=== uart_tx ===
Fig. 1: uart_tx, routed clock nets over the placement
Scale: 10 px per um.
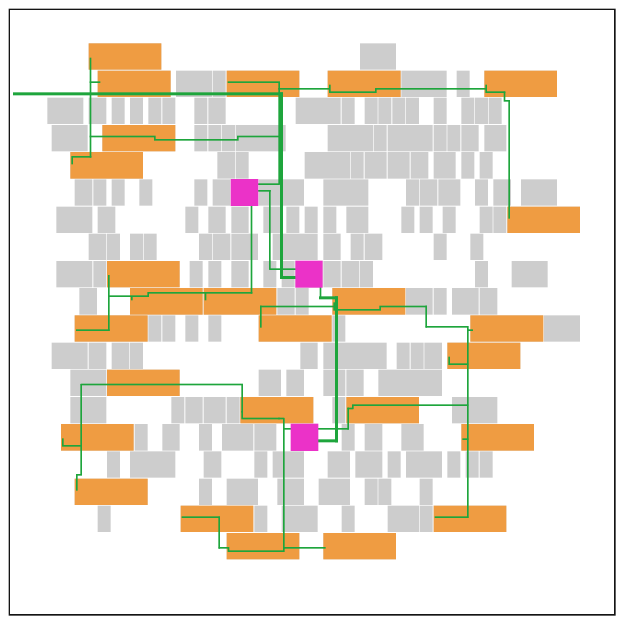

$ cat config.mk
export PLATFORM = sky130hd
export DESIGN_NAME = uart_tx
export DESIGN_NICKNAME = d
export VERILOG_FILES = /design/src/rtl/uart_pkg.sv /design/src/rtl/uart_baud_cnt.sv /design/src/rtl/uart_tx.sv
export SDC_FILE = /design/constraint.sdc
export NUM_CORES = 1
export LEC_CHECK = 0
export ABC_AREA = 1
export CORE_MARGIN = 3
export CORE_UTILIZATION = 45
export CTS_CLUSTER_SIZE = 40
export DETAILED_ROUTE_END_ITERATION = 10
export PLACE_DENSITY = 0.66
export SLEW_MARGIN = 20
export SYNTH_ARGS = -nofsm -noshare
export SYNTH_HDL_FRONTEND = slang
export SYNTH_SLANG_ARGS = --single-unit
$ cat constraint.sdc
create_clock -name in_clk -period 2.1 [get_ports in_clk]
set_clock_uncertainty 0.2 [all_clocks]
set_input_delay 0.21 -clock in_clk [delete_from_list [all_inputs] [get_ports in_clk]]
set_output_delay 0.21 -clock in_clk [all_outputs]
set_load 0.005 [all_outputs]
$ cat src/rtl/uart_pkg.sv
// uart_pkg: shared FSM encoding, frame width and baud divisor helper for the UART transmitter
package uart_pkg;
  typedef enum logic [1:0] {IDLE, START, DATA, STOP} uart_state_t;
  localparam int UART_DATA_BITS = 8;
  function automatic int clks_per_bit(input int clk_hz, input int baud);
    return (clk_hz + baud / 2) / baud;
  endfunction
endpackage

$ cat src/rtl/uart_baud_cnt.sv
// uart_baud_cnt: wrapping bit-period counter with clear and terminal-count flag
module uart_baud_cnt #(
  parameter int CLKS_PER_BIT = 868
) (
  input  logic in_clk,
  input  logic in_rst_n,
  input  logic in_clr,
  output logic out_tc
);
  localparam int W = $clog2(CLKS_PER_BIT);
  logic [W-1:0] cnt;
  assign out_tc = cnt == W'(CLKS_PER_BIT - 1);
  // count 0..CLKS_PER_BIT-1 and wrap; held at zero while cleared
  always_ff @(posedge in_clk) begin
    if (!in_rst_n) cnt <= '0;
    else cnt <= (in_clr || out_tc) ? '0 : cnt + W'(1);
  end
endmodule

$ cat src/rtl/uart_tx.sv
// uart_tx: 8N1 serial transmitter, LSB first, one frame per accepted in_en strobe
module uart_tx
  import uart_pkg::*;
#(
  parameter int CLKS_PER_BIT = clks_per_bit(100_000_000, 115_200)
) (
  input  logic       in_clk,
  input  logic       in_rst_n,
  input  logic       in_en,
  input  logic [7:0] in_data,
  output logic       out_tx,
  output logic       out_busy,
  output logic       out_done
);
  uart_state_t               state;
  logic [UART_DATA_BITS-1:0] shreg;
  logic [2:0]                idx;
  logic                      tc;
  uart_baud_cnt #(.CLKS_PER_BIT(CLKS_PER_BIT)) u_baud (
    .in_clk  (in_clk),
    .in_rst_n(in_rst_n),
    .in_clr  (state == IDLE),
    .out_tc  (tc)
  );
  // frame sequencer; every output is registered so the line changes only on bit boundaries
  always_ff @(posedge in_clk) begin
    if (!in_rst_n) begin
      state    <= IDLE;
      shreg    <= '0;
      idx      <= '0;
      out_tx   <= 1'b1;
      out_busy <= 1'b0;
      out_done <= 1'b0;
    end else begin
      out_done <= 1'b0;
      case (state)
        IDLE: begin
          out_tx <= 1'b1;
          if (in_en) begin
            shreg    <= in_data;
            out_busy <= 1'b1;
            out_tx   <= 1'b0;
            state    <= START;
          end
        end
        START: if (tc) begin
          idx    <= '0;
          out_tx <= shreg[0];
          state  <= DATA;
        end
        DATA: if (tc) begin
          if (idx == 3'(UART_DATA_BITS - 1)) begin
            out_tx <= 1'b1;
            state  <= STOP;
          end else begin
            idx    <= idx + 3'd1;
            out_tx <= shreg[idx + 3'd1];
          end
        end
        STOP: if (tc) begin
          out_busy <= 1'b0;
          out_done <= 1'b1;
          state    <= IDLE;
        end
      endcase
    end
  end
endmodule
=== mem_access_ctrl ===
==> src/rtl/mem_access_ctrl.sv <==
// Request sequencer in front of the 256x16 data RAM: single-word writes and 1..16-word read bursts.
// Optional perf counters (perf_reads/perf_writes/perf_clear) exist only when MEM_ACCESS_CTRL_PERF_EN is defined.
module mem_access_ctrl #(
  parameter int ADDR_W = 8,
  parameter int DATA_W = 16,
  parameter int LEN_W  = 4
) (
  input  logic              clock,
  input  logic              resetn,
  // Handshake: a transfer happens on the rising edge where valid && ready; the source
  // holds valid and its payload until then, and ready never depends on valid.
  input  logic              req_valid,
  output logic              req_ready,
  input  logic              req_write,
  input  logic [ADDR_W-1:0] req_addr,
  input  logic [LEN_W-1:0]  req_len,
  input  logic [DATA_W-1:0] req_wdata,
  output logic              rsp_valid,
  input  logic              rsp_ready,
  output logic [DATA_W-1:0] rsp_rdata,
  output logic              rsp_last,
  output logic              wr_done,
  output logic [ADDR_W-1:0] mem_address,
  output logic [DATA_W-1:0] mem_data,
  output logic              mem_wren,
  input  logic [DATA_W-1:0] mem_q,
  output logic [1:0]        dbg_state,
  output logic              busy
`ifdef MEM_ACCESS_CTRL_PERF_EN
  ,
  input  logic              perf_clear,
  output logic [15:0]       perf_reads,
  output logic [15:0]       perf_writes
`endif
);

  typedef enum logic [1:0] {
    IDLE  = 2'd0,
    WRITE = 2'd1,
    READ  = 2'd2,
    DRAIN = 2'd3
  } state_t;

  localparam logic [LEN_W:0]  LEN_ONE  = 1;
  localparam logic [ADDR_W-1:0] ADDR_ONE = 1;

  state_t            state;
  logic [LEN_W:0]    remaining;
  logic              cap_q;
  logic              cap_last_q;
  logic              b1_valid;
  logic              b1_last;
  logic [DATA_W-1:0] b1_data;

  logic       pop;
  logic       accept;
  logic       issue;
  logic       drain_done;
  logic [1:0] occ;

  // occ counts buffered words plus the word still in the RAM pipeline; an issue is
  // allowed only when it cannot overflow the 2-entry buffer by the time it lands.
  always_comb begin
    pop        = rsp_valid && rsp_ready;
    accept     = req_valid && req_ready;
    occ        = {1'b0, rsp_valid} + {1'b0, b1_valid} + {1'b0, cap_q};
    issue      = (state == READ) && ((occ - {1'b0, pop}) < 2'd2);
    drain_done = (state == DRAIN) && !cap_q && !b1_valid && (!rsp_valid || pop);
  end

  assign req_ready = resetn && (state == IDLE) && !rsp_valid && !b1_valid;
  assign dbg_state = state;

  always_ff @(posedge clock or negedge resetn) begin
    if (!resetn) begin
      state       <= IDLE;
      remaining   <= '0;
      cap_q       <= 1'b0;
      cap_last_q  <= 1'b0;
      mem_address <= '0;
      mem_data    <= '0;
      mem_wren    <= 1'b0;
      wr_done     <= 1'b0;
      busy        <= 1'b0;
    end else begin
      mem_wren   <= 1'b0;
      wr_done    <= 1'b0;
      cap_q      <= issue;
      cap_last_q <= issue && (remaining == LEN_ONE);
      case (state)
        IDLE: begin
          busy <= accept;
          if (accept) begin
            mem_address <= req_addr;
            if (req_write) begin
              state    <= WRITE;
              mem_data <= req_wdata;
              mem_wren <= 1'b1;
              wr_done  <= 1'b1;
            end else begin
              state     <= READ;
              remaining <= {1'b0, req_len} + LEN_ONE;
            end
          end
        end
        WRITE: begin
          state <= IDLE;
          busy  <= 1'b0;
        end
        READ: begin
          busy <= 1'b1;
          if (issue) begin
            mem_address <= mem_address + ADDR_ONE;
            remaining   <= remaining - LEN_ONE;
            if (remaining == LEN_ONE) state <= DRAIN;
          end
        end
        DRAIN: begin
          busy <= !drain_done;
          if (drain_done) state <= IDLE;
        end
        default: begin
          state <= IDLE;
          busy  <= 1'b0;
        end
      endcase
    end
  end

  // Head entry doubles as the response output registers; b1 is the second slot.
  always_ff @(posedge clock or negedge resetn) begin
    if (!resetn) begin
      rsp_valid <= 1'b0;
      rsp_rdata <= '0;
      rsp_last  <= 1'b0;
      b1_valid  <= 1'b0;
      b1_data   <= '0;
      b1_last   <= 1'b0;
    end else if (pop) begin
      if (b1_valid) begin
        rsp_valid <= 1'b1;
        rsp_rdata <= b1_data;
        rsp_last  <= b1_last;
        b1_valid  <= cap_q;
        b1_data   <= mem_q;
        b1_last   <= cap_last_q;
      end else begin
        rsp_valid <= cap_q;
        rsp_rdata <= mem_q;
        rsp_last  <= cap_q && cap_last_q;
      end
    end else if (cap_q) begin
      if (!rsp_valid) begin
        rsp_valid <= 1'b1;
        rsp_rdata <= mem_q;
        rsp_last  <= cap_last_q;
      end else begin
        b1_valid <= 1'b1;
        b1_data  <= mem_q;
        b1_last  <= cap_last_q;
      end
    end
  end

`ifdef MEM_ACCESS_CTRL_PERF_EN
  always_ff @(posedge clock or negedge resetn) begin
    if (!resetn) begin
      perf_reads  <= '0;
      perf_writes <= '0;
    end else if (perf_clear) begin
      perf_reads  <= '0;
      perf_writes <= '0;
    end else begin
      if (pop && (perf_reads != 16'hFFFF)) perf_reads <= perf_reads + 16'd1;
      if ((state == WRITE) && (perf_writes != 16'hFFFF)) perf_writes <= perf_writes + 16'd1;
    end
  end
`endif

endmodule

==> config.mk <==
export PLATFORM = sky130hd
export DESIGN_NAME = mem_access_ctrl
export DESIGN_NICKNAME = d
export VERILOG_FILES = /design/src/rtl/mem_access_ctrl.sv
export SDC_FILE = /design/constraint.sdc
export NUM_CORES = 1
export LEC_CHECK = 0
export CORE_MARGIN = 4
export CORE_UTILIZATION = 49
export CTS_CLUSTER_SIZE = 25
export DETAILED_ROUTE_END_ITERATION = 8
export PLACE_DENSITY = 0.81
export SETUP_SLACK_MARGIN = 0.1
export SKIP_CTS_REPAIR_TIMING = 1
export SLEW_MARGIN = 30
export SYNTH_ARGS = -nofsm -noshare
export SYNTH_HDL_FRONTEND = slang
export SYNTH_SLANG_ARGS = --single-unit
==> constraint.sdc <==
create_clock -name clock -period 3.2 [get_ports clock]
set_clock_uncertainty 0.15 [all_clocks]
set_input_delay 0.64 -clock clock [delete_from_list [all_inputs] [get_ports clock]]
set_output_delay 0.64 -clock clock [all_outputs]
set_load 0.1 [all_outputs]
Fig. 2: uart_tx, sequential cells coloured by netlist name
Scale: 8 px per um.
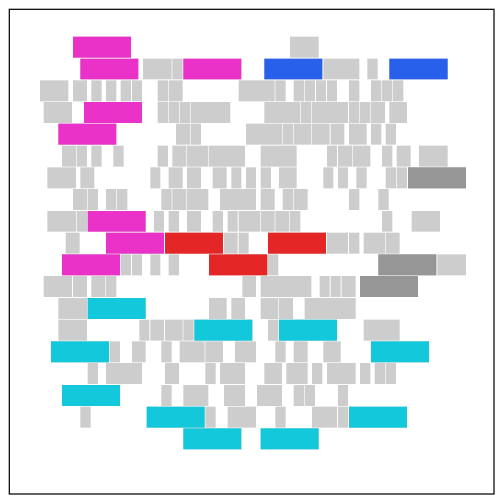
- magenta: shreg (placed flops 8)
- red: idx (placed flops 3)
- blue: state (placed flops 2)
- cyan: u_baud.cnt (placed flops 10)
- not coloured: 3

Notes on Fig. 1 above:
- orange: flip-flops (count 26)
- magenta: clock-net drivers (count 3)
- green: clock wires (length 347 um)
- flops lie: spread over the die

==> impl_metrics.toml, uart_tx <==
# implementation run metrics
[synth]
synth_area_um2 = 1333
aoi_share_pct = 8.263
yosysTopAreaCell = "dfxtp_1"
synth-area-yosys_um2 = 1333
synth_nets = 200
synth_area_per_cell_um2 = 7.403
synth_cell_types = 24
async_reset_ff_share_pct = 0
ys_sh_simple_pct = 34.37
mux_share_pct = 0

[die]
die_w_um = 60.42
ios = 14
initCoreUtil_pct = 47.91

[global_routing]
grt_max_degree = 15

[worst_setup_path]
crit_type = "flip-flop to flip-flop"
cp_slowest_stage_delay_ns = 0.44
cp_max_fo = 8
slowest_stage = "dfxtp_1"
cpMostUsedCell = "inv_1"
worstPathRequired_ns = 2.17
r2r_slack_ns = 0.28
r2r_start = "state[0]"
r2r_end = "idx[1]"

[routing]
wl_met2_um = 1127
totalWireLength_um = 2424
top_layer = "met4"
drt_iter0_markers = 36
first_pass_iters = 4
viasPerCell = 4.934

[finish]
mi_logic_area_um2 = 724.4
top_register = "u_baud.cnt"
drive_gt1_share_pct = 9.694
syn_to_final_growth_pct = 15.30
final_common_cell = "nor2_1"
fin_nets = 217

[timing]
finalCritPeriodShare_pct = 86.71
setup_viol = 0
maxSlewViolCount = 0
hold_viol_final = 0
worst_pin_slew_ns = 0.2595
slew_headroom_pct = 82.66
timing.fmax_mhz = 549.2
fin_tns_setup_ns = 0
setup_slack_ns = 0.2791

[placement]
dp_slack_ns = 0.3254

[clocking]
cts_max_level = 1
cts_hold_buffers = 0
path_clk_slew_ns = 0.14

[worst_hold_path]
min_from = "u_baud.cnt[0]"

[job]
tool_warnings = 31
max_cap_violations = 0

[status]
outcome = "completed"
[uart_tx: area by class of cell]
type	count	share of cell area [%]
Multi-Input combinational cell	131	47.15
Sequential cell	26	33.88
Timing Repair Buffer	14	8.958
Inverter	21	5.130
Tap cell	31	2.524
Clock buffer	4	2.362
Fig. 3: mem_access_ctrl, track usage over the die
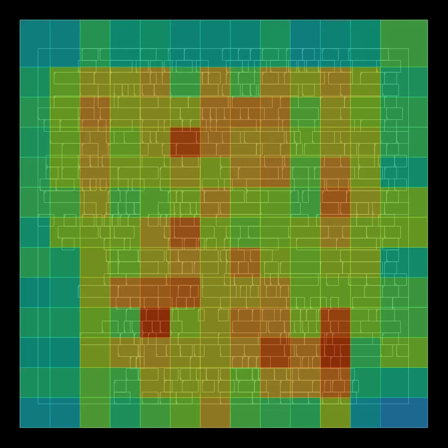
GR Layer Usage met3: 4.505%
GRT Resource Usage Total: 18.69%

==> impl_metrics.toml, mem_access_ctrl <==
# implementation run metrics
[status]
outcome = "completed"

[synth]
synth-area-yosys_um2 = 3591
ys.warnings.count = 0

[worst_setup_path]
cpMostUsedCell = "ha_1"
cp.depth = 8
crit_chain = "clkdlybuf4s50_1 > nand2_1 > ha_1 > ha_1 > a21oi_4 > mux2i_4 > nor2_2 > o22a_1"
r2r_slack_ns = 0.78
r2r_start = "cap_q"
startpoint = "rsp_ready"
worst_setup_path_end_kind = "flip-flop"

[finish]
nClkBuffers = 10
top_regs = "b1_data (16), mem_data (16), rsp_rdata (16)"
nonClockInverterCount = 10
ff_count = 71
dominant_cells = "registers"

[routing]
drt_iter0_markers = 171
totalWireLength_um = 7835
viasPerCell = 5.369
via_count = 2695
postRouteAntennaNets = 0
first_pass_iters = 4
met3_length_um = 457

[timing]
setup_slack_ns = 0.5156
finalCritPeriodShare_pct = 83.89
layout_min_cycle_time_ns = 2.684
rsz0062_at_grt = "no"

[clocking]
numCtsBuffers = 9
cts_max_path_buffers = 2
worst_skew_pair.late_latency_ns = 0.34

[die]
die_w_um = 93.61
initCoreUtil_pct = 51.71
chip_area_um2 = 8762

[placement]
placed_cells = 486

[job]
max_cap_violations = 0

[worst_hold_path]
min_from = "rsp_rdata[12]"
hold_path_class = "flip-flop to flip-flop"
-- mem_access_ctrl: logic make-up after synthesis --
| group | count (synthesis) |
|---|---|
| multiplexers | 52 |
| buffers and inverters | 28 |
| flip-flops | 71 |
| AND-OR/OR-AND | 67 |
| adder cells (fa/ha/maj) | 7 |
| AND/OR/NAND/NOR | 79 |
| XOR/XNOR | 3 |
-- mem_access_ctrl: synth_stat cells (6+ instances only) --
cell,instances
nor2_1,7
a21oi_1,8
dfrtp_1,71
mux2_4,10
inv_1,10
mux2i_1,18
ha_1,7
o21ai_0,23
clkbuf_1,6
nand2_1,33
mux2_2,23
a31oi_1,6

=== sram22_param_macro ===
Fig. 4: sram22_param_macro, power grid
Scale: 1 px per um. Pins as bars on the die edge.
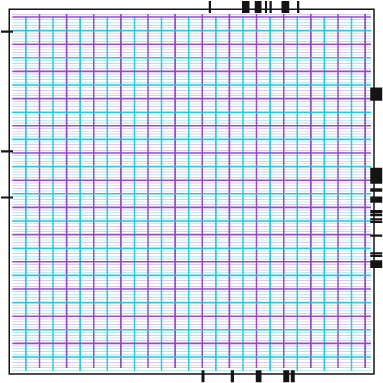

===== config.mk =====
export PLATFORM = sky130hd
export DESIGN_NAME = sram22_param_macro
export DESIGN_NICKNAME = d
export VERILOG_FILES = /design/src/rtl/sram22_param_macro.sv
export SDC_FILE = /design/constraint.sdc
export NUM_CORES = 2
export LEC_CHECK = 0
export CORE_MARGIN = 2
export CORE_UTILIZATION = 62
export CTS_CLUSTER_SIZE = 40
export DETAILED_ROUTE_END_ITERATION = 6
export PLACE_DENSITY = 0.79
export SLEW_MARGIN = 25
export SYNTH_ARGS = -nofsm -noshare
export SYNTH_HDL_FRONTEND = slang
export SYNTH_SLANG_ARGS = --single-unit

===== constraint.sdc =====
create_clock -name clk -period 3.3 [get_ports clk]
set_input_delay 0.66 -clock clk [delete_from_list [all_inputs] [get_ports clk]]
set_output_delay 0.66 -clock clk [all_outputs]
set_load 0.05 [all_outputs]

===== src/rtl/sram22_param_macro.sv =====
// Single-port SRAM macro model: self-clearing INIT sweep, per-lane write mask, 1- or 2-cycle read latency.
// Define SRAM22_X_ON_WRITE_EN to drive dout to X in the output slot of an accepted write.
module sram22_param_macro #(
  parameter int DATA_WIDTH   = 32,
  parameter int ADDR_WIDTH   = 6,
  parameter int WMASK_WIDTH  = 4,
  parameter int READ_LATENCY = 1
) (
  input  logic                   clk,
  input  logic                   reset,
  input  logic                   req_valid,
  output logic                   req_ready,
  input  logic                   we,
  input  logic [WMASK_WIDTH-1:0] wmask,
  input  logic [ADDR_WIDTH-1:0]  addr,
  input  logic [DATA_WIDTH-1:0]  din,
  output logic [DATA_WIDTH-1:0]  dout,
  output logic                   dout_valid
);

  localparam int DEPTH = 1 << ADDR_WIDTH;
  localparam int LW    = DATA_WIDTH / WMASK_WIDTH;

  typedef enum logic {INIT, READY} state_t;

  state_t                  state, state_nxt;
  logic [ADDR_WIDTH-1:0]   clr_cnt, clr_cnt_nxt;
  logic [DATA_WIDTH-1:0]   mem [DEPTH];
  logic                    accept, rd_acc, wr_acc;
  logic                    pipe_rd;
  logic [DATA_WIDTH-1:0]   pipe_dat;
  logic                    vld_q;
`ifdef SRAM22_X_ON_WRITE_EN
  logic                    pipe_wr;
`endif

  always_ff @(posedge clk) begin
    if (reset) begin
      state   <= INIT;
      clr_cnt <= '0;
    end else begin
      state   <= state_nxt;
      clr_cnt <= clr_cnt_nxt;
    end
  end

  always_comb begin
    state_nxt   = state;
    clr_cnt_nxt = clr_cnt;
    case (state)
      INIT: begin
        clr_cnt_nxt = clr_cnt + 1'b1;
        if (&clr_cnt) state_nxt = READY;
      end
      READY: ;
      default: state_nxt = INIT;
    endcase
  end

  // Gating with reset keeps ready/valid low in the very cycle reset rises.
  assign req_ready = (state == READY) && !reset;
  assign accept    = req_valid && req_ready;
  assign rd_acc    = accept && !we;
  assign wr_acc    = accept && we;

  always_ff @(posedge clk) begin
    if (!reset && state == INIT) begin
      mem[clr_cnt] <= '0;
    end else if (wr_acc) begin
      for (int k = 0; k < WMASK_WIDTH; k++) begin
        if (wmask[k]) mem[addr][k*LW +: LW] <= din[k*LW +: LW];
      end
    end
  end

  generate
    if (READ_LATENCY == 2) begin : g_lat2
      always_ff @(posedge clk) begin
        if (reset) begin
          pipe_rd <= 1'b0;
`ifdef SRAM22_X_ON_WRITE_EN
          pipe_wr <= 1'b0;
`endif
        end else begin
          pipe_rd <= rd_acc;
`ifdef SRAM22_X_ON_WRITE_EN
          pipe_wr <= wr_acc;
`endif
          if (rd_acc) pipe_dat <= mem[addr];
        end
      end
    end else begin : g_lat1
      assign pipe_rd  = rd_acc;
      assign pipe_dat = mem[addr];
`ifdef SRAM22_X_ON_WRITE_EN
      assign pipe_wr  = wr_acc;
`endif
    end
  endgenerate

  always_ff @(posedge clk) begin
    if (reset) begin
      vld_q <= 1'b0;
      dout  <= '0;
    end else begin
      vld_q <= pipe_rd;
      if (pipe_rd) dout <= pipe_dat;
`ifdef SRAM22_X_ON_WRITE_EN
      else if (pipe_wr) dout <= 'x;
`endif
    end
  end

  assign dout_valid = vld_q && !reset;

endmodule


=== keypad_matrix_scanner_flat ===
<file path="src/rtl/keypad_pkg.sv">
`default_nettype none
// ---------------------------------------------------------------------------
// keypad_pkg : scan states and column-pattern helpers for the keypad scanner
// Revision   : 1.0
// ---------------------------------------------------------------------------
package keypad_pkg;

   localparam int MAX_COLS = 32;

   typedef enum logic [1:0] {
      SCAN    = 2'd0,
      CONFIRM = 2'd1,
      RELEASE = 2'd2
   } state_e;

   typedef enum logic [1:0] {
      ZERO_LOW = 2'd0,
      ONE_LOW  = 2'd1,
      MANY_LOW = 2'd2
   } low_cnt_e;

   // Callers pad unused upper columns with ones so they never count as closed.
   function automatic low_cnt_e onehot_cnt(input logic [MAX_COLS-1:0] col_n);
      int       n;
      low_cnt_e res;
      n = 0;
      for (int i = 0; i < MAX_COLS; i++) begin
         if (!col_n[i]) n = n + 1;
      end
      if (n == 0)      res = ZERO_LOW;
      else if (n == 1) res = ONE_LOW;
      else             res = MANY_LOW;
      return res;
   endfunction

   function automatic logic [4:0] col_index(input logic [MAX_COLS-1:0] col_n);
      logic [4:0] idx;
      idx = '0;
      for (int i = 0; i < MAX_COLS; i++) begin
         if (!col_n[i]) idx = 5'(i);
      end
      return idx;
   endfunction

endpackage
`default_nettype wire

</file>
<file path="src/rtl/keypad_matrix_scanner_if.sv">
`default_nettype none
// ---------------------------------------------------------------------------
// keypad_matrix_scanner_if : key-code valid/ready channel plus event pulses
// Revision                 : 1.0
// ---------------------------------------------------------------------------
interface keypad_matrix_scanner_if #(
   parameter int CODE_W = 4
);
   logic [CODE_W-1:0] key_code;
   logic              key_valid;
   logic              key_ready;
   logic              multi_key;
   logic              overrun;

   modport master (
      output key_code, key_valid, multi_key, overrun,
      input  key_ready
   );

   modport slave (
      input  key_code, key_valid, multi_key, overrun,
      output key_ready
   );
endinterface
`default_nettype wire

</file>
<file path="src/rtl/keypad_row_sweeper.sv">
`default_nettype none
// ---------------------------------------------------------------------------
// keypad_row_sweeper : row dwell counter, row index ring and active-low drive
// Revision           : 1.0
// ---------------------------------------------------------------------------
module keypad_row_sweeper #(
   parameter int ROWS     = 4,
   parameter int SCAN_DIV = 50000
) (
   input  logic                    clk,
   input  logic                    rst,
   input  logic                    advance_i,
   input  logic                    hold_i,
   output logic                    sample_tick_o,
   output logic [$clog2(ROWS)-1:0] row_idx_o,
   output logic [ROWS-1:0]         row_o
);
   localparam int                IDX_W    = $clog2(ROWS);
   localparam int                CNT_W    = $clog2(SCAN_DIV);
   localparam logic [CNT_W-1:0]  CNT_LAST = CNT_W'(SCAN_DIV - 1);
   localparam logic [IDX_W-1:0]  ROW_LAST = IDX_W'(ROWS - 1);

   logic [CNT_W-1:0] dwell_q, dwell_d;
   logic [IDX_W-1:0] row_idx_q, row_idx_d;

   always_comb begin
      sample_tick_o = (dwell_q == CNT_LAST);
      dwell_d       = sample_tick_o ? '0 : dwell_q + CNT_W'(1);
      row_idx_d     = row_idx_q;
      if (sample_tick_o && advance_i && !hold_i) begin
         row_idx_d = (row_idx_q == ROW_LAST) ? '0 : row_idx_q + IDX_W'(1);
      end
   end

   always_ff @(posedge clk) begin
      if (!rst) begin
         dwell_q   <= '0;
         row_idx_q <= '0;
      end else begin
         dwell_q   <= dwell_d;
         row_idx_q <= row_idx_d;
      end
   end

   assign row_idx_o = row_idx_q;
   assign row_o     = ~(ROWS'(1) << row_idx_q);

endmodule
`default_nettype wire

</file>
<file path="src/rtl/keypad_matrix_scanner.sv">
`default_nettype none
// ---------------------------------------------------------------------------
// keypad_matrix_scanner : row-sweep keypad reader with debounce and handshake
// Revision              : 1.0
// ---------------------------------------------------------------------------
module keypad_matrix_scanner
   import keypad_pkg::*;
#(
   parameter int ROWS           = 4,
   parameter int COLS           = 4,
   parameter int SCAN_DIV       = 50000,
   parameter int DEBOUNCE_SCANS = 4
) (
   input  logic                    clk,
   input  logic                    rst,
   input  logic [COLS-1:0]         col,
   output logic [ROWS-1:0]         row,
   keypad_matrix_scanner_if.master kbus
);
   localparam int                 CODE_W    = $clog2(ROWS * COLS);
   localparam int                 IDX_W     = $clog2(ROWS);
   localparam int                 CIDX_W    = $clog2(COLS);
   localparam int                 SCNT_W    = $clog2(DEBOUNCE_SCANS + 1);
   localparam logic [SCNT_W-1:0]  SCNT_LAST = SCNT_W'(DEBOUNCE_SCANS);

   state_e              state_q, state_d;
   logic [COLS-1:0]     pat_q, pat_d;
   logic [CIDX_W-1:0]   cidx_q, cidx_d;
   logic [SCNT_W-1:0]   scnt_q, scnt_d;
   logic [CODE_W-1:0]   code_q, code_d;
   logic                valid_q, valid_d;
   logic                multi_q, multi_d;
   logic                over_q, over_d;
   logic                advance, hold, accept, tick;
   logic [IDX_W-1:0]    row_idx;
   logic [MAX_COLS-1:0] col_pad;
   low_cnt_e            lows;

   keypad_row_sweeper #(
      .ROWS     (ROWS),
      .SCAN_DIV (SCAN_DIV)
   ) u_sweeper (
      .clk           (clk),
      .rst           (rst),
      .advance_i     (advance),
      .hold_i        (hold),
      .sample_tick_o (tick),
      .row_idx_o     (row_idx),
      .row_o         (row)
   );

   always_comb begin
      col_pad             = '1;
      col_pad[COLS-1:0]   = col;
      lows                = onehot_cnt(col_pad);
      state_d             = state_q;
      pat_d               = pat_q;
      cidx_d              = cidx_q;
      scnt_d              = scnt_q;
      advance             = 1'b0;
      hold                = (state_q != SCAN);
      accept              = 1'b0;
      multi_d             = 1'b0;
      if (tick) begin
         case (state_q)
            SCAN: begin
               if (lows == ONE_LOW) begin
                  pat_d  = col;
                  cidx_d = CIDX_W'(col_index(col_pad));
                  hold   = 1'b1;
                  if (DEBOUNCE_SCANS == 1) begin
                     accept  = 1'b1;
                     scnt_d  = '0;
                     state_d = RELEASE;
                  end else begin
                     scnt_d  = SCNT_W'(1);
                     state_d = CONFIRM;
                  end
               end else begin
                  advance = 1'b1;
                  multi_d = (lows == MANY_LOW);
               end
            end
            CONFIRM: begin
               if (col == pat_q) begin
                  if (scnt_q + SCNT_W'(1) == SCNT_LAST) begin
                     accept  = 1'b1;
                     scnt_d  = '0;
                     state_d = RELEASE;
                  end else begin
                     scnt_d = scnt_q + SCNT_W'(1);
                  end
               end else begin
                  multi_d = (lows == MANY_LOW);
                  advance = 1'b1;
                  hold    = 1'b0;
                  state_d = SCAN;
               end
            end
            RELEASE: begin
               if (lows == ZERO_LOW) begin
                  if (scnt_q + SCNT_W'(1) == SCNT_LAST) begin
                     advance = 1'b1;
                     hold    = 1'b0;
                     scnt_d  = '0;
                     state_d = SCAN;
                  end else begin
                     scnt_d = scnt_q + SCNT_W'(1);
                  end
               end else begin
                  scnt_d = '0;
               end
            end
            default: state_d = SCAN;
         endcase
      end

      // A handshake on this edge frees the slot before the accept decision.
      valid_d = valid_q & ~kbus.key_ready;
      code_d  = code_q;
      over_d  = 1'b0;
      if (accept) begin
         if (valid_d) begin
            over_d = 1'b1;
         end else begin
            code_d  = CODE_W'(row_idx) * CODE_W'(COLS) + CODE_W'(cidx_d);
            valid_d = 1'b1;
         end
      end
   end

   always_ff @(posedge clk) begin
      if (!rst) begin
         state_q <= SCAN;
         pat_q   <= '1;
         cidx_q  <= '0;
         scnt_q  <= '0;
         code_q  <= '0;
         valid_q <= 1'b0;
         multi_q <= 1'b0;
         over_q  <= 1'b0;
      end else begin
         state_q <= state_d;
         pat_q   <= pat_d;
         cidx_q  <= cidx_d;
         scnt_q  <= scnt_d;
         code_q  <= code_d;
         valid_q <= valid_d;
         multi_q <= multi_d;
         over_q  <= over_d;
      end
   end

   assign kbus.key_code  = code_q;
   assign kbus.key_valid = valid_q;
   assign kbus.multi_key = multi_q;
   assign kbus.overrun   = over_q;

endmodule
`default_nettype wire

</file>
<file path="src/flat_wrapper.sv">
// flat-port wrapper written by rule: the top's interface ports become plain ports
module keypad_matrix_scanner_flat import keypad_pkg::*;
#(
   parameter int ROWS           = 4,
   parameter int COLS           = 4,
   parameter int SCAN_DIV       = 50000,
   parameter int DEBOUNCE_SCANS = 4
)
  (clk, rst, col, row, kbus_key_code, kbus_key_valid, kbus_multi_key, kbus_overrun, kbus_key_ready);
  keypad_matrix_scanner_if #(.CODE_W(4)) kbus_i ();
  input  logic clk;
  input  logic rst;
  input  logic [COLS-1:0] col;
  output logic [ROWS-1:0] row;
  output wire logic [$bits(kbus_i.key_code)-1:0] kbus_key_code;
  output wire logic [$bits(kbus_i.key_valid)-1:0] kbus_key_valid;
  output wire logic [$bits(kbus_i.multi_key)-1:0] kbus_multi_key;
  output wire logic [$bits(kbus_i.overrun)-1:0] kbus_overrun;
  input wire logic [$bits(kbus_i.key_ready)-1:0] kbus_key_ready;
  assign kbus_key_code = kbus_i.key_code;
  assign kbus_key_valid = kbus_i.key_valid;
  assign kbus_multi_key = kbus_i.multi_key;
  assign kbus_overrun = kbus_i.overrun;
  assign kbus_i.key_ready = kbus_key_ready;
  keypad_matrix_scanner #(.ROWS(ROWS), .COLS(COLS), .SCAN_DIV(SCAN_DIV), .DEBOUNCE_SCANS(DEBOUNCE_SCANS)) u_core (.clk(clk), .rst(rst), .col(col), .row(row), .kbus(kbus_i));
endmodule
</file>
<file path="config.mk">
export PLATFORM = sky130hd
export DESIGN_NAME = keypad_matrix_scanner_flat
export DESIGN_NICKNAME = d
export VERILOG_FILES = /design/src/rtl/keypad_pkg.sv /design/src/rtl/keypad_matrix_scanner_if.sv /design/src/rtl/keypad_row_sweeper.sv /design/src/rtl/keypad_matrix_scanner.sv /design/src/flat_wrapper.sv
export SDC_FILE = /design/constraint.sdc
export NUM_CORES = 1
export LEC_CHECK = 0
export CORE_AREA = 5 5 94 96
export CTS_CLUSTER_SIZE = 10
export DETAILED_ROUTE_END_ITERATION = 7
export DIE_AREA = 0 0 99 101
export PLACE_DENSITY_LB_ADDON = 0.08
export SYNTH_ARGS = -nofsm -noshare
export SYNTH_HDL_FRONTEND = slang
export SYNTH_HIERARCHICAL = 1
export SYNTH_SLANG_ARGS = --single-unit
</file>
<file path="constraint.sdc">
create_clock -name clk -period 3.7 [get_ports clk]
set_input_delay 0.74 -clock clk [delete_from_list [all_inputs] [get_ports clk]]
set_output_delay 0.74 -clock clk [all_outputs]
set_load 0.05 [all_outputs]
</file>
=== btn_debounce_pulse ===
<file path="src/rtl/btn_debounce_pulse.sv">
// Two-button debouncer producing a one-cycle strobe plus bit value per accepted press.
// Optional auto-repeat while a single button is held: define BTN_AUTO_REPEAT_EN.
module btn_debounce_pulse #(
    parameter int DB_CYCLES     = 4,
    parameter int REPEAT_CYCLES = 100
) (
    input  logic clk_in,
    input  logic clear,
    input  logic inp_0,
    input  logic inp_1,
    output logic clk_pulse,
    output logic bit_out,
    output logic conflict,
    output logic db_0,
    output logic db_1
);

    localparam logic [7:0] DB_LAST = 8'(DB_CYCLES - 1);

    if (DB_CYCLES < 1 || DB_CYCLES > 255) begin : g_bad_db
        $error("DB_CYCLES out of range 1..255");
    end
    if (REPEAT_CYCLES < 2 || REPEAT_CYCLES > 65535) begin : g_bad_rpt
        $error("REPEAT_CYCLES out of range 2..65535");
    end

    logic [1:0] sync1_q;
    logic [1:0] sync2_q;
    logic [1:0] db_q;
    logic [1:0] db_d;
    logic [1:0] db_prev_q;
    logic [7:0] cnt_q [2];
    logic [7:0] cnt_d [2];
    logic       pulse_q;
    logic       pulse_d;
    logic       bit_q;
    logic       bit_d;
    logic       conflict_q;
    logic       conflict_d;
    logic       accept_0_s;
    logic       accept_1_s;
    logic       rpt_fire_s;

    // Stability counters: a level change is accepted only after DB_CYCLES differing samples.
    always_comb begin
        for (int i = 0; i < 2; i++) begin
            cnt_d[i] = 8'd0;
            db_d[i]  = db_q[i];
            if (sync2_q[i] != db_q[i]) begin
                if (cnt_q[i] == DB_LAST) begin
                    db_d[i]  = ~db_q[i];
                    cnt_d[i] = 8'd0;
                end else begin
                    cnt_d[i] = cnt_q[i] + 8'd1;
                end
            end else begin
                cnt_d[i] = 8'd0;
            end
        end
    end

    // Press arbitration on registered rising edges of the debounced levels.
    always_comb begin
        logic [1:0] rise_s;
        rise_s     = db_q & ~db_prev_q;
        accept_0_s = rise_s[0] & ~db_q[1] & ~db_prev_q[1];
        accept_1_s = rise_s[1] & ~db_q[0] & ~db_prev_q[0];
        conflict_d = (rise_s[0] & ~accept_0_s) | (rise_s[1] & ~accept_1_s);
        pulse_d    = accept_0_s | accept_1_s | rpt_fire_s;
        if (accept_1_s) begin
            bit_d = 1'b1;
        end else if (accept_0_s) begin
            bit_d = 1'b0;
        end else begin
            bit_d = bit_q;
        end
    end

`ifdef BTN_AUTO_REPEAT_EN
    localparam logic [15:0] RPT_LAST = 16'(REPEAT_CYCLES - 1);

    logic [15:0] rpt_cnt_q;
    logic [15:0] rpt_cnt_d;
    logic        rpt_arm_q;
    logic        rpt_arm_d;

    // Repeat timer is armed by an accepted press and dropped on release or any conflict.
    always_comb begin
        logic hold_s;
        hold_s     = db_q[0] ^ db_q[1];
        rpt_fire_s = rpt_arm_q & hold_s & ~conflict_d & (rpt_cnt_q == RPT_LAST);
        rpt_arm_d  = 1'b0;
        rpt_cnt_d  = 16'd0;
        if (accept_0_s || accept_1_s) begin
            rpt_arm_d = 1'b1;
            rpt_cnt_d = 16'd0;
        end else if (conflict_d || !hold_s || !rpt_arm_q) begin
            rpt_arm_d = 1'b0;
            rpt_cnt_d = 16'd0;
        end else if (rpt_fire_s) begin
            rpt_arm_d = 1'b1;
            rpt_cnt_d = 16'd0;
        end else begin
            rpt_arm_d = 1'b1;
            rpt_cnt_d = rpt_cnt_q + 16'd1;
        end
    end

    // Repeat timer state.
    always_ff @(posedge clk_in or posedge clear) begin
        if (clear) begin
            rpt_cnt_q <= 16'd0;
            rpt_arm_q <= 1'b0;
        end else begin
            rpt_cnt_q <= rpt_cnt_d;
            rpt_arm_q <= rpt_arm_d;
        end
    end
`else
    assign rpt_fire_s = 1'b0;
`endif

    // Synchronizers, debounce state and registered outputs.
    always_ff @(posedge clk_in or posedge clear) begin
        if (clear) begin
            sync1_q    <= 2'b00;
            sync2_q    <= 2'b00;
            db_q       <= 2'b00;
            db_prev_q  <= 2'b00;
            cnt_q[0]   <= 8'd0;
            cnt_q[1]   <= 8'd0;
            pulse_q    <= 1'b0;
            bit_q      <= 1'b0;
            conflict_q <= 1'b0;
        end else begin
            sync1_q    <= {inp_1, inp_0};
            sync2_q    <= sync1_q;
            db_q       <= db_d;
            db_prev_q  <= db_q;
            cnt_q[0]   <= cnt_d[0];
            cnt_q[1]   <= cnt_d[1];
            pulse_q    <= pulse_d;
            bit_q      <= bit_d;
            conflict_q <= conflict_d;
        end
    end

    assign clk_pulse = pulse_q;
    assign bit_out   = bit_q;
    assign conflict  = conflict_q;
    assign db_0      = db_q[0];
    assign db_1      = db_q[1];

endmodule
</file>
<file path="config.mk">
export PLATFORM = sky130hd
export DESIGN_NAME = btn_debounce_pulse
export DESIGN_NICKNAME = d
export VERILOG_FILES = /design/src/rtl/btn_debounce_pulse.sv
export SDC_FILE = /design/constraint.sdc
export NUM_CORES = 1
export LEC_CHECK = 0
export CORE_MARGIN = 1
export CORE_UTILIZATION = 55
export DETAILED_ROUTE_END_ITERATION = 8
export PLACE_DENSITY = 0.76
export SLEW_MARGIN = 0
export SYNTH_ARGS = -nofsm -noshare
export SYNTH_HDL_FRONTEND = slang
export SYNTH_SLANG_ARGS = --single-unit
export TNS_END_PERCENT = 5
</file>
<file path="constraint.sdc">
create_clock -name clk_in -period 1.4 [get_ports clk_in]
set_input_delay 0.28 -clock clk_in [delete_from_list [all_inputs] [get_ports clk_in]]
set_output_delay 0.28 -clock clk_in [all_outputs]
set_load 0.1 [all_outputs]
</file>
Fig. 5: sram22_param_macro, sequential cells coloured by netlist name
Scale: 1 px per um.
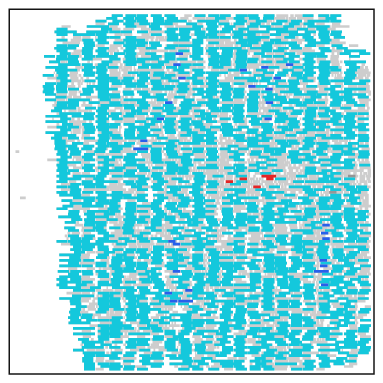
- cyan: mem (placed flops 2048; where spread over the die)
- blue: dout (placed flops 32)
- red: clr_cnt (placed flops 6)
- not coloured: 2

Notes on Fig. 4 above:
- cyan: VSS
- purple: VDD
- signal pins: 80
- rows: 131

==> impl_metrics.toml, sram22_param_macro <==
# implementation run metrics
[status]
outcome = "completed"

[finish]
drive_gt1_share_pct = 29.50
buffers_excl_clock = 655
mi_logic_area_um2 = 16780
comb.multi_input.count = 1503
clkCellAreaFrac_pct = 6.539
syn_to_final_growth_pct = 17.16
buf_share_pct = 6.896
finish.utilization_pct = 73.35
sh_comb_area_pct = 17.89
diodes = 1
ff_count = 2088
fin_area_um2 = 93770

[worst_hold_path]
holdPathStages = 2
hold_path_class = "flip-flop to flip-flop"

[clocking]
cts_max_path_buffers = 3
worst_skew_pair.late_latency_ns = 0.81
path_clk_slew_ns = 0.06
cts_tree = "built"
cts_root_buffer = "clkbuf_16"

[job]
tool_warnings = 27

[worst_setup_path]
worstPathRequired_ns = 2.64
cp_slowest_stage_delay_ns = 0.91
cp.arrival_ns = 2.41
startpoint = "dout[28]"
r2r_slack_ns = 0.38
crit_chain = "clkdlybuf4s50_1"
cp-endpoint = "dout[28]"
r2r_end = "mem[34][18]"

[routing]
postRouteAntennaNets = 0
detail_route.wl_per_cell_um = 33.73
via_count = 43720
drc = 0
first_pass_iters = 5
viasPerCell = 6.976

[synth]
most_common_cell = "edfxtp_1"
adder_share_pct = 0.01563
ys.flop_type = "edfxtp_1"
top_area_share_pct = 76.84
synth_area_per_cell_um2 = 20.92
logic_family = "multiplexers"
netlist_top_cells_count = "edfxtp_1 (2048), mux4_2 (448), nor2_1 (270), a22oi_1 (248), mux2i_1 (140)"
topCellsByArea = "edfxtp_1 (77%), mux4_2 (13%), a22oi_1 (2.3%)"
synth_area_um2 = 80040
mux_share_pct = 14.40
aoi_share_pct = 3.378
ys.warnings.count = 0

[die]
ios = 80
core_area_um2 = 127800
chipHeight_um = 363.3
die_w_um = 363.3
chip_area_um2 = 132000

[placement]
port_buffers = 79
gp_congestion = 0.8809
dp_slack_ns = -0.3286
placed_cells = 5912
hpwl_um = 128700
dpl_cell_area_um2 = 87640

[timing]
fin_tns_setup_ns = 0
finalCritPeriodShare_pct = 93.01
worst_pin_slew_ns = 1.082
finClkSkew_ns = 0.01888
rsz0062_at_grt = "no"

[global_routing]
antenna_found_initial = 6
grt_usage_pct = 32.58
grt_max_degree = 65

[power]
seq_cell_power_w = 0.0288
intPower_w = 0.04188
pwr-share-comb_pct = 3.5
p_total_w = 0.05246
## sram22_param_macro: flip-flops by register name (all words and copies together) (netlist names)
name,cells
state,1
dout,32
mem,2048
vld_q,1
clr_cnt,6
## sram22_param_macro: layer usage
| layer | GRT usage (%) | share of wire, % | wire length (um) |
|---|---|---|---|
| met1 | 45.18 | 35 | 73360 |
| met2 | 50.48 | 47 | 99780 |
| met3 | 7.505 | 13 | 27780 |
| met4 | 14.51 | 4.9 | 10430 |
| met5 | 0 | 0.016 | 34 |
Fig. 6: keypad_matrix_scanner_flat, power grid
Scale: 4 px per um. Pins as bars on the die edge.
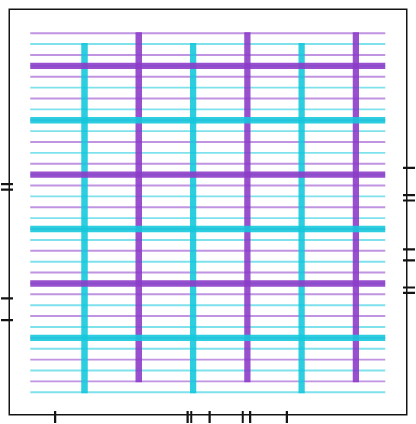
- cyan: VSS
- purple: VDD
- rows: 33
- met5 straps: 6
- met1 rails: 34
- met4 straps: 6

Fig. 7: keypad_matrix_scanner_flat, routed clock nets over the placement
Scale: 6 px per um.
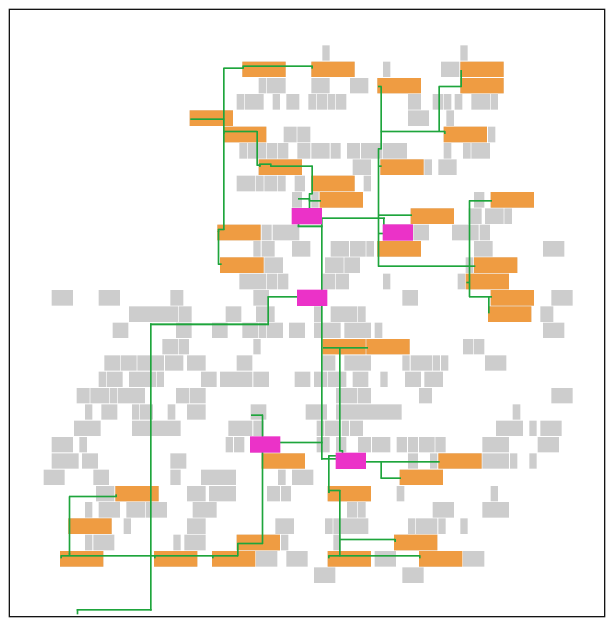
- green: clock wires (length 537 um)
- orange: flip-flops (count 36)
- magenta: clock-net drivers (count 5)
- routed clock nets: 6

==> impl_metrics.toml, keypad_matrix_scanner_flat <==
# implementation run metrics
[status]
outcome = "completed"

[die]
core_area_um2 = 7969
tap_cells = 105
ios = 18
die_w_um = 99

[clocking]
cts_hold_buffers = 0
cts_root_buffer = "clkbuf_8"
cts_max_level = 2
worst_skew_pair.late_latency_ns = 0.29

[synth]
logic_family = "simple AND/OR/NAND/NOR gates"
yosysSeqAreaShare_pct = 33.55
ys.flop_type = "dfxtp_1"
synth_flops = 36
aoi_share_pct = 10.66
mux_share_pct = 4.776
topCellsByArea = "dfxtp_1 (34%), ha_1 (8.2%), xnor2_1 (6.5%)"
ys_sh_simple_pct = 26.21

[timing]
finClkSkew_ns = 0.006166
rsz0062_at_grt = "no"
layout_min_cycle_time_ns = 3.417
slew_headroom_pct = 64.69

[power]
power_density_nw_per_um2 = 316.9
p_clk_w = 0.000346
p_leak_nw = 0.9221
pwr-share-comb_pct = 10.7
switching_share_pct = 23.41
p_clk_share_pct = 41.8
p_sw_w = 0.0001935

[placement]
hpwl_um = 3512
gp_congestion = 0.7651

[job]
max_cap_violations = 0

[worst_hold_path]
hold_path_class = "flip-flop to flip-flop"
holdPathStages = 1

[routing]
met3_length_um = 142
via_count = 1718
totalWireLength_um = 4692
drc = 0

[worst_setup_path]
worstPathRequired_ns = 3.92
startpoint_type = "primary input"
r2r_cells = 10
cpMostUsedCell = "ha_1"
crit_family = "simple AND/OR/NAND/NOR gates"
r2r_end = "u_core/u_sweeper/row_idx_o[0]"

[global_routing]
grt_use_met2_pct = 15.03
grtUsageMet1_pct = 14.52
grt_usage_pct = 10.25

[finish]
buf_share_pct = 10.56
fin_nets = 294
clkCellAreaFrac_pct = 4.271
fin_area_um2 = 2608
## keypad_matrix_scanner_flat: through the flow
stage | hold WS, ns | setup WS (ns) | util (%) | instances | setup TNS, ns
finish | 0.4709 | 0.2833 | 32.72 | 379 | 0
global route | 0.5247 | 0.04356 | 32.72 | 379 | 0
CTS | 0.4726 | 0.2850 | 32.72 | 379 | 0
detailed placement | 0.4533 | -0.007116 | 31.32 | 371 | -0.007116
global placement | 0.4513 | 0.008649 | 31.32 | 371 | 0
floorplan | 0.4295 | 0.5076 | - | 244 | 0
Fig. 8: btn_debounce_pulse, routed clock nets over the placement
Scale: 12 px per um.
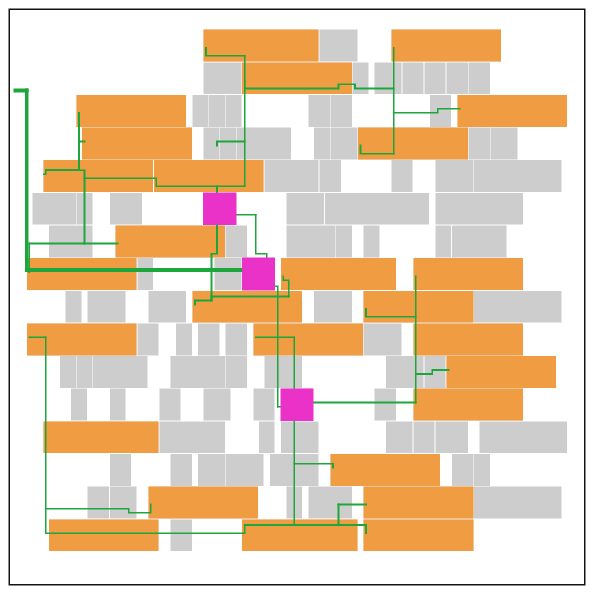
- orange: flip-flops (count 27)
- magenta: clock-net drivers (count 3)
- green: clock wires (length 277 um)
- routed clock nets: 4
- flops lie: spread over the die

==> impl_metrics.toml, btn_debounce_pulse <==
# implementation run metrics
[clocking]
path_clk_slew_ns = 0.13
cts_max_path_buffers = 2
cts_tree = "built"
clock-sinks = 27

[die]
initCoreUtil_pct = 58.93
core_area_um2 = 1962
ios = 9
chipHeight_um = 47.85
chip_area_um2 = 2289

[synth]
netlist_top_cells_count = "dfrtp_1 (27), nor2_1 (11), nand3_1 (8), a21oi_1 (7), o21ai_0 (7)"
ys_sh_simple_pct = 17.10
synth-area-yosys_um2 = 1156
top_area_share_pct = 58.44
synth_nets = 111
synth_cell_types = 21
xor_share_pct = 6.818
yosysTopAreaCell = "dfrtp_1"
mux_share_pct = 1.948
adder_share_pct = 4.329
synth_area_um2 = 1156
yosysSeqAreaShare_pct = 58.44
synthCells = 103
logic_family = "simple AND/OR/NAND/NOR gates"
synth_area_per_cell_um2 = 11.22

[power]
ir_drop_mv = 1.175
p_leak_nw = 0.5850
largestPowerGroup = "registers"
p_clk_w = 0.000321
seq_power_share_pct = 45.0
p_clk_share_pct = 12.0
p_total_w = 0.002663
intPower_w = 0.001510
seq_cell_power_w = 0.00120
switching_share_pct = 43.29

[finish]
top_register = "cnt_q"
finish.utilization_pct = 69.58
diodes = 0
fin_area_um2 = 1365

[worst_setup_path]
crit_chain = "ha_1 > nor4b_2 > nand2_1 > mux2_2"
r2r_end = "db_q[1]"
crit_family = "flip-flops"
slowest_stage = "dfrtp_2"
crit_type = "flip-flop to flip-flop"
cp.depth = 4
worstPathRequired_ns = 1.61
r2r_slack_ns = 0.07
worstPathBufferInverterCount = 0

[routing]
postRouteAntennaNets = 0
top_layer = "met4"
viasPerCell = 5.359
via_count = 761
first_pass_iters = 2

[job]
max_cap_violations = 0

[status]
outcome = "completed"

[global_routing]
grtUsageMet1_pct = 24.21
grt_overflow = 0
antenna_found_initial = 0

[placement]
placed_cells = 138
port_buffers = 8
hpwl_um = 1310
dpl_cell_area_um2 = 1325

[timing]
rsz0062_at_grt = "yes"
slew_headroom_pct = 78.39
hold_viol_final = 0
setup_slack_ns = 0.06962
timing.fmax_mhz = 751.7
finalCritPeriodShare_pct = 95.03
-- btn_debounce_pulse: area by class of cell --
type	count	area, um2	share of cell area, %
clock buffer	4	26.28	1.925
inverter	5	18.77	1.375
multi-input combinational	70	467.9	34.28
sequential	27	680.7	49.86
tap	27	33.78	2.475
timing repair buffer	9	137.6	10.08
-- btn_debounce_pulse: timing repair --
item                                    4_1_cts  5_1_grt
endpoints found under the hold margin         0        0
hold buffers                                  0        0
gates resized                                 0        5
buffers inserted                              0        0
endpoints found under the setup margin        0       16

=== transition_pair_sequencer ===
Fig. 9: transition_pair_sequencer, routed clock nets over the placement
Scale: 8 px per um.
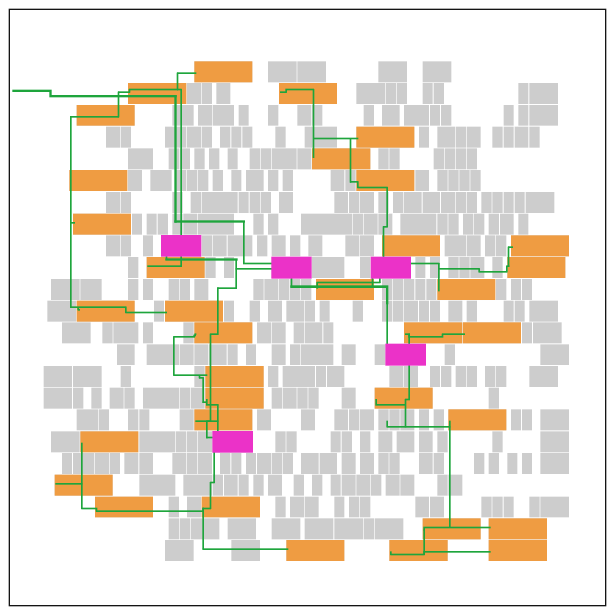

File: src/rtl/transition_pair_sequencer.sv
// transition_pair_sequencer: walks all 512 (q,i,j) transition windows, counts y toggles per j window, reports each over valid/ready
module transition_pair_sequencer #(
  parameter int HOLD_CYCLES = 5,
  parameter int CNT_W = 8
) (
  input  logic             clk,
  input  logic             rst,
  input  logic             start,
  input  logic             y,
  output logic             a,
  output logic             b,
  output logic             r1,
  output logic             r2,
  output logic             q,
  output logic             win_begin,
  output logic             win_end,
  output logic             busy,
  output logic             done,
  output logic             res_valid,
  input  logic             res_ready,
  output logic [8:0]       res_sim,
  output logic [CNT_W-1:0] res_count
);
  localparam logic [2:0] IDLE = 3'd0, APPLY_I = 3'd1, APPLY_J = 3'd2, REPORT = 3'd3, DONE = 3'd4;
  localparam logic [7:0] HL = 8'(HOLD_CYCLES - 1);
  logic [2:0] state;
  logic [8:0] s;
  logic [8:0] s_nx;
  logic [7:0] hcnt;
  logic [CNT_W-1:0] count;
  logic [3:0] vec;
  logic y_q;
  logic last;
  assign s_nx = s + 9'd1;
  assign last = hcnt == HL;
  assign {a, b, r1, r2} = vec;
  assign win_begin = state == APPLY_J && hcnt == 8'd0;
  assign win_end = state == APPLY_J && last;
  assign busy = state != IDLE;
  assign done = state == DONE;
  assign res_valid = state == REPORT;
  assign res_sim = res_valid ? s : '0;
  assign res_count = res_valid ? count : '0;
  always_ff @(posedge clk) begin
    if (rst) begin
      state <= IDLE;
      s <= '0;
      hcnt <= '0;
      count <= '0;
      vec <= '0;
      q <= 1'b0;
      y_q <= 1'b0;
    end else begin
      y_q <= y;
      case (state)
        IDLE: if (start) begin
          state <= APPLY_I;
          hcnt <= '0;
          count <= '0;
          vec <= s[7:4];
          q <= s[8];
        end
        APPLY_I: if (last) begin
          state <= APPLY_J;
          hcnt <= '0;
          vec <= s[3:0];
        end else hcnt <= hcnt + 8'd1;
        APPLY_J: begin
          count <= (y != y_q && count != {CNT_W{1'b1}}) ? count + CNT_W'(1) : count;
          if (last) state <= REPORT;
          else hcnt <= hcnt + 8'd1;
        end
        REPORT: if (res_ready) begin
          if (s == 9'd511) begin
            state <= DONE;
            s <= '0;
            vec <= '0;
            q <= 1'b0;
          end else begin
            state <= APPLY_I;
            s <= s_nx;
            hcnt <= '0;
            count <= '0;
            vec <= s_nx[7:4];
            q <= s_nx[8];
          end
        end
        default: state <= IDLE;
      endcase
    end
  end
endmodule

File: config.mk
export PLATFORM = sky130hd
export DESIGN_NAME = transition_pair_sequencer
export DESIGN_NICKNAME = d
export VERILOG_FILES = /design/src/rtl/transition_pair_sequencer.sv
export SDC_FILE = /design/constraint.sdc
export NUM_CORES = 1
export LEC_CHECK = 0
export ABC_AREA = 1
export CORE_MARGIN = 4
export CORE_UTILIZATION = 50
export DETAILED_ROUTE_END_ITERATION = 7
export PLACE_DENSITY_LB_ADDON = 0.25
export SYNTH_ARGS = -nofsm -noshare
export SYNTH_HDL_FRONTEND = slang
export SYNTH_SLANG_ARGS = --single-unit
File: constraint.sdc
create_clock -name clk -period 3.7 [get_ports clk]
set_clock_uncertainty 0.15 [all_clocks]
set_input_delay 0.925 -clock clk [delete_from_list [all_inputs] [get_ports clk]]
set_output_delay 0.925 -clock clk [all_outputs]
set_load 0.005 [all_outputs]
=== acc_in_sram_arb_flat ===
$ cat config.mk
export PLATFORM = sky130hd
export DESIGN_NAME = acc_in_sram_arb_flat
export DESIGN_NICKNAME = d
export VERILOG_FILES = /design/src/rtl/acc_in_sram_arb_pkg.sv /design/src/rtl/acc_in_sram_arb_if.sv /design/src/rtl/acc_in_sram_arb_rr_pick.sv /design/src/rtl/acc_in_sram_arb.sv /design/src/flat_wrapper.sv
export SDC_FILE = /design/constraint.sdc
export NUM_CORES = 1
export LEC_CHECK = 0
export ABC_AREA = 1
export CAP_MARGIN = 20
export CORE_ASPECT_RATIO = 1.75
export CORE_UTILIZATION = 29
export DETAILED_ROUTE_END_ITERATION = 7
export HOLD_SLACK_MARGIN = 0.08
export PLACE_DENSITY = 0.85
export SLEW_MARGIN = 20
export SYNTH_ARGS = -nofsm -noshare
export SYNTH_HDL_FRONTEND = slang
export SYNTH_SLANG_ARGS = --single-unit
$ cat constraint.sdc
create_clock -name clk -period 3.28 [get_ports clk]
set_input_delay 0.656 -clock clk [delete_from_list [all_inputs] [get_ports clk]]
set_output_delay 0.656 -clock clk [all_outputs]
set_load 0.02 [all_outputs]
$ cat src/rtl/acc_in_sram_arb_pkg.sv
`default_nettype none
// ============================================================================
//  Module      : acc_arb_pkg
//  Description : Shared constants, FSM state type and the round-robin pointer
//                helper for the input-SRAM read-port arbiter.
//  Revision    : 1.0 - initial release
// ============================================================================
package acc_arb_pkg;

    localparam int NREQ       = 3;
    localparam int REQ_WEIGHT = 0;
    localparam int REQ_IFMAP  = 1;
    localparam int REQ_HOST   = 2;

    typedef enum logic [0:0] {
        ARB_IDLE   = 1'b0,
        ARB_LOCKED = 1'b1
    } arb_state_t;

    // Next round-robin start position after a grant to idx, wrapping at n.
    function automatic logic [1:0] next_ptr(input logic [1:0] idx, input int n);
        if (int'(idx) >= n - 1) begin
            return 2'd0;
        end
        return idx + 2'd1;
    endfunction

endpackage
`default_nettype wire

$ cat src/rtl/acc_in_sram_arb_if.sv
`default_nettype none
// ============================================================================
//  Module      : acc_in_sram_arb_if
//  Description : Requester-side bus of the input-SRAM read arbiter: requests,
//                lock hints, packed addresses, grants and the return path.
//  Revision    : 1.0 - initial release
// ============================================================================
interface acc_in_sram_arb_if #(
    parameter int NREQ = 3,
    parameter int AW   = 13,
    parameter int DW   = 32
) ();

    logic [NREQ-1:0]    req;
    logic [NREQ-1:0]    lock;
    logic [NREQ*AW-1:0] addr;
    logic [NREQ-1:0]    gnt;
    logic [NREQ-1:0]    rvalid;
    logic [DW-1:0]      rdata;

    // Requester side
    modport master (
        output req,
        output lock,
        output addr,
        input  gnt,
        input  rvalid,
        input  rdata
    );

    // Arbiter side
    modport slave (
        input  req,
        input  lock,
        input  addr,
        output gnt,
        output rvalid,
        output rdata
    );

endinterface
`default_nettype wire

$ cat src/rtl/acc_in_sram_arb_rr_pick.sv
`default_nettype none
// ============================================================================
//  Module      : acc_rr_pick
//  Description : Combinational rotating-priority picker. Scans upward from
//                i_ptr (modulo NREQ) and returns the first set request as a
//                one-hot vector and as an index. A pointer >= NREQ acts as 0.
//  Revision    : 1.0 - initial release
// ============================================================================
module acc_rr_pick #(
    parameter int NREQ = 3
) (
    input  wire logic [NREQ-1:0] i_req,
    input  wire logic [1:0]      i_ptr,
    output logic      [NREQ-1:0] o_pick,
    output logic      [1:0]      o_idx,
    output logic                 o_any
);
    import acc_arb_pkg::*;

    int w_start;
    int w_pos;

    // Scan from farthest to nearest so the closest requester after the pointer wins.
    always_comb begin
        w_start = (int'(i_ptr) >= NREQ) ? 0 : int'(i_ptr);
        w_pos   = 0;
        o_idx   = 2'd0;
        o_any   = 1'b0;
        for (int k = NREQ - 1; k >= 0; k--) begin
            w_pos = w_start + k;
            if (w_pos >= NREQ) begin
                w_pos = w_pos - NREQ;
            end
            if (i_req[w_pos]) begin
                o_idx = 2'(w_pos);
                o_any = 1'b1;
            end
        end
        o_pick = o_any ? (NREQ'(1) << o_idx) : '0;
    end

endmodule
`default_nettype wire

$ cat src/rtl/acc_in_sram_arb.sv
`default_nettype none
// ============================================================================
//  Module      : acc_in_sram_arb
//  Description : Read-port arbiter for the 8k x 32b accelerator input SRAM.
//                Round-robin among weight loader (0), ifmap streamer (1) and
//                host debug (2), with lockable bursts capped at MAX_BURST
//                grants and a fixed-latency, per-requester rvalid return.
//                Optional macro ACC_ARB_PERF_EN builds saturating 16-bit
//                per-requester wait counters; without it wait_cnt reads 0.
//  Revision    : 1.0 - initial release
// ============================================================================
module acc_in_sram_arb #(
    parameter int NREQ      = 3,
    parameter int AW        = 13,
    parameter int DW        = 32,
    parameter int MAX_BURST = 16,
    parameter int RD_LAT    = 1
) (
    input  wire logic             clk,
    input  wire logic             rst_n,
    acc_in_sram_arb_if.slave      bus,
    output logic                  sram_rd_en,
    output logic [AW-1:0]         sram_raddr,
    input  wire logic [DW-1:0]    sram_rdata,
    output logic [1:0]            owner,
    output logic                  locked,
    input  wire logic             perf_clr,
    output logic [NREQ*16-1:0]    wait_cnt
);
    import acc_arb_pkg::*;

    localparam int BCW = $clog2(MAX_BURST + 1);

    arb_state_t        r_state;
    arb_state_t        w_state_nxt;
    logic [1:0]        r_rr_ptr;
    logic [1:0]        w_rr_ptr_nxt;
    logic [1:0]        r_owner;
    logic [1:0]        w_owner_nxt;
    logic [BCW-1:0]    r_burst_cnt;
    logic [BCW-1:0]    w_burst_nxt;

    logic [NREQ-1:0]   w_req;
    logic [NREQ-1:0]   w_lock;
    logic [NREQ-1:0]   w_gnt;
    logic [NREQ-1:0]   w_own_oh;
    logic              w_own_hold;
    logic              w_burst_done;
    logic              w_keep;
    logic [NREQ-1:0]   w_pick_req;
    logic [NREQ-1:0]   w_pick_oh;
    logic [1:0]        w_pick_idx;
    logic              w_pick_any;
    logic [AW-1:0]     w_raddr;
    logic [NREQ-1:0]   r_rv_sr [RD_LAT];

    assign w_req        = bus.req;
    assign w_lock       = bus.lock;
    assign w_own_oh     = NREQ'(1) << r_owner;
    assign w_own_hold   = |(w_own_oh & w_req & w_lock);
    assign w_burst_done = (r_burst_cnt == BCW'(MAX_BURST));
    assign w_keep       = (r_state == ARB_LOCKED) && w_own_hold && !w_burst_done;

    // An owner that let go of req/lock must not win the release arbitration.
    assign w_pick_req = ((r_state == ARB_LOCKED) && !w_own_hold) ? (w_req & ~w_own_oh) : w_req;

    // While LOCKED, r_rr_ptr already equals owner+1 (set by the lock grant),
    // so the same picker also serves the forced-release arbitration.
    acc_rr_pick #(
        .NREQ   (NREQ)
    ) u_pick (
        .i_req  (w_pick_req),
        .i_ptr  (r_rr_ptr),
        .o_pick (w_pick_oh),
        .o_idx  (w_pick_idx),
        .o_any  (w_pick_any)
    );

    // Next-state and grant: keep feeding the lock owner, else arbitrate round-robin.
    always_comb begin
        w_gnt        = '0;
        w_state_nxt  = r_state;
        w_rr_ptr_nxt = r_rr_ptr;
        w_owner_nxt  = r_owner;
        w_burst_nxt  = r_burst_cnt;
        if (w_keep) begin
            w_gnt       = w_own_oh;
            w_burst_nxt = r_burst_cnt + BCW'(1);
        end else begin
            w_state_nxt = ARB_IDLE;
            if (w_pick_any) begin
                w_gnt        = w_pick_oh;
                w_rr_ptr_nxt = next_ptr(w_pick_idx, NREQ);
                if (|(w_pick_oh & w_lock)) begin
                    w_state_nxt = ARB_LOCKED;
                    w_owner_nxt = w_pick_idx;
                    w_burst_nxt = BCW'(1);
                end
            end
        end
    end

    // Arbiter state registers.
    always_ff @(posedge clk or negedge rst_n) begin
        if (!rst_n) begin
            r_state     <= ARB_IDLE;
            r_rr_ptr    <= 2'd0;
            r_owner     <= 2'd0;
            r_burst_cnt <= '0;
        end else begin
            r_state     <= w_state_nxt;
            r_rr_ptr    <= w_rr_ptr_nxt;
            r_owner     <= w_owner_nxt;
            r_burst_cnt <= w_burst_nxt;
        end
    end

    // Address mux: granted requester's address, zero when nobody is granted.
    always_comb begin
        w_raddr = '0;
        for (int i = 0; i < NREQ; i++) begin
            if (w_gnt[i]) begin
                w_raddr = w_raddr | bus.addr[i*AW +: AW];
            end
        end
    end

    // Return path: delay the grant vector by the SRAM read latency.
    always_ff @(posedge clk or negedge rst_n) begin
        if (!rst_n) begin
            for (int k = 0; k < RD_LAT; k++) begin
                r_rv_sr[k] <= '0;
            end
        end else begin
            r_rv_sr[0] <= w_gnt;
            for (int k = 1; k < RD_LAT; k++) begin
                r_rv_sr[k] <= r_rv_sr[k-1];
            end
        end
    end

    assign bus.gnt    = w_gnt;
    assign bus.rvalid = r_rv_sr[RD_LAT-1];
    assign bus.rdata  = sram_rdata;
    assign sram_rd_en = |w_gnt;
    assign sram_raddr = w_raddr;
    assign owner      = r_owner;
    assign locked     = (r_state == ARB_LOCKED);

`ifdef ACC_ARB_PERF_EN
    for (genvar gi = 0; gi < NREQ; gi++) begin : g_perf
        logic [15:0] r_wait;

        // Saturating wait counter; clear has priority over counting.
        always_ff @(posedge clk or negedge rst_n) begin
            if (!rst_n) begin
                r_wait <= '0;
            end else if (perf_clr) begin
                r_wait <= '0;
            end else if (w_req[gi] && !w_gnt[gi] && (r_wait != 16'hFFFF)) begin
                r_wait <= r_wait + 16'd1;
            end
        end

        assign wait_cnt[gi*16 +: 16] = r_wait;
    end
`else
    logic w_unused_perf_clr;
    assign w_unused_perf_clr = perf_clr;
    assign wait_cnt          = '0;
`endif

endmodule
`default_nettype wire
$ cat src/flat_wrapper.sv
// flat-port wrapper written by rule: the top's interface ports become plain ports
module acc_in_sram_arb_flat import acc_arb_pkg::*;
#(
    parameter int NREQ      = 3,
    parameter int AW        = 13,
    parameter int DW        = 32,
    parameter int MAX_BURST = 16,
    parameter int RD_LAT    = 1
)
  (clk, rst_n, sram_rd_en, sram_raddr, sram_rdata, owner, locked, perf_clr, wait_cnt, bus_req, bus_lock, bus_addr, bus_gnt, bus_rvalid, bus_rdata);
  acc_in_sram_arb_if #(.NREQ(NREQ), .AW(AW), .DW(DW)) bus_i ();
  input  wire logic clk;
  input  wire logic rst_n;
  output logic sram_rd_en;
  output logic [AW-1:0] sram_raddr;
  input  wire logic [DW-1:0] sram_rdata;
  output logic [1:0] owner;
  output logic locked;
  input  wire logic perf_clr;
  output logic [NREQ*16-1:0] wait_cnt;
  input wire logic [$bits(bus_i.req)-1:0] bus_req;
  input wire logic [$bits(bus_i.lock)-1:0] bus_lock;
  input wire logic [$bits(bus_i.addr)-1:0] bus_addr;
  output wire logic [$bits(bus_i.gnt)-1:0] bus_gnt;
  output wire logic [$bits(bus_i.rvalid)-1:0] bus_rvalid;
  output wire logic [$bits(bus_i.rdata)-1:0] bus_rdata;
  assign bus_i.req = bus_req;
  assign bus_i.lock = bus_lock;
  assign bus_i.addr = bus_addr;
  assign bus_gnt = bus_i.gnt;
  assign bus_rvalid = bus_i.rvalid;
  assign bus_rdata = bus_i.rdata;
  acc_in_sram_arb #(.NREQ(NREQ), .AW(AW), .DW(DW), .MAX_BURST(MAX_BURST), .RD_LAT(RD_LAT)) u_core (.clk(clk), .rst_n(rst_n), .bus(bus_i), .sram_rd_en(sram_rd_en), .sram_raddr(sram_raddr), .sram_rdata(sram_rdata), .owner(owner), .locked(locked), .perf_clr(perf_clr), .wait_cnt(wait_cnt));
endmodule
Fig. 10: transition_pair_sequencer, sequential cells coloured by netlist name
Scale: 6 px per um.
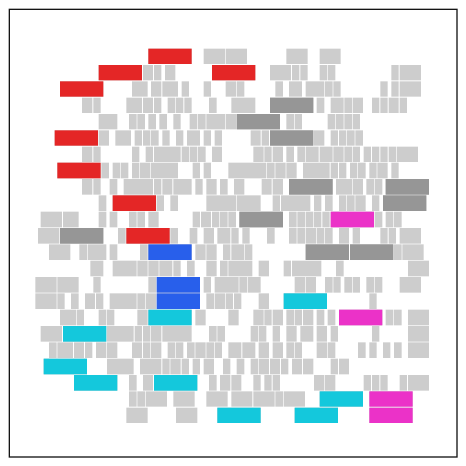
- red: hcnt (placed flops 8; where top left)
- magenta: vec (placed flops 4; where bottom right)
- blue: state (placed flops 3)
- cyan: s (placed flops 9)
- not coloured: 10

## Picture notes: Fig. 9
- green: clock wires (length 439 um)
- orange: flip-flops (count 34)
- magenta: clock-net drivers (count 5)
- flops lie: spread over the die
- routed clock nets: 6

==> impl_metrics.toml, transition_pair_sequencer <==
# implementation run metrics
[finish]
largest_reg_flops = 9
nonClockInverterCount = 53
fin_nets = 402
dominant_cells = "logic gates"
buf_share_pct = 12.13
sh_seq_area_pct = 25.98
regArea_um2 = 680.7
comb.multi_input.count = 265

[worst_setup_path]
crit_type = "flip-flop to output port"
startpoint = "state[1]"
r2r_end = "hcnt[0]"
startpoint_type = "flip-flop"
r2r_slack_ns = 1.04
cp.depth = 5
crit_chain = "nand2_2 > inv_2 > nand2_1 > inv_1 > clkdlybuf4s50_1"

[global_routing]
grt_pass1_vias = 2018
grtUsageMet1_pct = 27.86
grt_max_degree = 24
busiest_layer = "met2"
grt_usage_pct = 20.23

[power]
intPower_w = 0.0008356
p_sw_w = 0.0006652
ir_drop_mv = 0.2937
comb_cell_power_w = 0.000710
switching_share_pct = 44.32
p_clk_w = 0.000252
seq_cell_power_w = 0.000539

[timing]
rsz0062_at_grt = "no"
finalCritPeriodShare_pct = 80.86
timing.fmax_mhz = 334.2
hold_viol_final = 0
setup_viol = 0
worst_pin_slew_ns = 0.4917
slew_headroom_pct = 67.18
maxSlewViolCount = 0

[synth]
yosysSeqAreaShare_pct = 30.91
top_area_share_pct = 30.91
adder_share_pct = 3.409
synth_cell_types = 30
synth_flops = 34
synth_area_um2 = 2202
logic_family = "simple AND/OR/NAND/NOR gates"
edf_count = 0
mux_share_pct = 0
ys_cells = 360
yosysTopAreaCell = "dfxtp_1"

[clocking]
clock-sinks = 34
cts_max_path_buffers = 2
path_clk_slew_ns = 0.07
numCtsBuffers = 5

[worst_hold_path]
min_from = "q"

[die]
core_area_um2 = 4115
tap_cells = 50
die_w_um = 74.37
initCoreUtil_pct = 53.51
chipHeight_um = 74.37
chip_area_um2 = 5530

[routing]
drc = 0
totalWireLength_um = 5095
drt_iter0_markers = 228
via_count = 2284
detail_route.wl_per_cell_um = 11.55
viasPerCell = 5.179

[placement]
hpwl_um = 3877

[status]
outcome = "completed"

[job]
tool_warnings = 28
## transition_pair_sequencer: through the flow
| step | area (um2) | setup WS [ns] | hold slack [ns] | util, % | std cells |
|---|---|---|---|---|---|
| 4_1_cts | 2620 | 0.6972 | 0.3344 | 63.67 | 441 |
| 5_1_grt | 2620 | 0.5416 | 0.3767 | 63.67 | 441 |
| 3_5_place_dp | 2544 | 1.006 | 0.3162 | 61.81 | 434 |
| 6_report | 2620 | 0.7080 | 0.3294 | 63.67 | 441 |
| 3_3_place_gp | 2544 | 1.049 | 0.3210 | 61.81 | 434 |
| 2_1_floorplan | 2202 | 1.430 | 0.3214 | - | 360 |
Fig. 11: acc_in_sram_arb_flat, routed clock nets over the placement
Scale: 8 px per um.
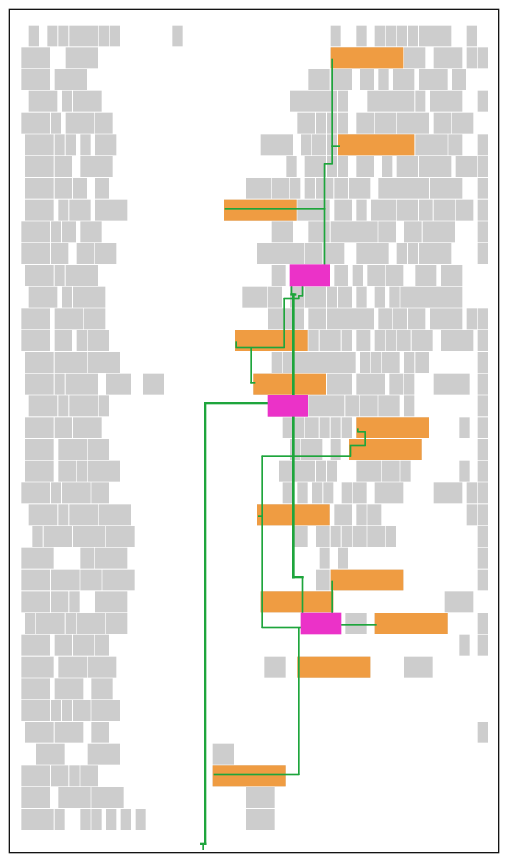
- orange: flip-flops (count 13)
- green: clock wires (length 264 um)
- magenta: clock-net drivers (count 3)
- routed clock nets: 4

==> impl_metrics.toml, acc_in_sram_arb_flat <==
# implementation run metrics
[timing]
rsz0062_at_grt = "yes"
whs_ns = 0.5462
setup_slack_ns = -0.08473
setup_viol = 7
slew_headroom_pct = 55.29
layout_min_cycle_time_ns = 3.365
timing.fmax_mhz = 297.2

[job]
tool_warnings = 30

[finish]
fin_area_um2 = 2806
dominant_cells = "logic gates"
fin_nets = 439
largest_reg_flops = 5
nonClockInverterCount = 26
final_common_cell = "nand2_1"
num-fill-cells = 544

[global_routing]
met3_usage_pct = 6.626
grt_max_degree = 14
grt_usage_pct = 19.93
grt_pass1_wl_um = 9211

[clocking]
clock-sinks = 13
cts_root_buffer = "clkbuf_8"
cts_tree = "built"
path_clk_slew_ns = 0.06
cts_max_level = 1

[status]
outcome = "finished, violations left"
violations = "setup timing"

[synth]
netlist_top_cells_count = "buf_4 (82), nand2_1 (78), nand3_1 (31), inv_1 (18), dfrtp_1 (13)"
synth_flops = 13
ys.warnings.count = 0
topCellsByArea = "buf_4 (35%), dfrtp_1 (18%), nand2_1 (17%)"
top_area_share_pct = 34.84
ys_cells = 267

[worst_setup_path]
crit_chain = "inv_1 > ha_4 > inv_1 > nand4_1 > nand3_2 > nand2_1 > nand2_1 > nand2_2 > inv_2 > nand2_2 > o21ai_4 > clkinvlp_4 > buf_6 > nand2_4 > nand3_2 > buf_6"
r2r_slack_ns = 0.45
crit_family = "buffers and inverters"
worstPathBufferInverterCount = 6

[placement]
hpwl_um = 4150
port_buffers = 69

[die]
chip_area_um2 = 6420
ios = 183
tap_cells = 78
initCoreUtil_pct = 30.05
die_w_um = 61

[routing]
drt_iter0_markers = 104
drc = 0

[power]
p_total_w = 0.003610
## acc_in_sram_arb_flat: where the power goes
group	switching [W]	total (W)	internal (W)
logic	0.00172	0.00319	0.00147
clock network	0.0000662	0.000150	0.0000842
registers	0.0000478	0.000271	0.000223
## acc_in_sram_arb_flat: cells by family (layout without fill, tap and decap cells)
kind of cell	after synthesis	count (layout)	share of synthesized area (%)
simple gates	129	129	32.93
buf+inv	107	146	40.23
compound gates	13	14	5.383
flops	13	13	18.41
fa+ha+maj	4	4	2.833
other cells	1	48	0.2123

==> screenshots <==
Power grid.
Scale: 4 px per um. Pins as bars on the die edge.
image #1
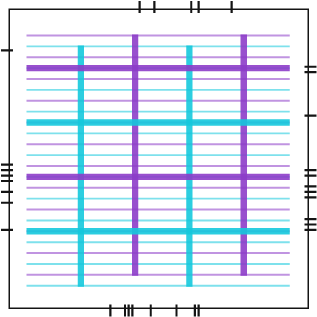
image #2
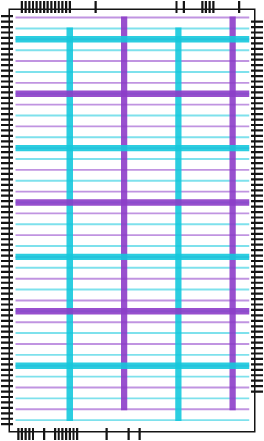
acc_in_sram_arb_flat is image #2.
transition_pair_sequencer is image #1.
The one with the most pins is image #2.
The one with the largest die is image #2.

Key to image #1:
- cyan: VSS
- purple: VDD
- rows: 23
- met4 straps: 4
- met1 rails: 24


=== jtag_chain_regfile ===
==> src/rtl/jtag_chain_regfile.sv <==
// jtag_chain_regfile: addressed register file behind a JTAG user data chain.
// A frame {DATA, ADDR, WR} (LSB first) is shifted in. On update it either
// writes one of NUM_RW control registers or just points readback at an
// address. Capture loads {rd_data, rd_ptr, err} into the chain.
// Ports:
//   JTCK       - JTAG test clock, all logic on rising edge
//   JRST       - synchronous active-high reset
//   JTDI/JTDO  - serial in / registered serial out
//   JSHIFT     - shift-DR state; JCE=1 with JSHIFT=0 means capture
//   JUPDATE    - update-DR state
//   JCE        - this chain selected
//   STATUS_IN  - NUM_RO read-only status words, word k at address NUM_RW+k
//   REG_OUT    - NUM_RW control registers, register i at [i*DATA_W +: DATA_W]
//   REG_WSTB   - one-cycle write strobe per control register
module jtag_chain_regfile #(
  parameter int DATA_W = 9,
  parameter int ADDR_W = 3,
  parameter int NUM_RW = 4,
  parameter int NUM_RO = 2
) (
  input  logic                     JTCK,
  input  logic                     JRST,
  input  logic                     JTDI,
  input  logic                     JSHIFT,
  input  logic                     JUPDATE,
  input  logic                     JCE,
  output logic                     JTDO,
  input  logic [NUM_RO*DATA_W-1:0] STATUS_IN,
  output logic [NUM_RW*DATA_W-1:0] REG_OUT,
  output logic [NUM_RW-1:0]        REG_WSTB
);

  localparam int FRAME_W = 1 + ADDR_W + DATA_W;

  if (NUM_RW + NUM_RO > (1 << ADDR_W)) begin : g_bad_cfg
    $error("jtag_chain_regfile: NUM_RW+NUM_RO exceeds the address space");
  end

  // Bit 0 of the chain is WR, so the struct lists fields MSB first.
  typedef struct packed {
    logic [DATA_W-1:0] data;
    logic [ADDR_W-1:0] addr;
    logic              wr;
  } frame_t;

  frame_t                         sr;
  logic [ADDR_W-1:0]              rd_ptr;
  logic                           err;
  logic                           sel;     // a shift happened since the last update
  logic [NUM_RW-1:0][DATA_W-1:0]  regs;
  logic [DATA_W-1:0]              rd_data;
  logic                           upd;
  logic                           addr_ok;
  logic [NUM_RW-1:0]              wr_hit;

  assign upd     = JUPDATE & sel;
  assign addr_ok = (int'(sr.addr) < NUM_RW);
  assign REG_OUT = regs;

  for (genvar i = 0; i < NUM_RW; i++) begin : g_hit
    assign wr_hit[i] = upd & sr.wr & (sr.addr == ADDR_W'(i));
  end

  // Readback mux: control regs, then status words, anything beyond reads 0.
  always_comb begin
    rd_data = '0;
    for (int i = 0; i < NUM_RW; i++)
      if (int'(rd_ptr) == i) rd_data = regs[i];
    for (int k = 0; k < NUM_RO; k++)
      if (int'(rd_ptr) == NUM_RW + k) rd_data = STATUS_IN[k*DATA_W +: DATA_W];
  end

  always_ff @(posedge JTCK) begin
    if (JRST) begin
      sr       <= '0;
      JTDO     <= 1'b0;
      rd_ptr   <= '0;
      err      <= 1'b0;
      sel      <= 1'b0;
      regs     <= '0;
      REG_WSTB <= '0;
    end else begin
      REG_WSTB <= wr_hit;
      for (int i = 0; i < NUM_RW; i++)
        if (wr_hit[i]) regs[i] <= sr.data;
      // Update decodes the pre-edge frame; a shift at the same edge still
      // moves the chain and re-arms sel (later assignment wins).
      if (upd) begin
        rd_ptr <= sr.addr;
        err    <= sr.wr & ~addr_ok;
        sel    <= 1'b0;
      end
      if (JCE) begin
        if (JSHIFT) begin
          JTDO <= sr.wr;
          sr   <= {JTDI, sr[FRAME_W-1:1]};
          sel  <= 1'b1;
        end else begin
          sr <= '{data: rd_data, addr: rd_ptr, wr: err};
        end
      end
    end
  end

endmodule

==> config.mk <==
export PLATFORM = sky130hd
export DESIGN_NAME = jtag_chain_regfile
export DESIGN_NICKNAME = d
export VERILOG_FILES = /design/src/rtl/jtag_chain_regfile.sv
export SDC_FILE = /design/constraint.sdc
export NUM_CORES = 1
export LEC_CHECK = 0
export CAP_MARGIN = 0
export CELL_PAD_IN_SITES_DETAIL_PLACEMENT = 0
export CELL_PAD_IN_SITES_GLOBAL_PLACEMENT = 1
export CORE_MARGIN = 5
export CORE_UTILIZATION = 37
export CTS_CLUSTER_DIAMETER = 200
export DETAILED_ROUTE_END_ITERATION = 10
export PLACE_DENSITY_LB_ADDON = 0.15
export SLEW_MARGIN = 15
export SYNTH_ARGS = -nofsm -noshare
export SYNTH_HDL_FRONTEND = slang
export SYNTH_SLANG_ARGS = --single-unit
==> constraint.sdc <==
create_clock -name JTCK -period 1.9 [get_ports JTCK]
set_clock_uncertainty 0.2 [all_clocks]
set_input_delay 0.285 -clock JTCK [delete_from_list [all_inputs] [get_ports JTCK]]
set_output_delay 0.285 -clock JTCK [all_outputs]
set_load 0.005 [all_outputs]
=== uart_rx_servo ===
File: src/rtl/uart_rx_servo_pkg.sv
// Shared UART definitions: receiver/transmitter state encoding and default line timing.
package uart_rx_servo_pkg;

  localparam int unsigned DefaultClkHz = 50_000_000;
  localparam int unsigned DefaultBaud  = 115_200;

  typedef enum logic [2:0] {
    ST_IDLE,
    ST_START,
    ST_DATA,
    ST_STOP,
    ST_BREAK
  } uart_state_e;

  // Bits needed to hold div-1 in the bit-period down-counter.
  function automatic int unsigned cnt_width(input int unsigned div);
    return (div > 2) ? $clog2(div) : 1;
  endfunction

endpackage

File: src/rtl/uart_rx_servo_bit_timer.sv
// Loadable down-counter that parks at zero; expired_o is high while the count is zero.
module uart_rx_servo_bit_timer #(
  parameter int unsigned Width = 9
) (
  input  logic             clk,
  input  logic             rst_n,
  input  logic             load_i,
  input  logic [Width-1:0] load_val_i,
  output logic             expired_o
);

  logic [Width-1:0] cnt_q;
  logic [Width-1:0] cnt_d;

  always_comb begin
    cnt_d = cnt_q;
    if (load_i) begin
      cnt_d = load_val_i;
    end else if (cnt_q != '0) begin
      cnt_d = cnt_q - 1'b1;
    end
  end

  always_ff @(posedge clk) begin
    if (!rst_n) begin
      cnt_q <= '0;
    end else begin
      cnt_q <= cnt_d;
    end
  end

  assign expired_o = (cnt_q == '0);

endmodule

File: src/rtl/uart_rx_servo.sv
// 8N1 UART receiver feeding a servo position register; mid-bit sampling with frame-error and break handling.
module uart_rx_servo
  import uart_rx_servo_pkg::*;
#(
  parameter int unsigned ClkFrequency = DefaultClkHz,
  parameter int unsigned Baud         = DefaultBaud,
  parameter int unsigned BitDiv       = ClkFrequency / Baud
) (
  input  logic       clk,
  input  logic       rst_n,
  input  logic       RxD,
  output logic [7:0] RxD_data,
  output logic       RxD_data_ready,
  output logic       RxD_frame_error,
  output logic       RxD_busy
);

  localparam int unsigned CntW = cnt_width(BitDiv);
  localparam logic [CntW-1:0] HalfLoad = CntW'(BitDiv / 2 - 1);
  localparam logic [CntW-1:0] FullLoad = CntW'(BitDiv - 1);

  logic            sync_q;
  logic            rx_s_q;
  uart_state_e     state_q;
  logic [2:0]      bit_idx_q;
  logic [7:0]      shift_q;
  logic [7:0]      data_q;
  logic            ready_q;
  logic            ferr_q;

  logic            tmr_load;
  logic [CntW-1:0] tmr_val;
  logic            tmr_expired;

  // Synchronizer resets to the idle line level so reset release never looks like a start edge.
  always_ff @(posedge clk) begin
    if (!rst_n) begin
      sync_q <= 1'b1;
      rx_s_q <= 1'b1;
    end else begin
      sync_q <= RxD;
      rx_s_q <= sync_q;
    end
  end

  always_comb begin
    tmr_load = 1'b0;
    tmr_val  = FullLoad;
    unique case (state_q)
      ST_IDLE: begin
        if (!rx_s_q) begin
          tmr_load = 1'b1;
          tmr_val  = HalfLoad;
        end
      end
      ST_START: tmr_load = tmr_expired && !rx_s_q;
      ST_DATA:  tmr_load = tmr_expired;
      default:  tmr_load = 1'b0;
    endcase
  end

  uart_rx_servo_bit_timer #(
    .Width(CntW)
  ) u_bit_timer (
    .clk       (clk),
    .rst_n     (rst_n),
    .load_i    (tmr_load),
    .load_val_i(tmr_val),
    .expired_o (tmr_expired)
  );

  // Output contract: RxD_data is a held register; ready and frame_error are one-clock
  // strobes with no backpressure, mutually exclusive, never on consecutive cycles.
  always_ff @(posedge clk) begin
    if (!rst_n) begin
      state_q   <= ST_IDLE;
      bit_idx_q <= 3'd0;
      shift_q   <= 8'h00;
      data_q    <= 8'h00;
      ready_q   <= 1'b0;
      ferr_q    <= 1'b0;
    end else begin
      ready_q <= 1'b0;
      ferr_q  <= 1'b0;
      unique case (state_q)
        ST_IDLE: begin
          if (!rx_s_q) begin
            state_q <= ST_START;
          end
        end
        ST_START: begin
          if (tmr_expired) begin
            if (!rx_s_q) begin
              bit_idx_q <= 3'd0;
              state_q   <= ST_DATA;
            end else begin
              state_q <= ST_IDLE;
            end
          end
        end
        ST_DATA: begin
          if (tmr_expired) begin
            shift_q   <= {rx_s_q, shift_q[7:1]};
            bit_idx_q <= bit_idx_q + 3'd1;
            if (bit_idx_q == 3'd7) begin
              state_q <= ST_STOP;
            end
          end
        end
        ST_STOP: begin
          if (tmr_expired) begin
            if (rx_s_q) begin
              data_q  <= shift_q;
              ready_q <= 1'b1;
              state_q <= ST_IDLE;
            end else begin
              ferr_q  <= 1'b1;
              state_q <= ST_BREAK;
            end
          end
        end
        ST_BREAK: begin
          if (rx_s_q) begin
            state_q <= ST_IDLE;
          end
        end
        default: state_q <= ST_IDLE;
      endcase
    end
  end

  assign RxD_data        = data_q;
  assign RxD_data_ready  = ready_q;
  assign RxD_frame_error = ferr_q;
  assign RxD_busy        = (state_q != ST_IDLE);

endmodule

File: config.mk
export PLATFORM = sky130hd
export DESIGN_NAME = uart_rx_servo
export DESIGN_NICKNAME = d
export VERILOG_FILES = /design/src/rtl/uart_rx_servo_pkg.sv /design/src/rtl/uart_rx_servo_bit_timer.sv /design/src/rtl/uart_rx_servo.sv
export SDC_FILE = /design/constraint.sdc
export NUM_CORES = 1
export LEC_CHECK = 0
export CELL_PAD_IN_SITES_DETAIL_PLACEMENT = 0
export CELL_PAD_IN_SITES_GLOBAL_PLACEMENT = 1
export CORE_AREA = 8 8 72 90
export CTS_BUF_LIST = sky130_fd_sc_hd__clkbuf_4 sky130_fd_sc_hd__clkbuf_8
export DETAILED_ROUTE_END_ITERATION = 10
export DIE_AREA = 0 0 80 98
export GPL_ROUTABILITY_DRIVEN = 0
export PLACE_DENSITY = 0.65
export SETUP_SLACK_MARGIN = 0.2
export SLEW_MARGIN = 30
export SYNTH_ARGS = -nofsm -noshare
export SYNTH_HDL_FRONTEND = slang
export SYNTH_SLANG_ARGS = --single-unit
File: constraint.sdc
create_clock -name clk -period 2 [get_ports clk]
set_input_delay 0.6 -clock clk [delete_from_list [all_inputs] [get_ports clk]]
set_output_delay 0.6 -clock clk [all_outputs]
set_load 0.005 [all_outputs]
=== quiz_host ===
$ cat config.mk
export PLATFORM = sky130hd
export DESIGN_NAME = quiz_host
export DESIGN_NICKNAME = d
export VERILOG_FILES = /design/src/rtl/quiz_host.sv
export SDC_FILE = /design/constraint.sdc
export NUM_CORES = 1
export LEC_CHECK = 0
export ABC_CLOCK_PERIOD_IN_PS = 4200
export CAP_MARGIN = 10
export CORE_UTILIZATION = 45
export DETAILED_ROUTE_END_ITERATION = 12
export PLACE_DENSITY = 0.7
export SETUP_SLACK_MARGIN = 0.5
export SKIP_LAST_GASP = 1
export SLEW_MARGIN = 20
export SYNTH_ARGS = -nofsm -noshare
export SYNTH_HDL_FRONTEND = slang
export SYNTH_SLANG_ARGS = --single-unit
$ cat constraint.sdc
create_clock -name clk -period 4.2 [get_ports clk]
set_clock_uncertainty 0.05 [all_clocks]
set_input_delay 0.84 -clock clk [delete_from_list [all_inputs] [get_ports clk]]
set_output_delay 0.84 -clock clk [all_outputs]
set_load 0.01 [all_outputs]
$ cat src/rtl/quiz_host.sv
// quiz_host: quiz moderator FSM with judge arming, scoring, alarm; define QUIZ_PENALTY_EN to decrement on wrong/timeout
module quiz_host #(
  parameter int ROUND_CYC = 100,
  parameter int MAX_SCORE = 9,
  parameter int ALARM_CYC = 4
) (
  input  logic        clk,
  input  logic        rst_n,
  input  logic        btn_round,
  input  logic        btn_ok,
  input  logic        btn_ng,
  input  logic [3:0]  lamp_n,
  input  logic        buzz_n,
  output logic        start,
  output logic [2:0]  winner,
  output logic [15:0] score,
  output logic        alarm,
  output logic [2:0]  state
);
  typedef enum logic [2:0] {IDLE = 3'd0, ARMED = 3'd1, LOCKED = 3'd2, CLEAR = 3'd3} st_t;
  localparam int CW = ROUND_CYC > 1 ? $clog2(ROUND_CYC) : 1;
  localparam int AW = $clog2(ALARM_CYC + 1);
  localparam logic [CW-1:0] LAST = CW'(ROUND_CYC - 1);
  localparam logic [3:0] MAXS = 4'(MAX_SCORE);
  st_t st, st_nx;
  logic [CW-1:0] cnt, cnt_nx;
  logic [AW-1:0] acnt;
  logic clr, clr_nx, fire;
  logic [2:0] win_nx, first;
  logic [15:0] sc_nx;
  logic [1:0] wi;
  logic [3:0] cur;
  assign wi = 2'(winner - 3'd1);
  assign cur = score[{wi, 2'b00} +: 4];
  assign first = !lamp_n[0] ? 3'd1 : !lamp_n[1] ? 3'd2 : !lamp_n[2] ? 3'd3 : 3'd4;
  assign start = st == ARMED || st == LOCKED;
  assign alarm = acnt != '0;
  assign state = st;
  always_comb begin
    st_nx = st;
    cnt_nx = cnt;
    clr_nx = 1'b0;
    win_nx = winner;
    sc_nx = score;
    fire = 1'b0;
    case (st)
      IDLE: if (btn_round) begin
        st_nx = ARMED;
        win_nx = '0;
        cnt_nx = '0;
      end
      ARMED: begin
        cnt_nx = cnt + CW'(1);
        if (btn_round) begin
          st_nx = CLEAR;
          win_nx = '0;
        end else if (lamp_n != 4'hf) begin
          st_nx = LOCKED;
          win_nx = first;
        end else if (cnt == LAST) begin
          st_nx = CLEAR;
          win_nx = '0;
          fire = 1'b1;
        end
      end
      LOCKED: if (btn_ok && !btn_ng) begin
        sc_nx[{wi, 2'b00} +: 4] = cur >= MAXS ? cur : cur + 4'd1;
        st_nx = CLEAR;
      end else if ((btn_ng && !btn_ok) || !buzz_n) begin
`ifdef QUIZ_PENALTY_EN
        sc_nx[{wi, 2'b00} +: 4] = cur == 4'd0 ? 4'd0 : cur - 4'd1;
`endif
        st_nx = CLEAR;
        fire = !buzz_n;
      end
      CLEAR: begin
        clr_nx = !clr;
        st_nx = clr ? IDLE : CLEAR;
      end
      default: st_nx = IDLE;
    endcase
  end
  always_ff @(posedge clk or negedge rst_n)
    if (!rst_n) begin
      st <= IDLE;
      cnt <= '0;
      clr <= 1'b0;
      acnt <= '0;
      winner <= '0;
      score <= '0;
    end else begin
      st <= st_nx;
      cnt <= cnt_nx;
      clr <= clr_nx;
      winner <= win_nx;
      score <= sc_nx;
      acnt <= fire ? AW'(ALARM_CYC) : acnt - AW'(acnt != '0);
    end
endmodule
=== dmem_arbiter ===
--- src/rtl/dmem_arbiter_pkg.sv ---
// rtl/dmem_arbiter_pkg.sv - shared constants and types for the data-memory port arbiter
//
// Contents:
//   arb_state_t  : arbiter ownership states ST_IDLE / ST_OWN0 / ST_OWN1
//   PORT0/PORT1  : requester identifiers carried through the read-return pipe
//   DMEM_ADDR_W  : default dmem address width
//   DMEM_DATA_W  : default dmem data width
package dmem_arbiter_pkg;

  typedef enum logic [1:0] {
    ST_IDLE = 2'd0,
    ST_OWN0 = 2'd1,
    ST_OWN1 = 2'd2
  } arb_state_t;

  localparam logic PORT0 = 1'b0;
  localparam logic PORT1 = 1'b1;

  localparam int DMEM_ADDR_W = 13;
  localparam int DMEM_DATA_W = 32;

endpackage

--- src/rtl/dmem_arbiter_rd_return_pipe.sv ---
// rtl/dmem_arbiter_rd_return_pipe.sv - RD_LAT-deep valid+port-ID pipe that steers read-data strobes
//
// Ports:
//   clock    in   system clock, rising edge
//   reset    in   synchronous active-high reset, clears all in-flight entries
//   push     in   a read was granted this cycle
//   push_id  in   port that owns the granted read
//   rvalid0  out  read data on mem_data_out belongs to port 0 this cycle
//   rvalid1  out  read data on mem_data_out belongs to port 1 this cycle
module rd_return_pipe
  import dmem_arbiter_pkg::*;
#(
  parameter int RD_LAT = 1
) (
  input  logic clock,
  input  logic reset,
  input  logic push,
  input  logic push_id,
  output logic rvalid0,
  output logic rvalid1
);

  logic [RD_LAT-1:0] vld_q;
  logic [RD_LAT-1:0] id_q;

  always_ff @(posedge clock) begin
    if (reset) begin
      vld_q <= '0;
      id_q  <= '0;
    end else begin
      vld_q[0] <= push;
      id_q[0]  <= push_id;
      for (int i = 1; i < RD_LAT; i++) begin
        vld_q[i] <= vld_q[i-1];
        id_q[i]  <= id_q[i-1];
      end
    end
  end

  // Gating with reset drops a read whose data would land while reset is
  // asserted; the pipe itself is cleared on the same edge.
  assign rvalid0 = vld_q[RD_LAT-1] & (id_q[RD_LAT-1] == PORT0) & ~reset;
  assign rvalid1 = vld_q[RD_LAT-1] & (id_q[RD_LAT-1] == PORT1) & ~reset;

endmodule

--- src/rtl/dmem_arbiter.sv ---
// rtl/dmem_arbiter.sv - two-port round-robin arbiter with burst cap for the dmem/MMIO port
//
// Optional build macro: DMEM_ARB_STATS_EN adds per-port stall counters.
//
// Ports:
//   clock, reset                          clock and synchronous active-high reset
//   req0, we0, addr0, wdata0              port 0 (processor load/store) request
//   gnt0, rvalid0, rdata0                 port 0 grant and read return
//   req1, we1, addr1, wdata1              port 1 (auxiliary master) request
//   gnt1, rvalid1, rdata1                 port 1 grant and read return
//   mem_address, mem_data_in, mem_wren    to mmio
//   mem_data_out                          from mmio, valid RD_LAT cycles after a read grant
//   stall_cnt0, stall_cnt1                (DMEM_ARB_STATS_EN) saturating waiting-cycle counts
module dmem_arbiter
  import dmem_arbiter_pkg::*;
#(
  parameter int ADDR_W    = DMEM_ADDR_W,
  parameter int DATA_W    = DMEM_DATA_W,
  parameter int MAX_BURST = 4,
  parameter int RD_LAT    = 1
) (
  input  logic              clock,
  input  logic              reset,
  input  logic              req0,
  input  logic              we0,
  input  logic [ADDR_W-1:0] addr0,
  input  logic [DATA_W-1:0] wdata0,
  output logic              gnt0,
  output logic              rvalid0,
  output logic [DATA_W-1:0] rdata0,
  input  logic              req1,
  input  logic              we1,
  input  logic [ADDR_W-1:0] addr1,
  input  logic [DATA_W-1:0] wdata1,
  output logic              gnt1,
  output logic              rvalid1,
  output logic [DATA_W-1:0] rdata1,
  output logic [ADDR_W-1:0] mem_address,
  output logic [DATA_W-1:0] mem_data_in,
  output logic              mem_wren,
  input  logic [DATA_W-1:0] mem_data_out
`ifdef DMEM_ARB_STATS_EN
  ,
  output logic [15:0]       stall_cnt0,
  output logic [15:0]       stall_cnt1
`endif
);

  localparam logic [3:0] MAX_BURST_C = 4'(MAX_BURST);

  arb_state_t state_q, state_d;
  logic       last_q, last_d;
  logic [3:0] burst_q, burst_d;

  logic       grant_vld;
  logic       grant_id;
  logic       rd_push;

  // State register
  always_ff @(posedge clock) begin
    if (reset) begin
      state_q <= ST_IDLE;
      last_q  <= PORT1;
      burst_q <= 4'd0;
    end else begin
      state_q <= state_d;
      last_q  <= last_d;
      burst_q <= burst_d;
    end
  end

  // Grant decision: a lone requester always wins; under contention the
  // owner keeps the port until its burst count reaches the cap.
  always_comb begin
    grant_vld = 1'b0;
    grant_id  = PORT0;
    if (!reset) begin
      case ({req1, req0})
        2'b01: begin
          grant_vld = 1'b1;
          grant_id  = PORT0;
        end
        2'b10: begin
          grant_vld = 1'b1;
          grant_id  = PORT1;
        end
        2'b11: begin
          grant_vld = 1'b1;
          if (state_q == ST_OWN0) begin
            grant_id = (burst_q < MAX_BURST_C) ? PORT0 : PORT1;
          end else if (state_q == ST_OWN1) begin
            grant_id = (burst_q < MAX_BURST_C) ? PORT1 : PORT0;
          end else begin
            grant_id = ~last_q;
          end
        end
        default: begin
          grant_vld = 1'b0;
        end
      endcase
    end
  end

  // Next state
  always_comb begin
    state_d = state_q;
    last_d  = last_q;
    burst_d = burst_q;
    if (grant_vld) begin
      state_d = (grant_id == PORT0) ? ST_OWN0 : ST_OWN1;
      last_d  = grant_id;
      if (grant_id != last_q) begin
        burst_d = 4'd1;
      end else if (burst_q != 4'hF) begin
        burst_d = burst_q + 4'd1;
      end
    end else begin
      state_d = ST_IDLE;
      burst_d = 4'd0;
    end
  end

  // Outputs
  always_comb begin
    gnt0        = grant_vld & (grant_id == PORT0);
    gnt1        = grant_vld & (grant_id == PORT1);
    mem_address = '0;
    mem_data_in = '0;
    mem_wren    = 1'b0;
    if (gnt0) begin
      mem_address = addr0;
      mem_data_in = wdata0;
      mem_wren    = we0;
    end else if (gnt1) begin
      mem_address = addr1;
      mem_data_in = wdata1;
      mem_wren    = we1;
    end
  end

  assign rd_push = (gnt0 & ~we0) | (gnt1 & ~we1);

  rd_return_pipe #(
    .RD_LAT (RD_LAT)
  ) u_rd_pipe (
    .clock   (clock),
    .reset   (reset),
    .push    (rd_push),
    .push_id (grant_id),
    .rvalid0 (rvalid0),
    .rvalid1 (rvalid1)
  );

  assign rdata0 = rvalid0 ? mem_data_out : '0;
  assign rdata1 = rvalid1 ? mem_data_out : '0;

`ifdef DMEM_ARB_STATS_EN
  always_ff @(posedge clock) begin
    if (reset) begin
      stall_cnt0 <= 16'd0;
      stall_cnt1 <= 16'd0;
    end else begin
      if (req0 && !gnt0 && stall_cnt0 != 16'hFFFF) begin
        stall_cnt0 <= stall_cnt0 + 16'd1;
      end
      if (req1 && !gnt1 && stall_cnt1 != 16'hFFFF) begin
        stall_cnt1 <= stall_cnt1 + 16'd1;
      end
    end
  end
`endif

endmodule

--- config.mk ---
export PLATFORM = sky130hd
export DESIGN_NAME = dmem_arbiter
export DESIGN_NICKNAME = d
export VERILOG_FILES = /design/src/rtl/dmem_arbiter_pkg.sv /design/src/rtl/dmem_arbiter_rd_return_pipe.sv /design/src/rtl/dmem_arbiter.sv
export SDC_FILE = /design/constraint.sdc
export NUM_CORES = 1
export LEC_CHECK = 0
export CORE_AREA = 2 2 93 95
export DETAILED_ROUTE_END_ITERATION = 12
export DIE_AREA = 0 0 95 97
export HOLD_SLACK_MARGIN = 0.1
export PLACE_DENSITY_LB_ADDON = 0.15
export REMOVE_ABC_BUFFERS = 1
export SLEW_MARGIN = 20
export SYNTH_ARGS = -nofsm -noshare
export SYNTH_HDL_FRONTEND = slang
export SYNTH_SLANG_ARGS = --single-unit
export TNS_END_PERCENT = 50
--- constraint.sdc ---
create_clock -name clock -period 3 [get_ports clock]
set_input_delay 0.6 -clock clock [delete_from_list [all_inputs] [get_ports clock]]
set_output_delay 0.6 -clock clock [all_outputs]
set_load 0.01 [all_outputs]
Fig. 12: jtag_chain_regfile, power grid
Scale: 4 px per um. Pins as bars on the die edge.
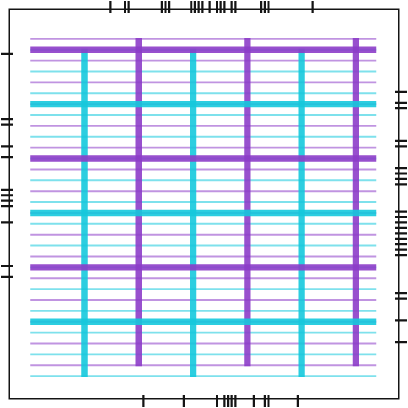
- cyan: VSS
- purple: VDD
- signal pins: 65
- met1 rails: 32
- rows: 31
- met4 straps: 6

==> impl_metrics.toml, jtag_chain_regfile <==
# implementation run metrics
[status]
outcome = "completed"

[worst_setup_path]
slowest_stage = "mux4_2"
startpoint = "rd_ptr[2]"
r2r_end = "sr[7]"
worst_setup_path_end_kind = "flip-flop"
cp.depth = 4

[power]
comb_cell_power_w = 0.000199
p_sw_w = 0.0005891
largestPowerGroup = "registers"
p_clk_w = 0.00103
p_clk_share_pct = 40.9
seq_power_share_pct = 51.2

[global_routing]
grt_overflow = 0
antenna_found_initial = 0
busiest_layer = "met2"
met3_usage_pct = 4.173

[clocking]
cts_root_buffer = "clkbuf_8"
cts_max_level = 3
cts_hold_buffers = 0

[synth]
yosysSeqAreaShare_pct = 42.20
xor_share_pct = 0
netlist_top_cells_count = "dfxtp_1 (59), nor2_1 (49), mux2i_1 (40), nand2_1 (16), a211oi_1 (12)"
ys.flop_type = "dfxtp_1"
synth_flops = 59
edf_count = 0
most_common_cell = "dfxtp_1"
synthCells = 296
yosysTopAreaCell = "dfxtp_1"
adder_share_pct = 0

[placement]
dpl_cell_area_um2 = 3662
port_buffers = 64

[die]
core_area_um2 = 7292
num_rows = 31
chipHeight_um = 96.98
die_w_um = 96.98

[finish]
largest_reg_flops = 36
dominant_cells = "logic gates"
syn_to_final_growth_pct = 37.46
fin_nets = 396
ff_count = 59
num-fill-cells = 712
regArea_um2 = 1181
fin_area_um2 = 3847
diodes = 0
nonClockInverterCount = 11

[routing]
drt_iter0_markers = 53
via_count = 2413
met1Wirelength_um = 3733
detail_route.wl_per_cell_um = 16.46
wl_met2_um = 3698

[timing]
slew_headroom_pct = 67.12
timing.fmax_mhz = 571.4
setup_slack_ns = 0.1498
maxSlewViolCount = 0

[worst_hold_path]
min_from = "JRST"
-- jtag_chain_regfile: cell usage in the layout (no fill, tap or decap), types with 2 or more instances in the layout --
master and n:
clkdlybuf4s50_1 63, dfxtp_1 59, nor2_1 49, mux2i_1 40, buf_4 28, nand2_1 16
a211oi_1 12, clkbuf_8 12, inv_1 11, a21o_1 9, a221oi_1 9, mux4_2 8
a22oi_1 8, a21oi_1 6, and2b_1 5, nor2b_1 4, or2_1 4, nand3_1 4
nor3_2 3, nor4_1 3, or2_2 3, nand3b_1 2, clkinv_2 2
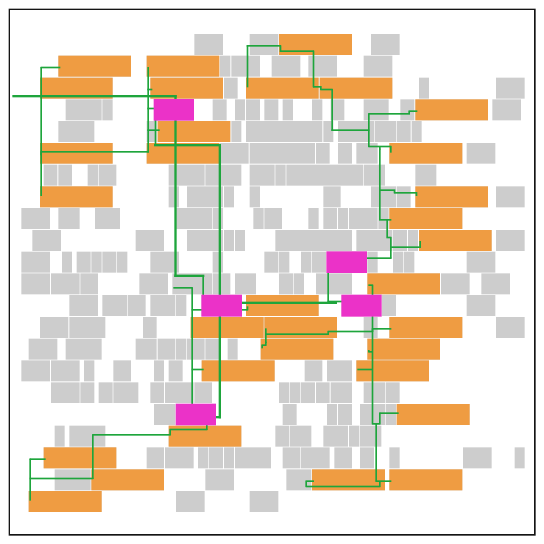
Fig. 13. Routed clock nets over the placement (quiz_host).
Scale: 8 px per um.
- orange: flip-flops (count 32)
- magenta: clock-net drivers (count 5)
- green: clock wires (length 375 um)
- flops lie: spread over the die

==> impl_metrics.toml, quiz_host <==
# implementation run metrics
[status]
outcome = "completed"

[synth]
synthCells = 181
mux_share_pct = 8.890
ys.flop_type = "dfrtp_1"
synth_cell_types = 41
yosysSeqAreaShare_pct = 44.11

[global_routing]
grt_pass1_wl_um = 6582

[timing]
finalCritPeriodShare_pct = 72.30
timing.fmax_mhz = 329.3
layout_min_cycle_time_ns = 3.037
maxSlewViolCount = 0
fin_tns_setup_ns = 0

[finish]
buffers_excl_clock = 33
nClkBuffers = 8
syn_to_final_growth_pct = 24.60
clkCellAreaFrac_pct = 3.982
lay_top_cells = "nand2_1 (33), dfrtp_1 (32), clkdlybuf4s50_1 (32), o21ai_0 (15), ha_1 (15)"
buf_share_pct = 14.49

[worst_setup_path]
worst_setup_path_end_kind = "flip-flop"
worstPathBufferInverterCount = 1
crit_chain = "inv_1 > ha_1 > mux4_1 > ha_1 > or2b_1 > o21ai_2 > mux2i_1 > o21ai_1"
cpMostUsedCell = "ha_1"
startpoint_type = "flip-flop"
slowest_stage = "dfrtp_1"

[power]
seq_power_share_pct = 34.7
p_leak_nw = 1.019
intPower_w = 0.0008029
largestPowerGroup = "combinational cells"

[job]
tool_warnings = 35

[clocking]
cts_root_buffer = "clkbuf_8"
cts_tree = "built"

[die]
chip_area_um2 = 4292
die_w_um = 65.52

[routing]
drc = 0
## quiz_host: layer usage
metal / vias up / GRT usage, % / part of all wire [%]
met5: - / 0 / 0
met4: 0 / 9.239 / 2.4
met3: 9 / 4.514 / 6.4
met2: 60 / 32.35 / 47
met1: 690 / 27.30 / 44
li1: 709 / - / -
## quiz_host: cells by family after synthesis
logic type / after synthesis
adders and majority gates: 15
AOI/OAI and AO/OA: 43
and+or+nand+nor: 61
buffers and inverters: 16
xor gates and xnor gates: 3
other: 1
muxes: 10
DFF: 32
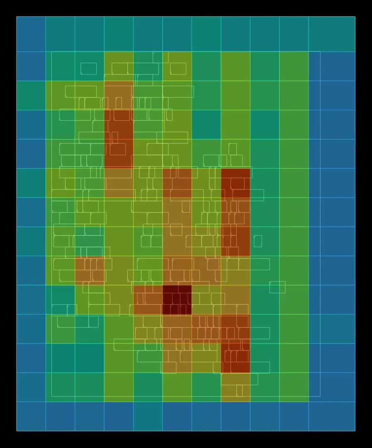
Fig. 14. Track usage over the die (uart_rx_servo).
GR Layer Usage met3: 3.585%
met2 Usage GRT: 15.10%
gr busiest metal: met2
Wirelength per Cell: 13.26 um
routing usage on met1: 9.632%

==> impl_metrics.toml, uart_rx_servo <==
# implementation run metrics
[finish]
largest_reg_flops = 9
syn_to_final_growth_pct = 28.17
dominant_cells = "logic gates"
top_register = "u_bit_timer.cnt_q"
fin_area_um2 = 1896
mi_logic_area_um2 = 745.7
drive_gt1_share_pct = 19.25
finish.utilization_pct = 36.59
sh_seq_area_pct = 37.62
sh_comb_area_pct = 39.34
layout.cells.non_filler = 251

[global_routing]
grt_pass1_wl_um = 5623
grt_overflow = 0

[worst_setup_path]
crit_type = "flip-flop to flip-flop"
r2r_end = "u_bit_timer.cnt_q[7]"
cp.depth = 6
worstPathRequired_ns = 2.20
cp.arrival_ns = 1.94
crit_chain = "inv_2 > ha_4 > or4b_4 > nor2_2 > mux2_2 > o221ai_1"
r2r_slack_ns = 0.26

[power]
switching_share_pct = 32.40
intPower_w = 0.001555
comb_cell_power_w = 0.000791
seq_cell_power_w = 0.000873
p_sw_w = 0.0007450
ir_drop_mv = 0.4957

[synth]
async_reset_ff_share_pct = 0
synth_area_per_cell_um2 = 9.186

[timing]
hold_viol_final = 0

[routing]
viasPerCell = 4.761
drc = 0

[status]
outcome = "completed"

[worst_hold_path]
min_from = "sync_q"

[die]
tap_cells = 64

[placement]
hpwl_um = 2349
[uart_rx_servo: layer usage]
layer	global-route usage, %	wire length [um]	vias to the layer above
met2	15.10	1631	25
met1	9.632	1487	551
met4	3.933	51	0
li1	-	-	613
met5	0	0	-
met3	3.585	158	6
[uart_rx_servo: cell families after synthesis]
| family | after synthesis | share of synthesized area (%) |
|---|---|---|
| xor+xnor | 3 | 1.777 |
| simple gates | 66 | 22.50 |
| mux | 18 | 12.27 |
| buf+inv | 13 | 3.469 |
| compound gates | 23 | 10.07 |
| flops | 35 | 47.38 |
| fa+ha+maj | 3 | 2.538 |
Fig. 15: dmem_arbiter, power grid
Scale: 4 px per um. Pins as bars on the die edge.
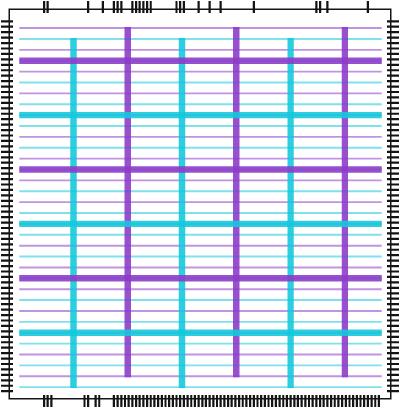
- cyan: VSS
- purple: VDD
- signal pins: 242
- met5 straps: 6
- met4 straps: 6

Fig. 16: dmem_arbiter, routed clock nets over the placement
Scale: 6 px per um.
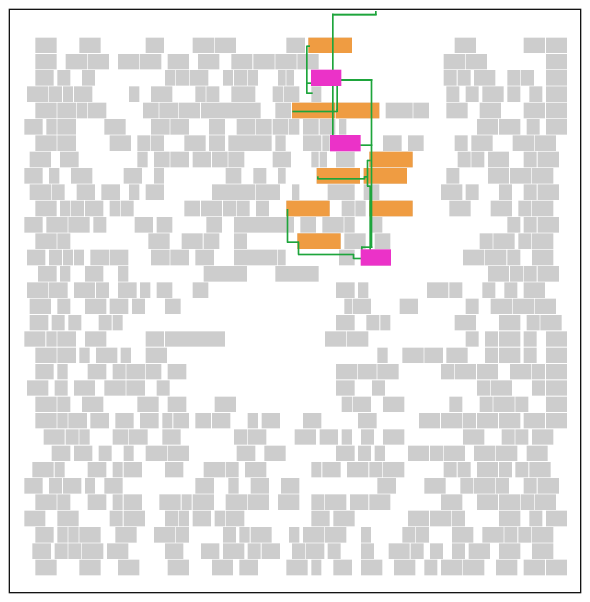
- magenta: clock-net drivers (count 3)
- green: clock wires (length 150 um)
- orange: flip-flops (count 9)
- routed clock nets: 4

==> impl_metrics.toml, dmem_arbiter <==
# implementation run metrics
[finish]
nonClockInverterCount = 3
sh_seq_area_pct = 3.853
sh_comb_area_pct = 35.64
top_register = "burst_q"

[timing]
fin_tns_setup_ns = 0
setup_slack_ns = 0.1217

[placement]
dpl_cell_area_um2 = 4637
hpwl_um = 8371

[global_routing]
grt_usage_pct = 22.60
grtUsageMet1_pct = 25.25
grt_pass1_wl_um = 16930
antenna_found_initial = 0
grt_pass1_vias = 3320

[worst_setup_path]
crit_chain = "nand2b_1 > a2111oi_4 > buf_6 > o31ai_1 > nor2_1 > clkdlybuf4s50_1"
cp.arrival_ns = 2.28
r2r_cells = 5

[power]
p_clk_share_pct = 17.6
ir_drop_mv = 0.07280
pwr-share-comb_pct = 65.8

[routing]
drc = 0
totalWireLength_um = 11150
via_count = 3445

[synth]
top_area_share_pct = 20.77
synth_area_per_cell_um2 = 6.638
topCellsByArea = "o311ai_1 (21%), and2_1 (20%), nand4_1 (15%)"
mux_share_pct = 0.4944
logic_family = "simple AND/OR/NAND/NOR gates"
synth_flops = 9
async_reset_ff_share_pct = 0
synth-area-yosys_um2 = 2024

[die]
die_w_um = 95

[status]
outcome = "completed"

[clocking]
cts_max_level = 1
worst_skew_pair.late_latency_ns = 0.24
[dmem_arbiter: logic make-up after synthesis]
family / after synthesis
adders and majority gates: 1
xor gates and xnor gates: 1
DFF: 9
buffers and inverters: 51
and+or+nand+nor: 134
AOI/OAI and AO/OA: 108
muxes: 1
[dmem_arbiter: critical path: cells and delay by family (launching register included)]
kind / cells / cell delay (ns)
AND/OR/NAND/NOR: 2 / 0.33
AND-OR/OR-AND: 2 / 0.61
buffers and inverters: 2 / 0.77
flip-flops: 1 / 0.33

=== serial_nibble_adder ===
## src/rtl/serial_adder_pkg.sv

```systemverilog
// Shared types and constants for the serial nibble adder.
package serial_adder_pkg;

  localparam int NIBBLE_W = 4;

  typedef enum logic [1:0] {
    ST_IDLE = 2'd0,
    ST_RUN  = 2'd1,
    ST_DONE = 2'd2
  } state_e;

endpackage

```

## src/rtl/FourBitAdder.sv

```systemverilog
// 4-bit ripple adder with carry-in/out; purely combinational.
module FourBitAdder (
  input  logic [3:0] A,
  input  logic [3:0] B,
  input  logic       Cin,
  output logic [3:0] Sum,
  output logic       Cout
);

  assign {Cout, Sum} = {1'b0, A} + {1'b0, B} + {4'b0000, Cin};

endmodule

```

## src/rtl/serial_nibble_adder.sv

```systemverilog
// Serial nibble adder: one nibble of A+B+cin per cycle, result after NIBBLES cycles.
// in_ready only in IDLE; the result is held in DONE until out_ready (abort wins).
module serial_nibble_adder
  import serial_adder_pkg::*;
#(
  parameter int NIBBLES = 4
) (
  input  logic                        clk,
  input  logic                        rst_n,
  input  logic                        in_valid,
  output logic                        in_ready,
  input  logic [NIBBLES*NIBBLE_W-1:0] a_in,
  input  logic [NIBBLES*NIBBLE_W-1:0] b_in,
  input  logic                        cin,
  input  logic                        abort,
  output logic                        out_valid,
  input  logic                        out_ready,
  output logic [NIBBLES*NIBBLE_W-1:0] sum_out,
  output logic                        cout,
  output logic                        overflow,
  output logic                        busy
);

  localparam int W     = NIBBLES * NIBBLE_W;
  localparam int IDX_W = (NIBBLES > 1) ? $clog2(NIBBLES) : 1;
  localparam logic [IDX_W-1:0] LAST_IDX = IDX_W'(NIBBLES - 1);

  state_e           state_q, state_d;
  logic [W-1:0]     a_q, a_d, b_q, b_d;
  logic [W-1:0]     res_q, res_d;
  logic [W-1:0]     sum_q, sum_d;
  logic             carry_q, carry_d;
  logic             cout_q, cout_d;
  logic             ovf_q, ovf_d;
  logic [IDX_W-1:0] idx_q, idx_d;

  logic [NIBBLE_W-1:0] nib_a, nib_b, nib_sum;
  logic                nib_cout;

  assign nib_a = a_q[idx_q*NIBBLE_W +: NIBBLE_W];
  assign nib_b = b_q[idx_q*NIBBLE_W +: NIBBLE_W];

  FourBitAdder u_nibble_add (
    .A    (nib_a),
    .B    (nib_b),
    .Cin  (carry_q),
    .Sum  (nib_sum),
    .Cout (nib_cout)
  );

  // res_q is the working result; sum_q only updates on entry to DONE so the
  // visible result survives aborts and new operations in flight.
  always_comb begin
    state_d = state_q;
    a_d     = a_q;
    b_d     = b_q;
    res_d   = res_q;
    sum_d   = sum_q;
    carry_d = carry_q;
    cout_d  = cout_q;
    ovf_d   = ovf_q;
    idx_d   = idx_q;
    case (state_q)
      ST_IDLE: begin
        if (in_valid) begin
          a_d     = a_in;
          b_d     = b_in;
          carry_d = cin;
          idx_d   = '0;
          state_d = ST_RUN;
        end
      end
      ST_RUN: begin
        if (abort) begin
          state_d = ST_IDLE;
        end else begin
          res_d[idx_q*NIBBLE_W +: NIBBLE_W] = nib_sum;
          carry_d = nib_cout;
          if (idx_q == LAST_IDX) begin
            sum_d   = res_d;
            cout_d  = nib_cout;
            ovf_d   = (a_q[W-1] == b_q[W-1]) && (res_d[W-1] != a_q[W-1]);
            state_d = ST_DONE;
          end else begin
            idx_d = idx_q + 1'b1;
          end
        end
      end
      ST_DONE: begin
        if (abort || out_ready) state_d = ST_IDLE;
      end
      default: state_d = ST_IDLE;
    endcase
  end

  always_ff @(posedge clk or negedge rst_n) begin
    if (!rst_n) begin
      state_q <= ST_IDLE;
      a_q     <= '0;
      b_q     <= '0;
      res_q   <= '0;
      sum_q   <= '0;
      carry_q <= 1'b0;
      cout_q  <= 1'b0;
      ovf_q   <= 1'b0;
      idx_q   <= '0;
    end else begin
      state_q <= state_d;
      a_q     <= a_d;
      b_q     <= b_d;
      res_q   <= res_d;
      sum_q   <= sum_d;
      carry_q <= carry_d;
      cout_q  <= cout_d;
      ovf_q   <= ovf_d;
      idx_q   <= idx_d;
    end
  end

  assign in_ready  = (state_q == ST_IDLE);
  assign out_valid = (state_q == ST_DONE);
  assign busy      = (state_q == ST_RUN);
  assign sum_out   = sum_q;
  assign cout      = cout_q;
  assign overflow  = ovf_q;

endmodule

```

## config.mk

```make
export PLATFORM = sky130hd
export DESIGN_NAME = serial_nibble_adder
export DESIGN_NICKNAME = d
export VERILOG_FILES = /design/src/rtl/serial_adder_pkg.sv /design/src/rtl/FourBitAdder.sv /design/src/rtl/serial_nibble_adder.sv
export SDC_FILE = /design/constraint.sdc
export NUM_CORES = 1
export LEC_CHECK = 0
export CAP_MARGIN = 20
export CORE_MARGIN = 1.5
export CORE_UTILIZATION = 25
export DETAILED_ROUTE_END_ITERATION = 10
export GPL_ROUTABILITY_DRIVEN = 0
export PLACE_DENSITY = 0.57
export SETUP_SLACK_MARGIN = 0.5
export SLEW_MARGIN = 15
export SYNTH_ARGS = -nofsm -noshare
export SYNTH_HDL_FRONTEND = slang
export SYNTH_SLANG_ARGS = --single-unit
```

## constraint.sdc

```tcl
create_clock -name clk -period 2.4 [get_ports clk]
set_input_delay 0.36 -clock clk [delete_from_list [all_inputs] [get_ports clk]]
set_output_delay 0.36 -clock clk [all_outputs]
set_load 0.03 [all_outputs]
```

Fig. 17: serial_nibble_adder, placement by cell class
Scale: 4 px per um. Fill, decap, tap and diode cells in grey.
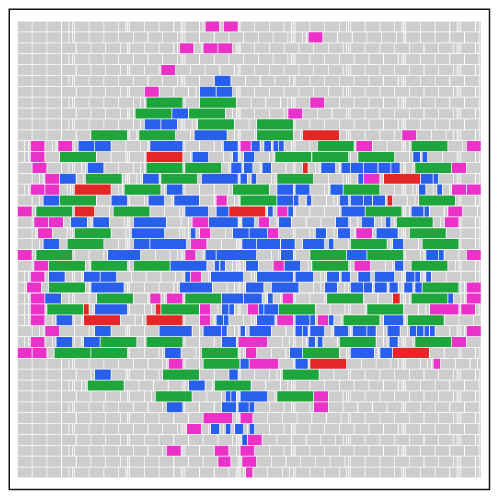
- magenta: remaining buffers and delay cells (cells 86)
- red: clock drivers and dummy loads (cells 15)
- blue: remaining logic cells (cells 187)
- green: sequential cells (cells 71)

Fig. 18: serial_nibble_adder, sequential cells coloured by netlist name
Scale: 4 px per um.
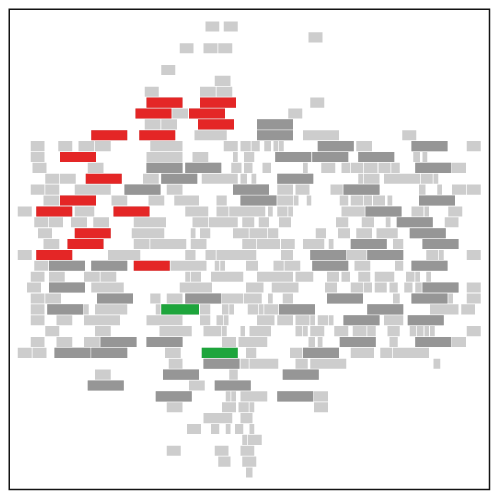
- green: idx_q (placed flops 2)
- red: b_q (placed flops 16)
- not coloured: 53

==> impl_metrics.toml <==
# implementation run metrics
[power]
ir_drop_mv = 0.5669
p_leak_nw = 1.982
p_sw_w = 0.003076

[routing]
drc = 0
totalWireLength_um = 8037

[worst_setup_path]
worst_setup_path_end_kind = "flip-flop"
worstPathBufferInverterCount = 1
cp-endpoint = "res_q[9]"

[finish]
buffers_excl_clock = 86
fin_nets = 404

[synth]
ys_cells = 272
synthCells = 272
async_reset_ff_share_pct = 100.0

[clocking]
numCtsBuffers = 9

[timing]
setup_viol = 0

[die]
initCoreUtil_pct = 25.72
die_w_um = 119.7
core_area_um2 = 13240

[global_routing]
busiest_layer = "met2"
grt_pass1_wl_um = 13580
grt_use_met2_pct = 19.94

[status]
outcome = "completed"

[placement]
port_buffers = 58
Fig. 19: serial_nibble_adder, power grid
Scale: 3 px per um. Pins as bars on the die edge.
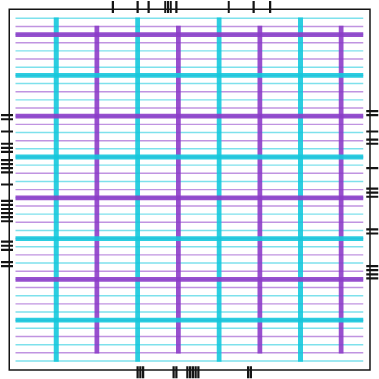
- purple: VDD
- cyan: VSS
- met4 straps: 8
- rows: 42
- signal pins: 59
- met5 straps: 8

-- stage by stage --
| step | instances | utilization, % | hold WS, ns |
|---|---|---|---|
| detailed placement | 511 | 32.94 | 0.3812 |
| global placement | 511 | 32.94 | 0.3709 |
| floorplan | 272 | - | 0.06441 |
| CTS | 534 | 36.50 | 0.01552 |
| finish | 535 | 37.09 | 0.01350 |
| global route | 535 | 37.09 | 0.05856 |
-- what timing repair did --
item                                    in CTS  in global routing
hold buffers                                 0                  0
gates resized                               30                 19
endpoints found under the setup margin      38                 36
setup buffers                                8                  1
pin swaps                                   10                 18


==> notes/layouts.md <==
Pictures saved along the way, in no particular order.

Sequential cells coloured by netlist name.
panel A
Scale: 8 px per um.
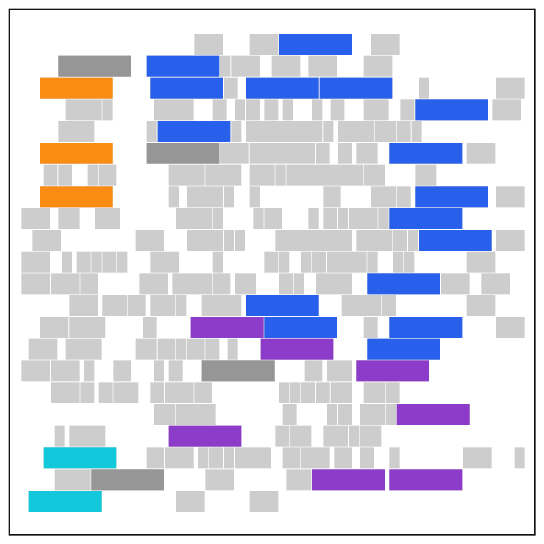
panel B
Scale: 4 px per um.
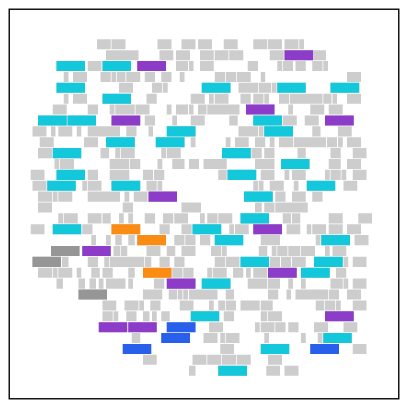
panel C
Scale: 4 px per um.
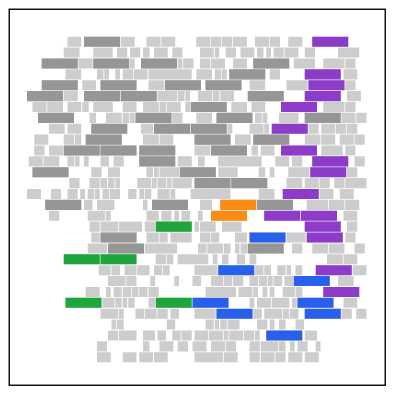
panel D
Scale: 4 px per um.
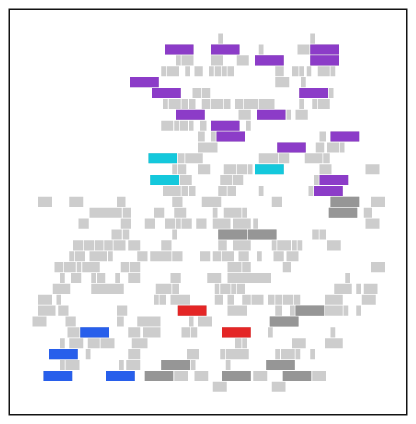
panel E
Scale: 4 px per um.
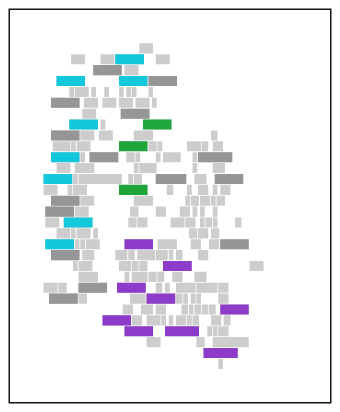
panel F
Scale: 4 px per um.
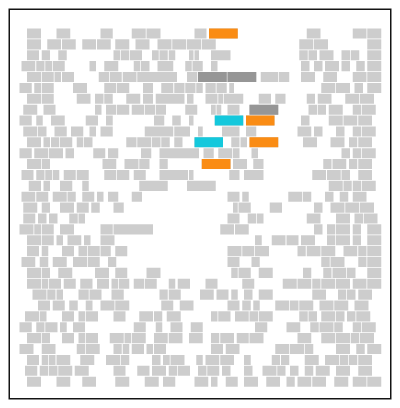
keypad_matrix_scanner_flat: panel D
mem_access_ctrl: panel C
quiz_host: panel A
dmem_arbiter: panel F
uart_rx_servo: panel E
jtag_chain_regfile: panel B

Key to panel C:
- blue: mem_address (placed flops 8)
- green: remaining (placed flops 5)
- purple: mem_data (placed flops 16)
- orange: dbg_state (placed flops 2)


## Gallery

Track usage over the die.
shot_01.png
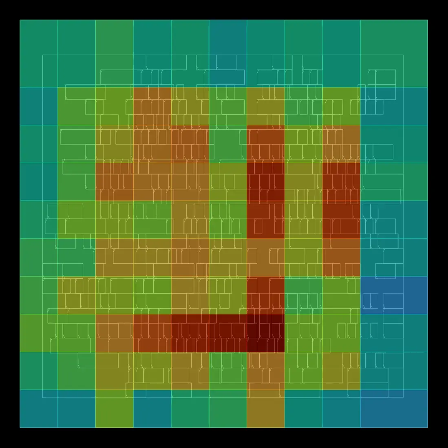
shot_02.png
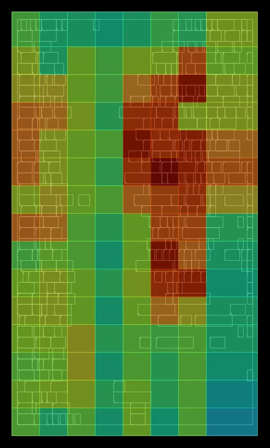
shot_03.png
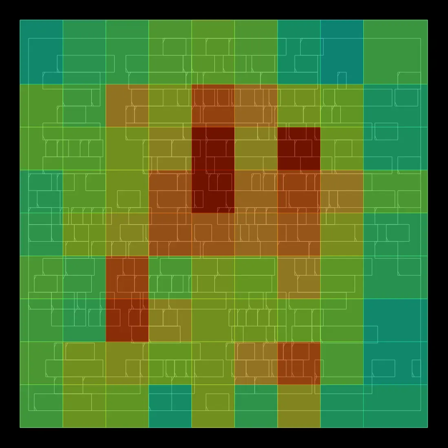
shot_04.png
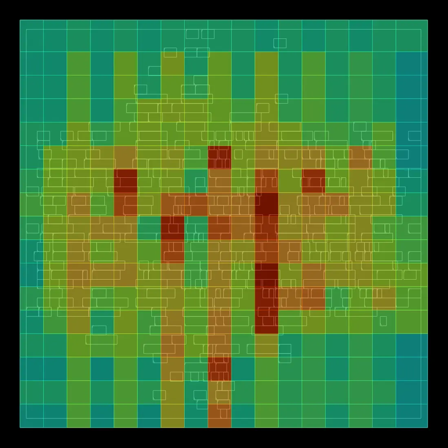
shot_05.png
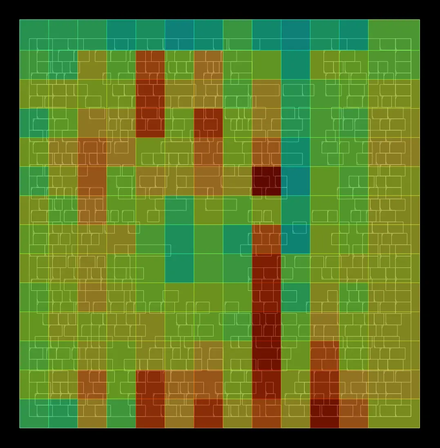
shot_06.png
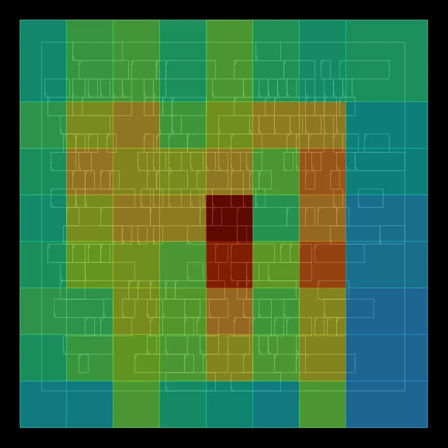
shot_04.png comes from serial_nibble_adder.
shot_01.png comes from transition_pair_sequencer.
shot_03.png comes from quiz_host.
shot_05.png comes from dmem_arbiter.
shot_02.png comes from acc_in_sram_arb_flat.
shot_06.png comes from uart_tx.

Power is estimated from default activity; no workload was simulated.
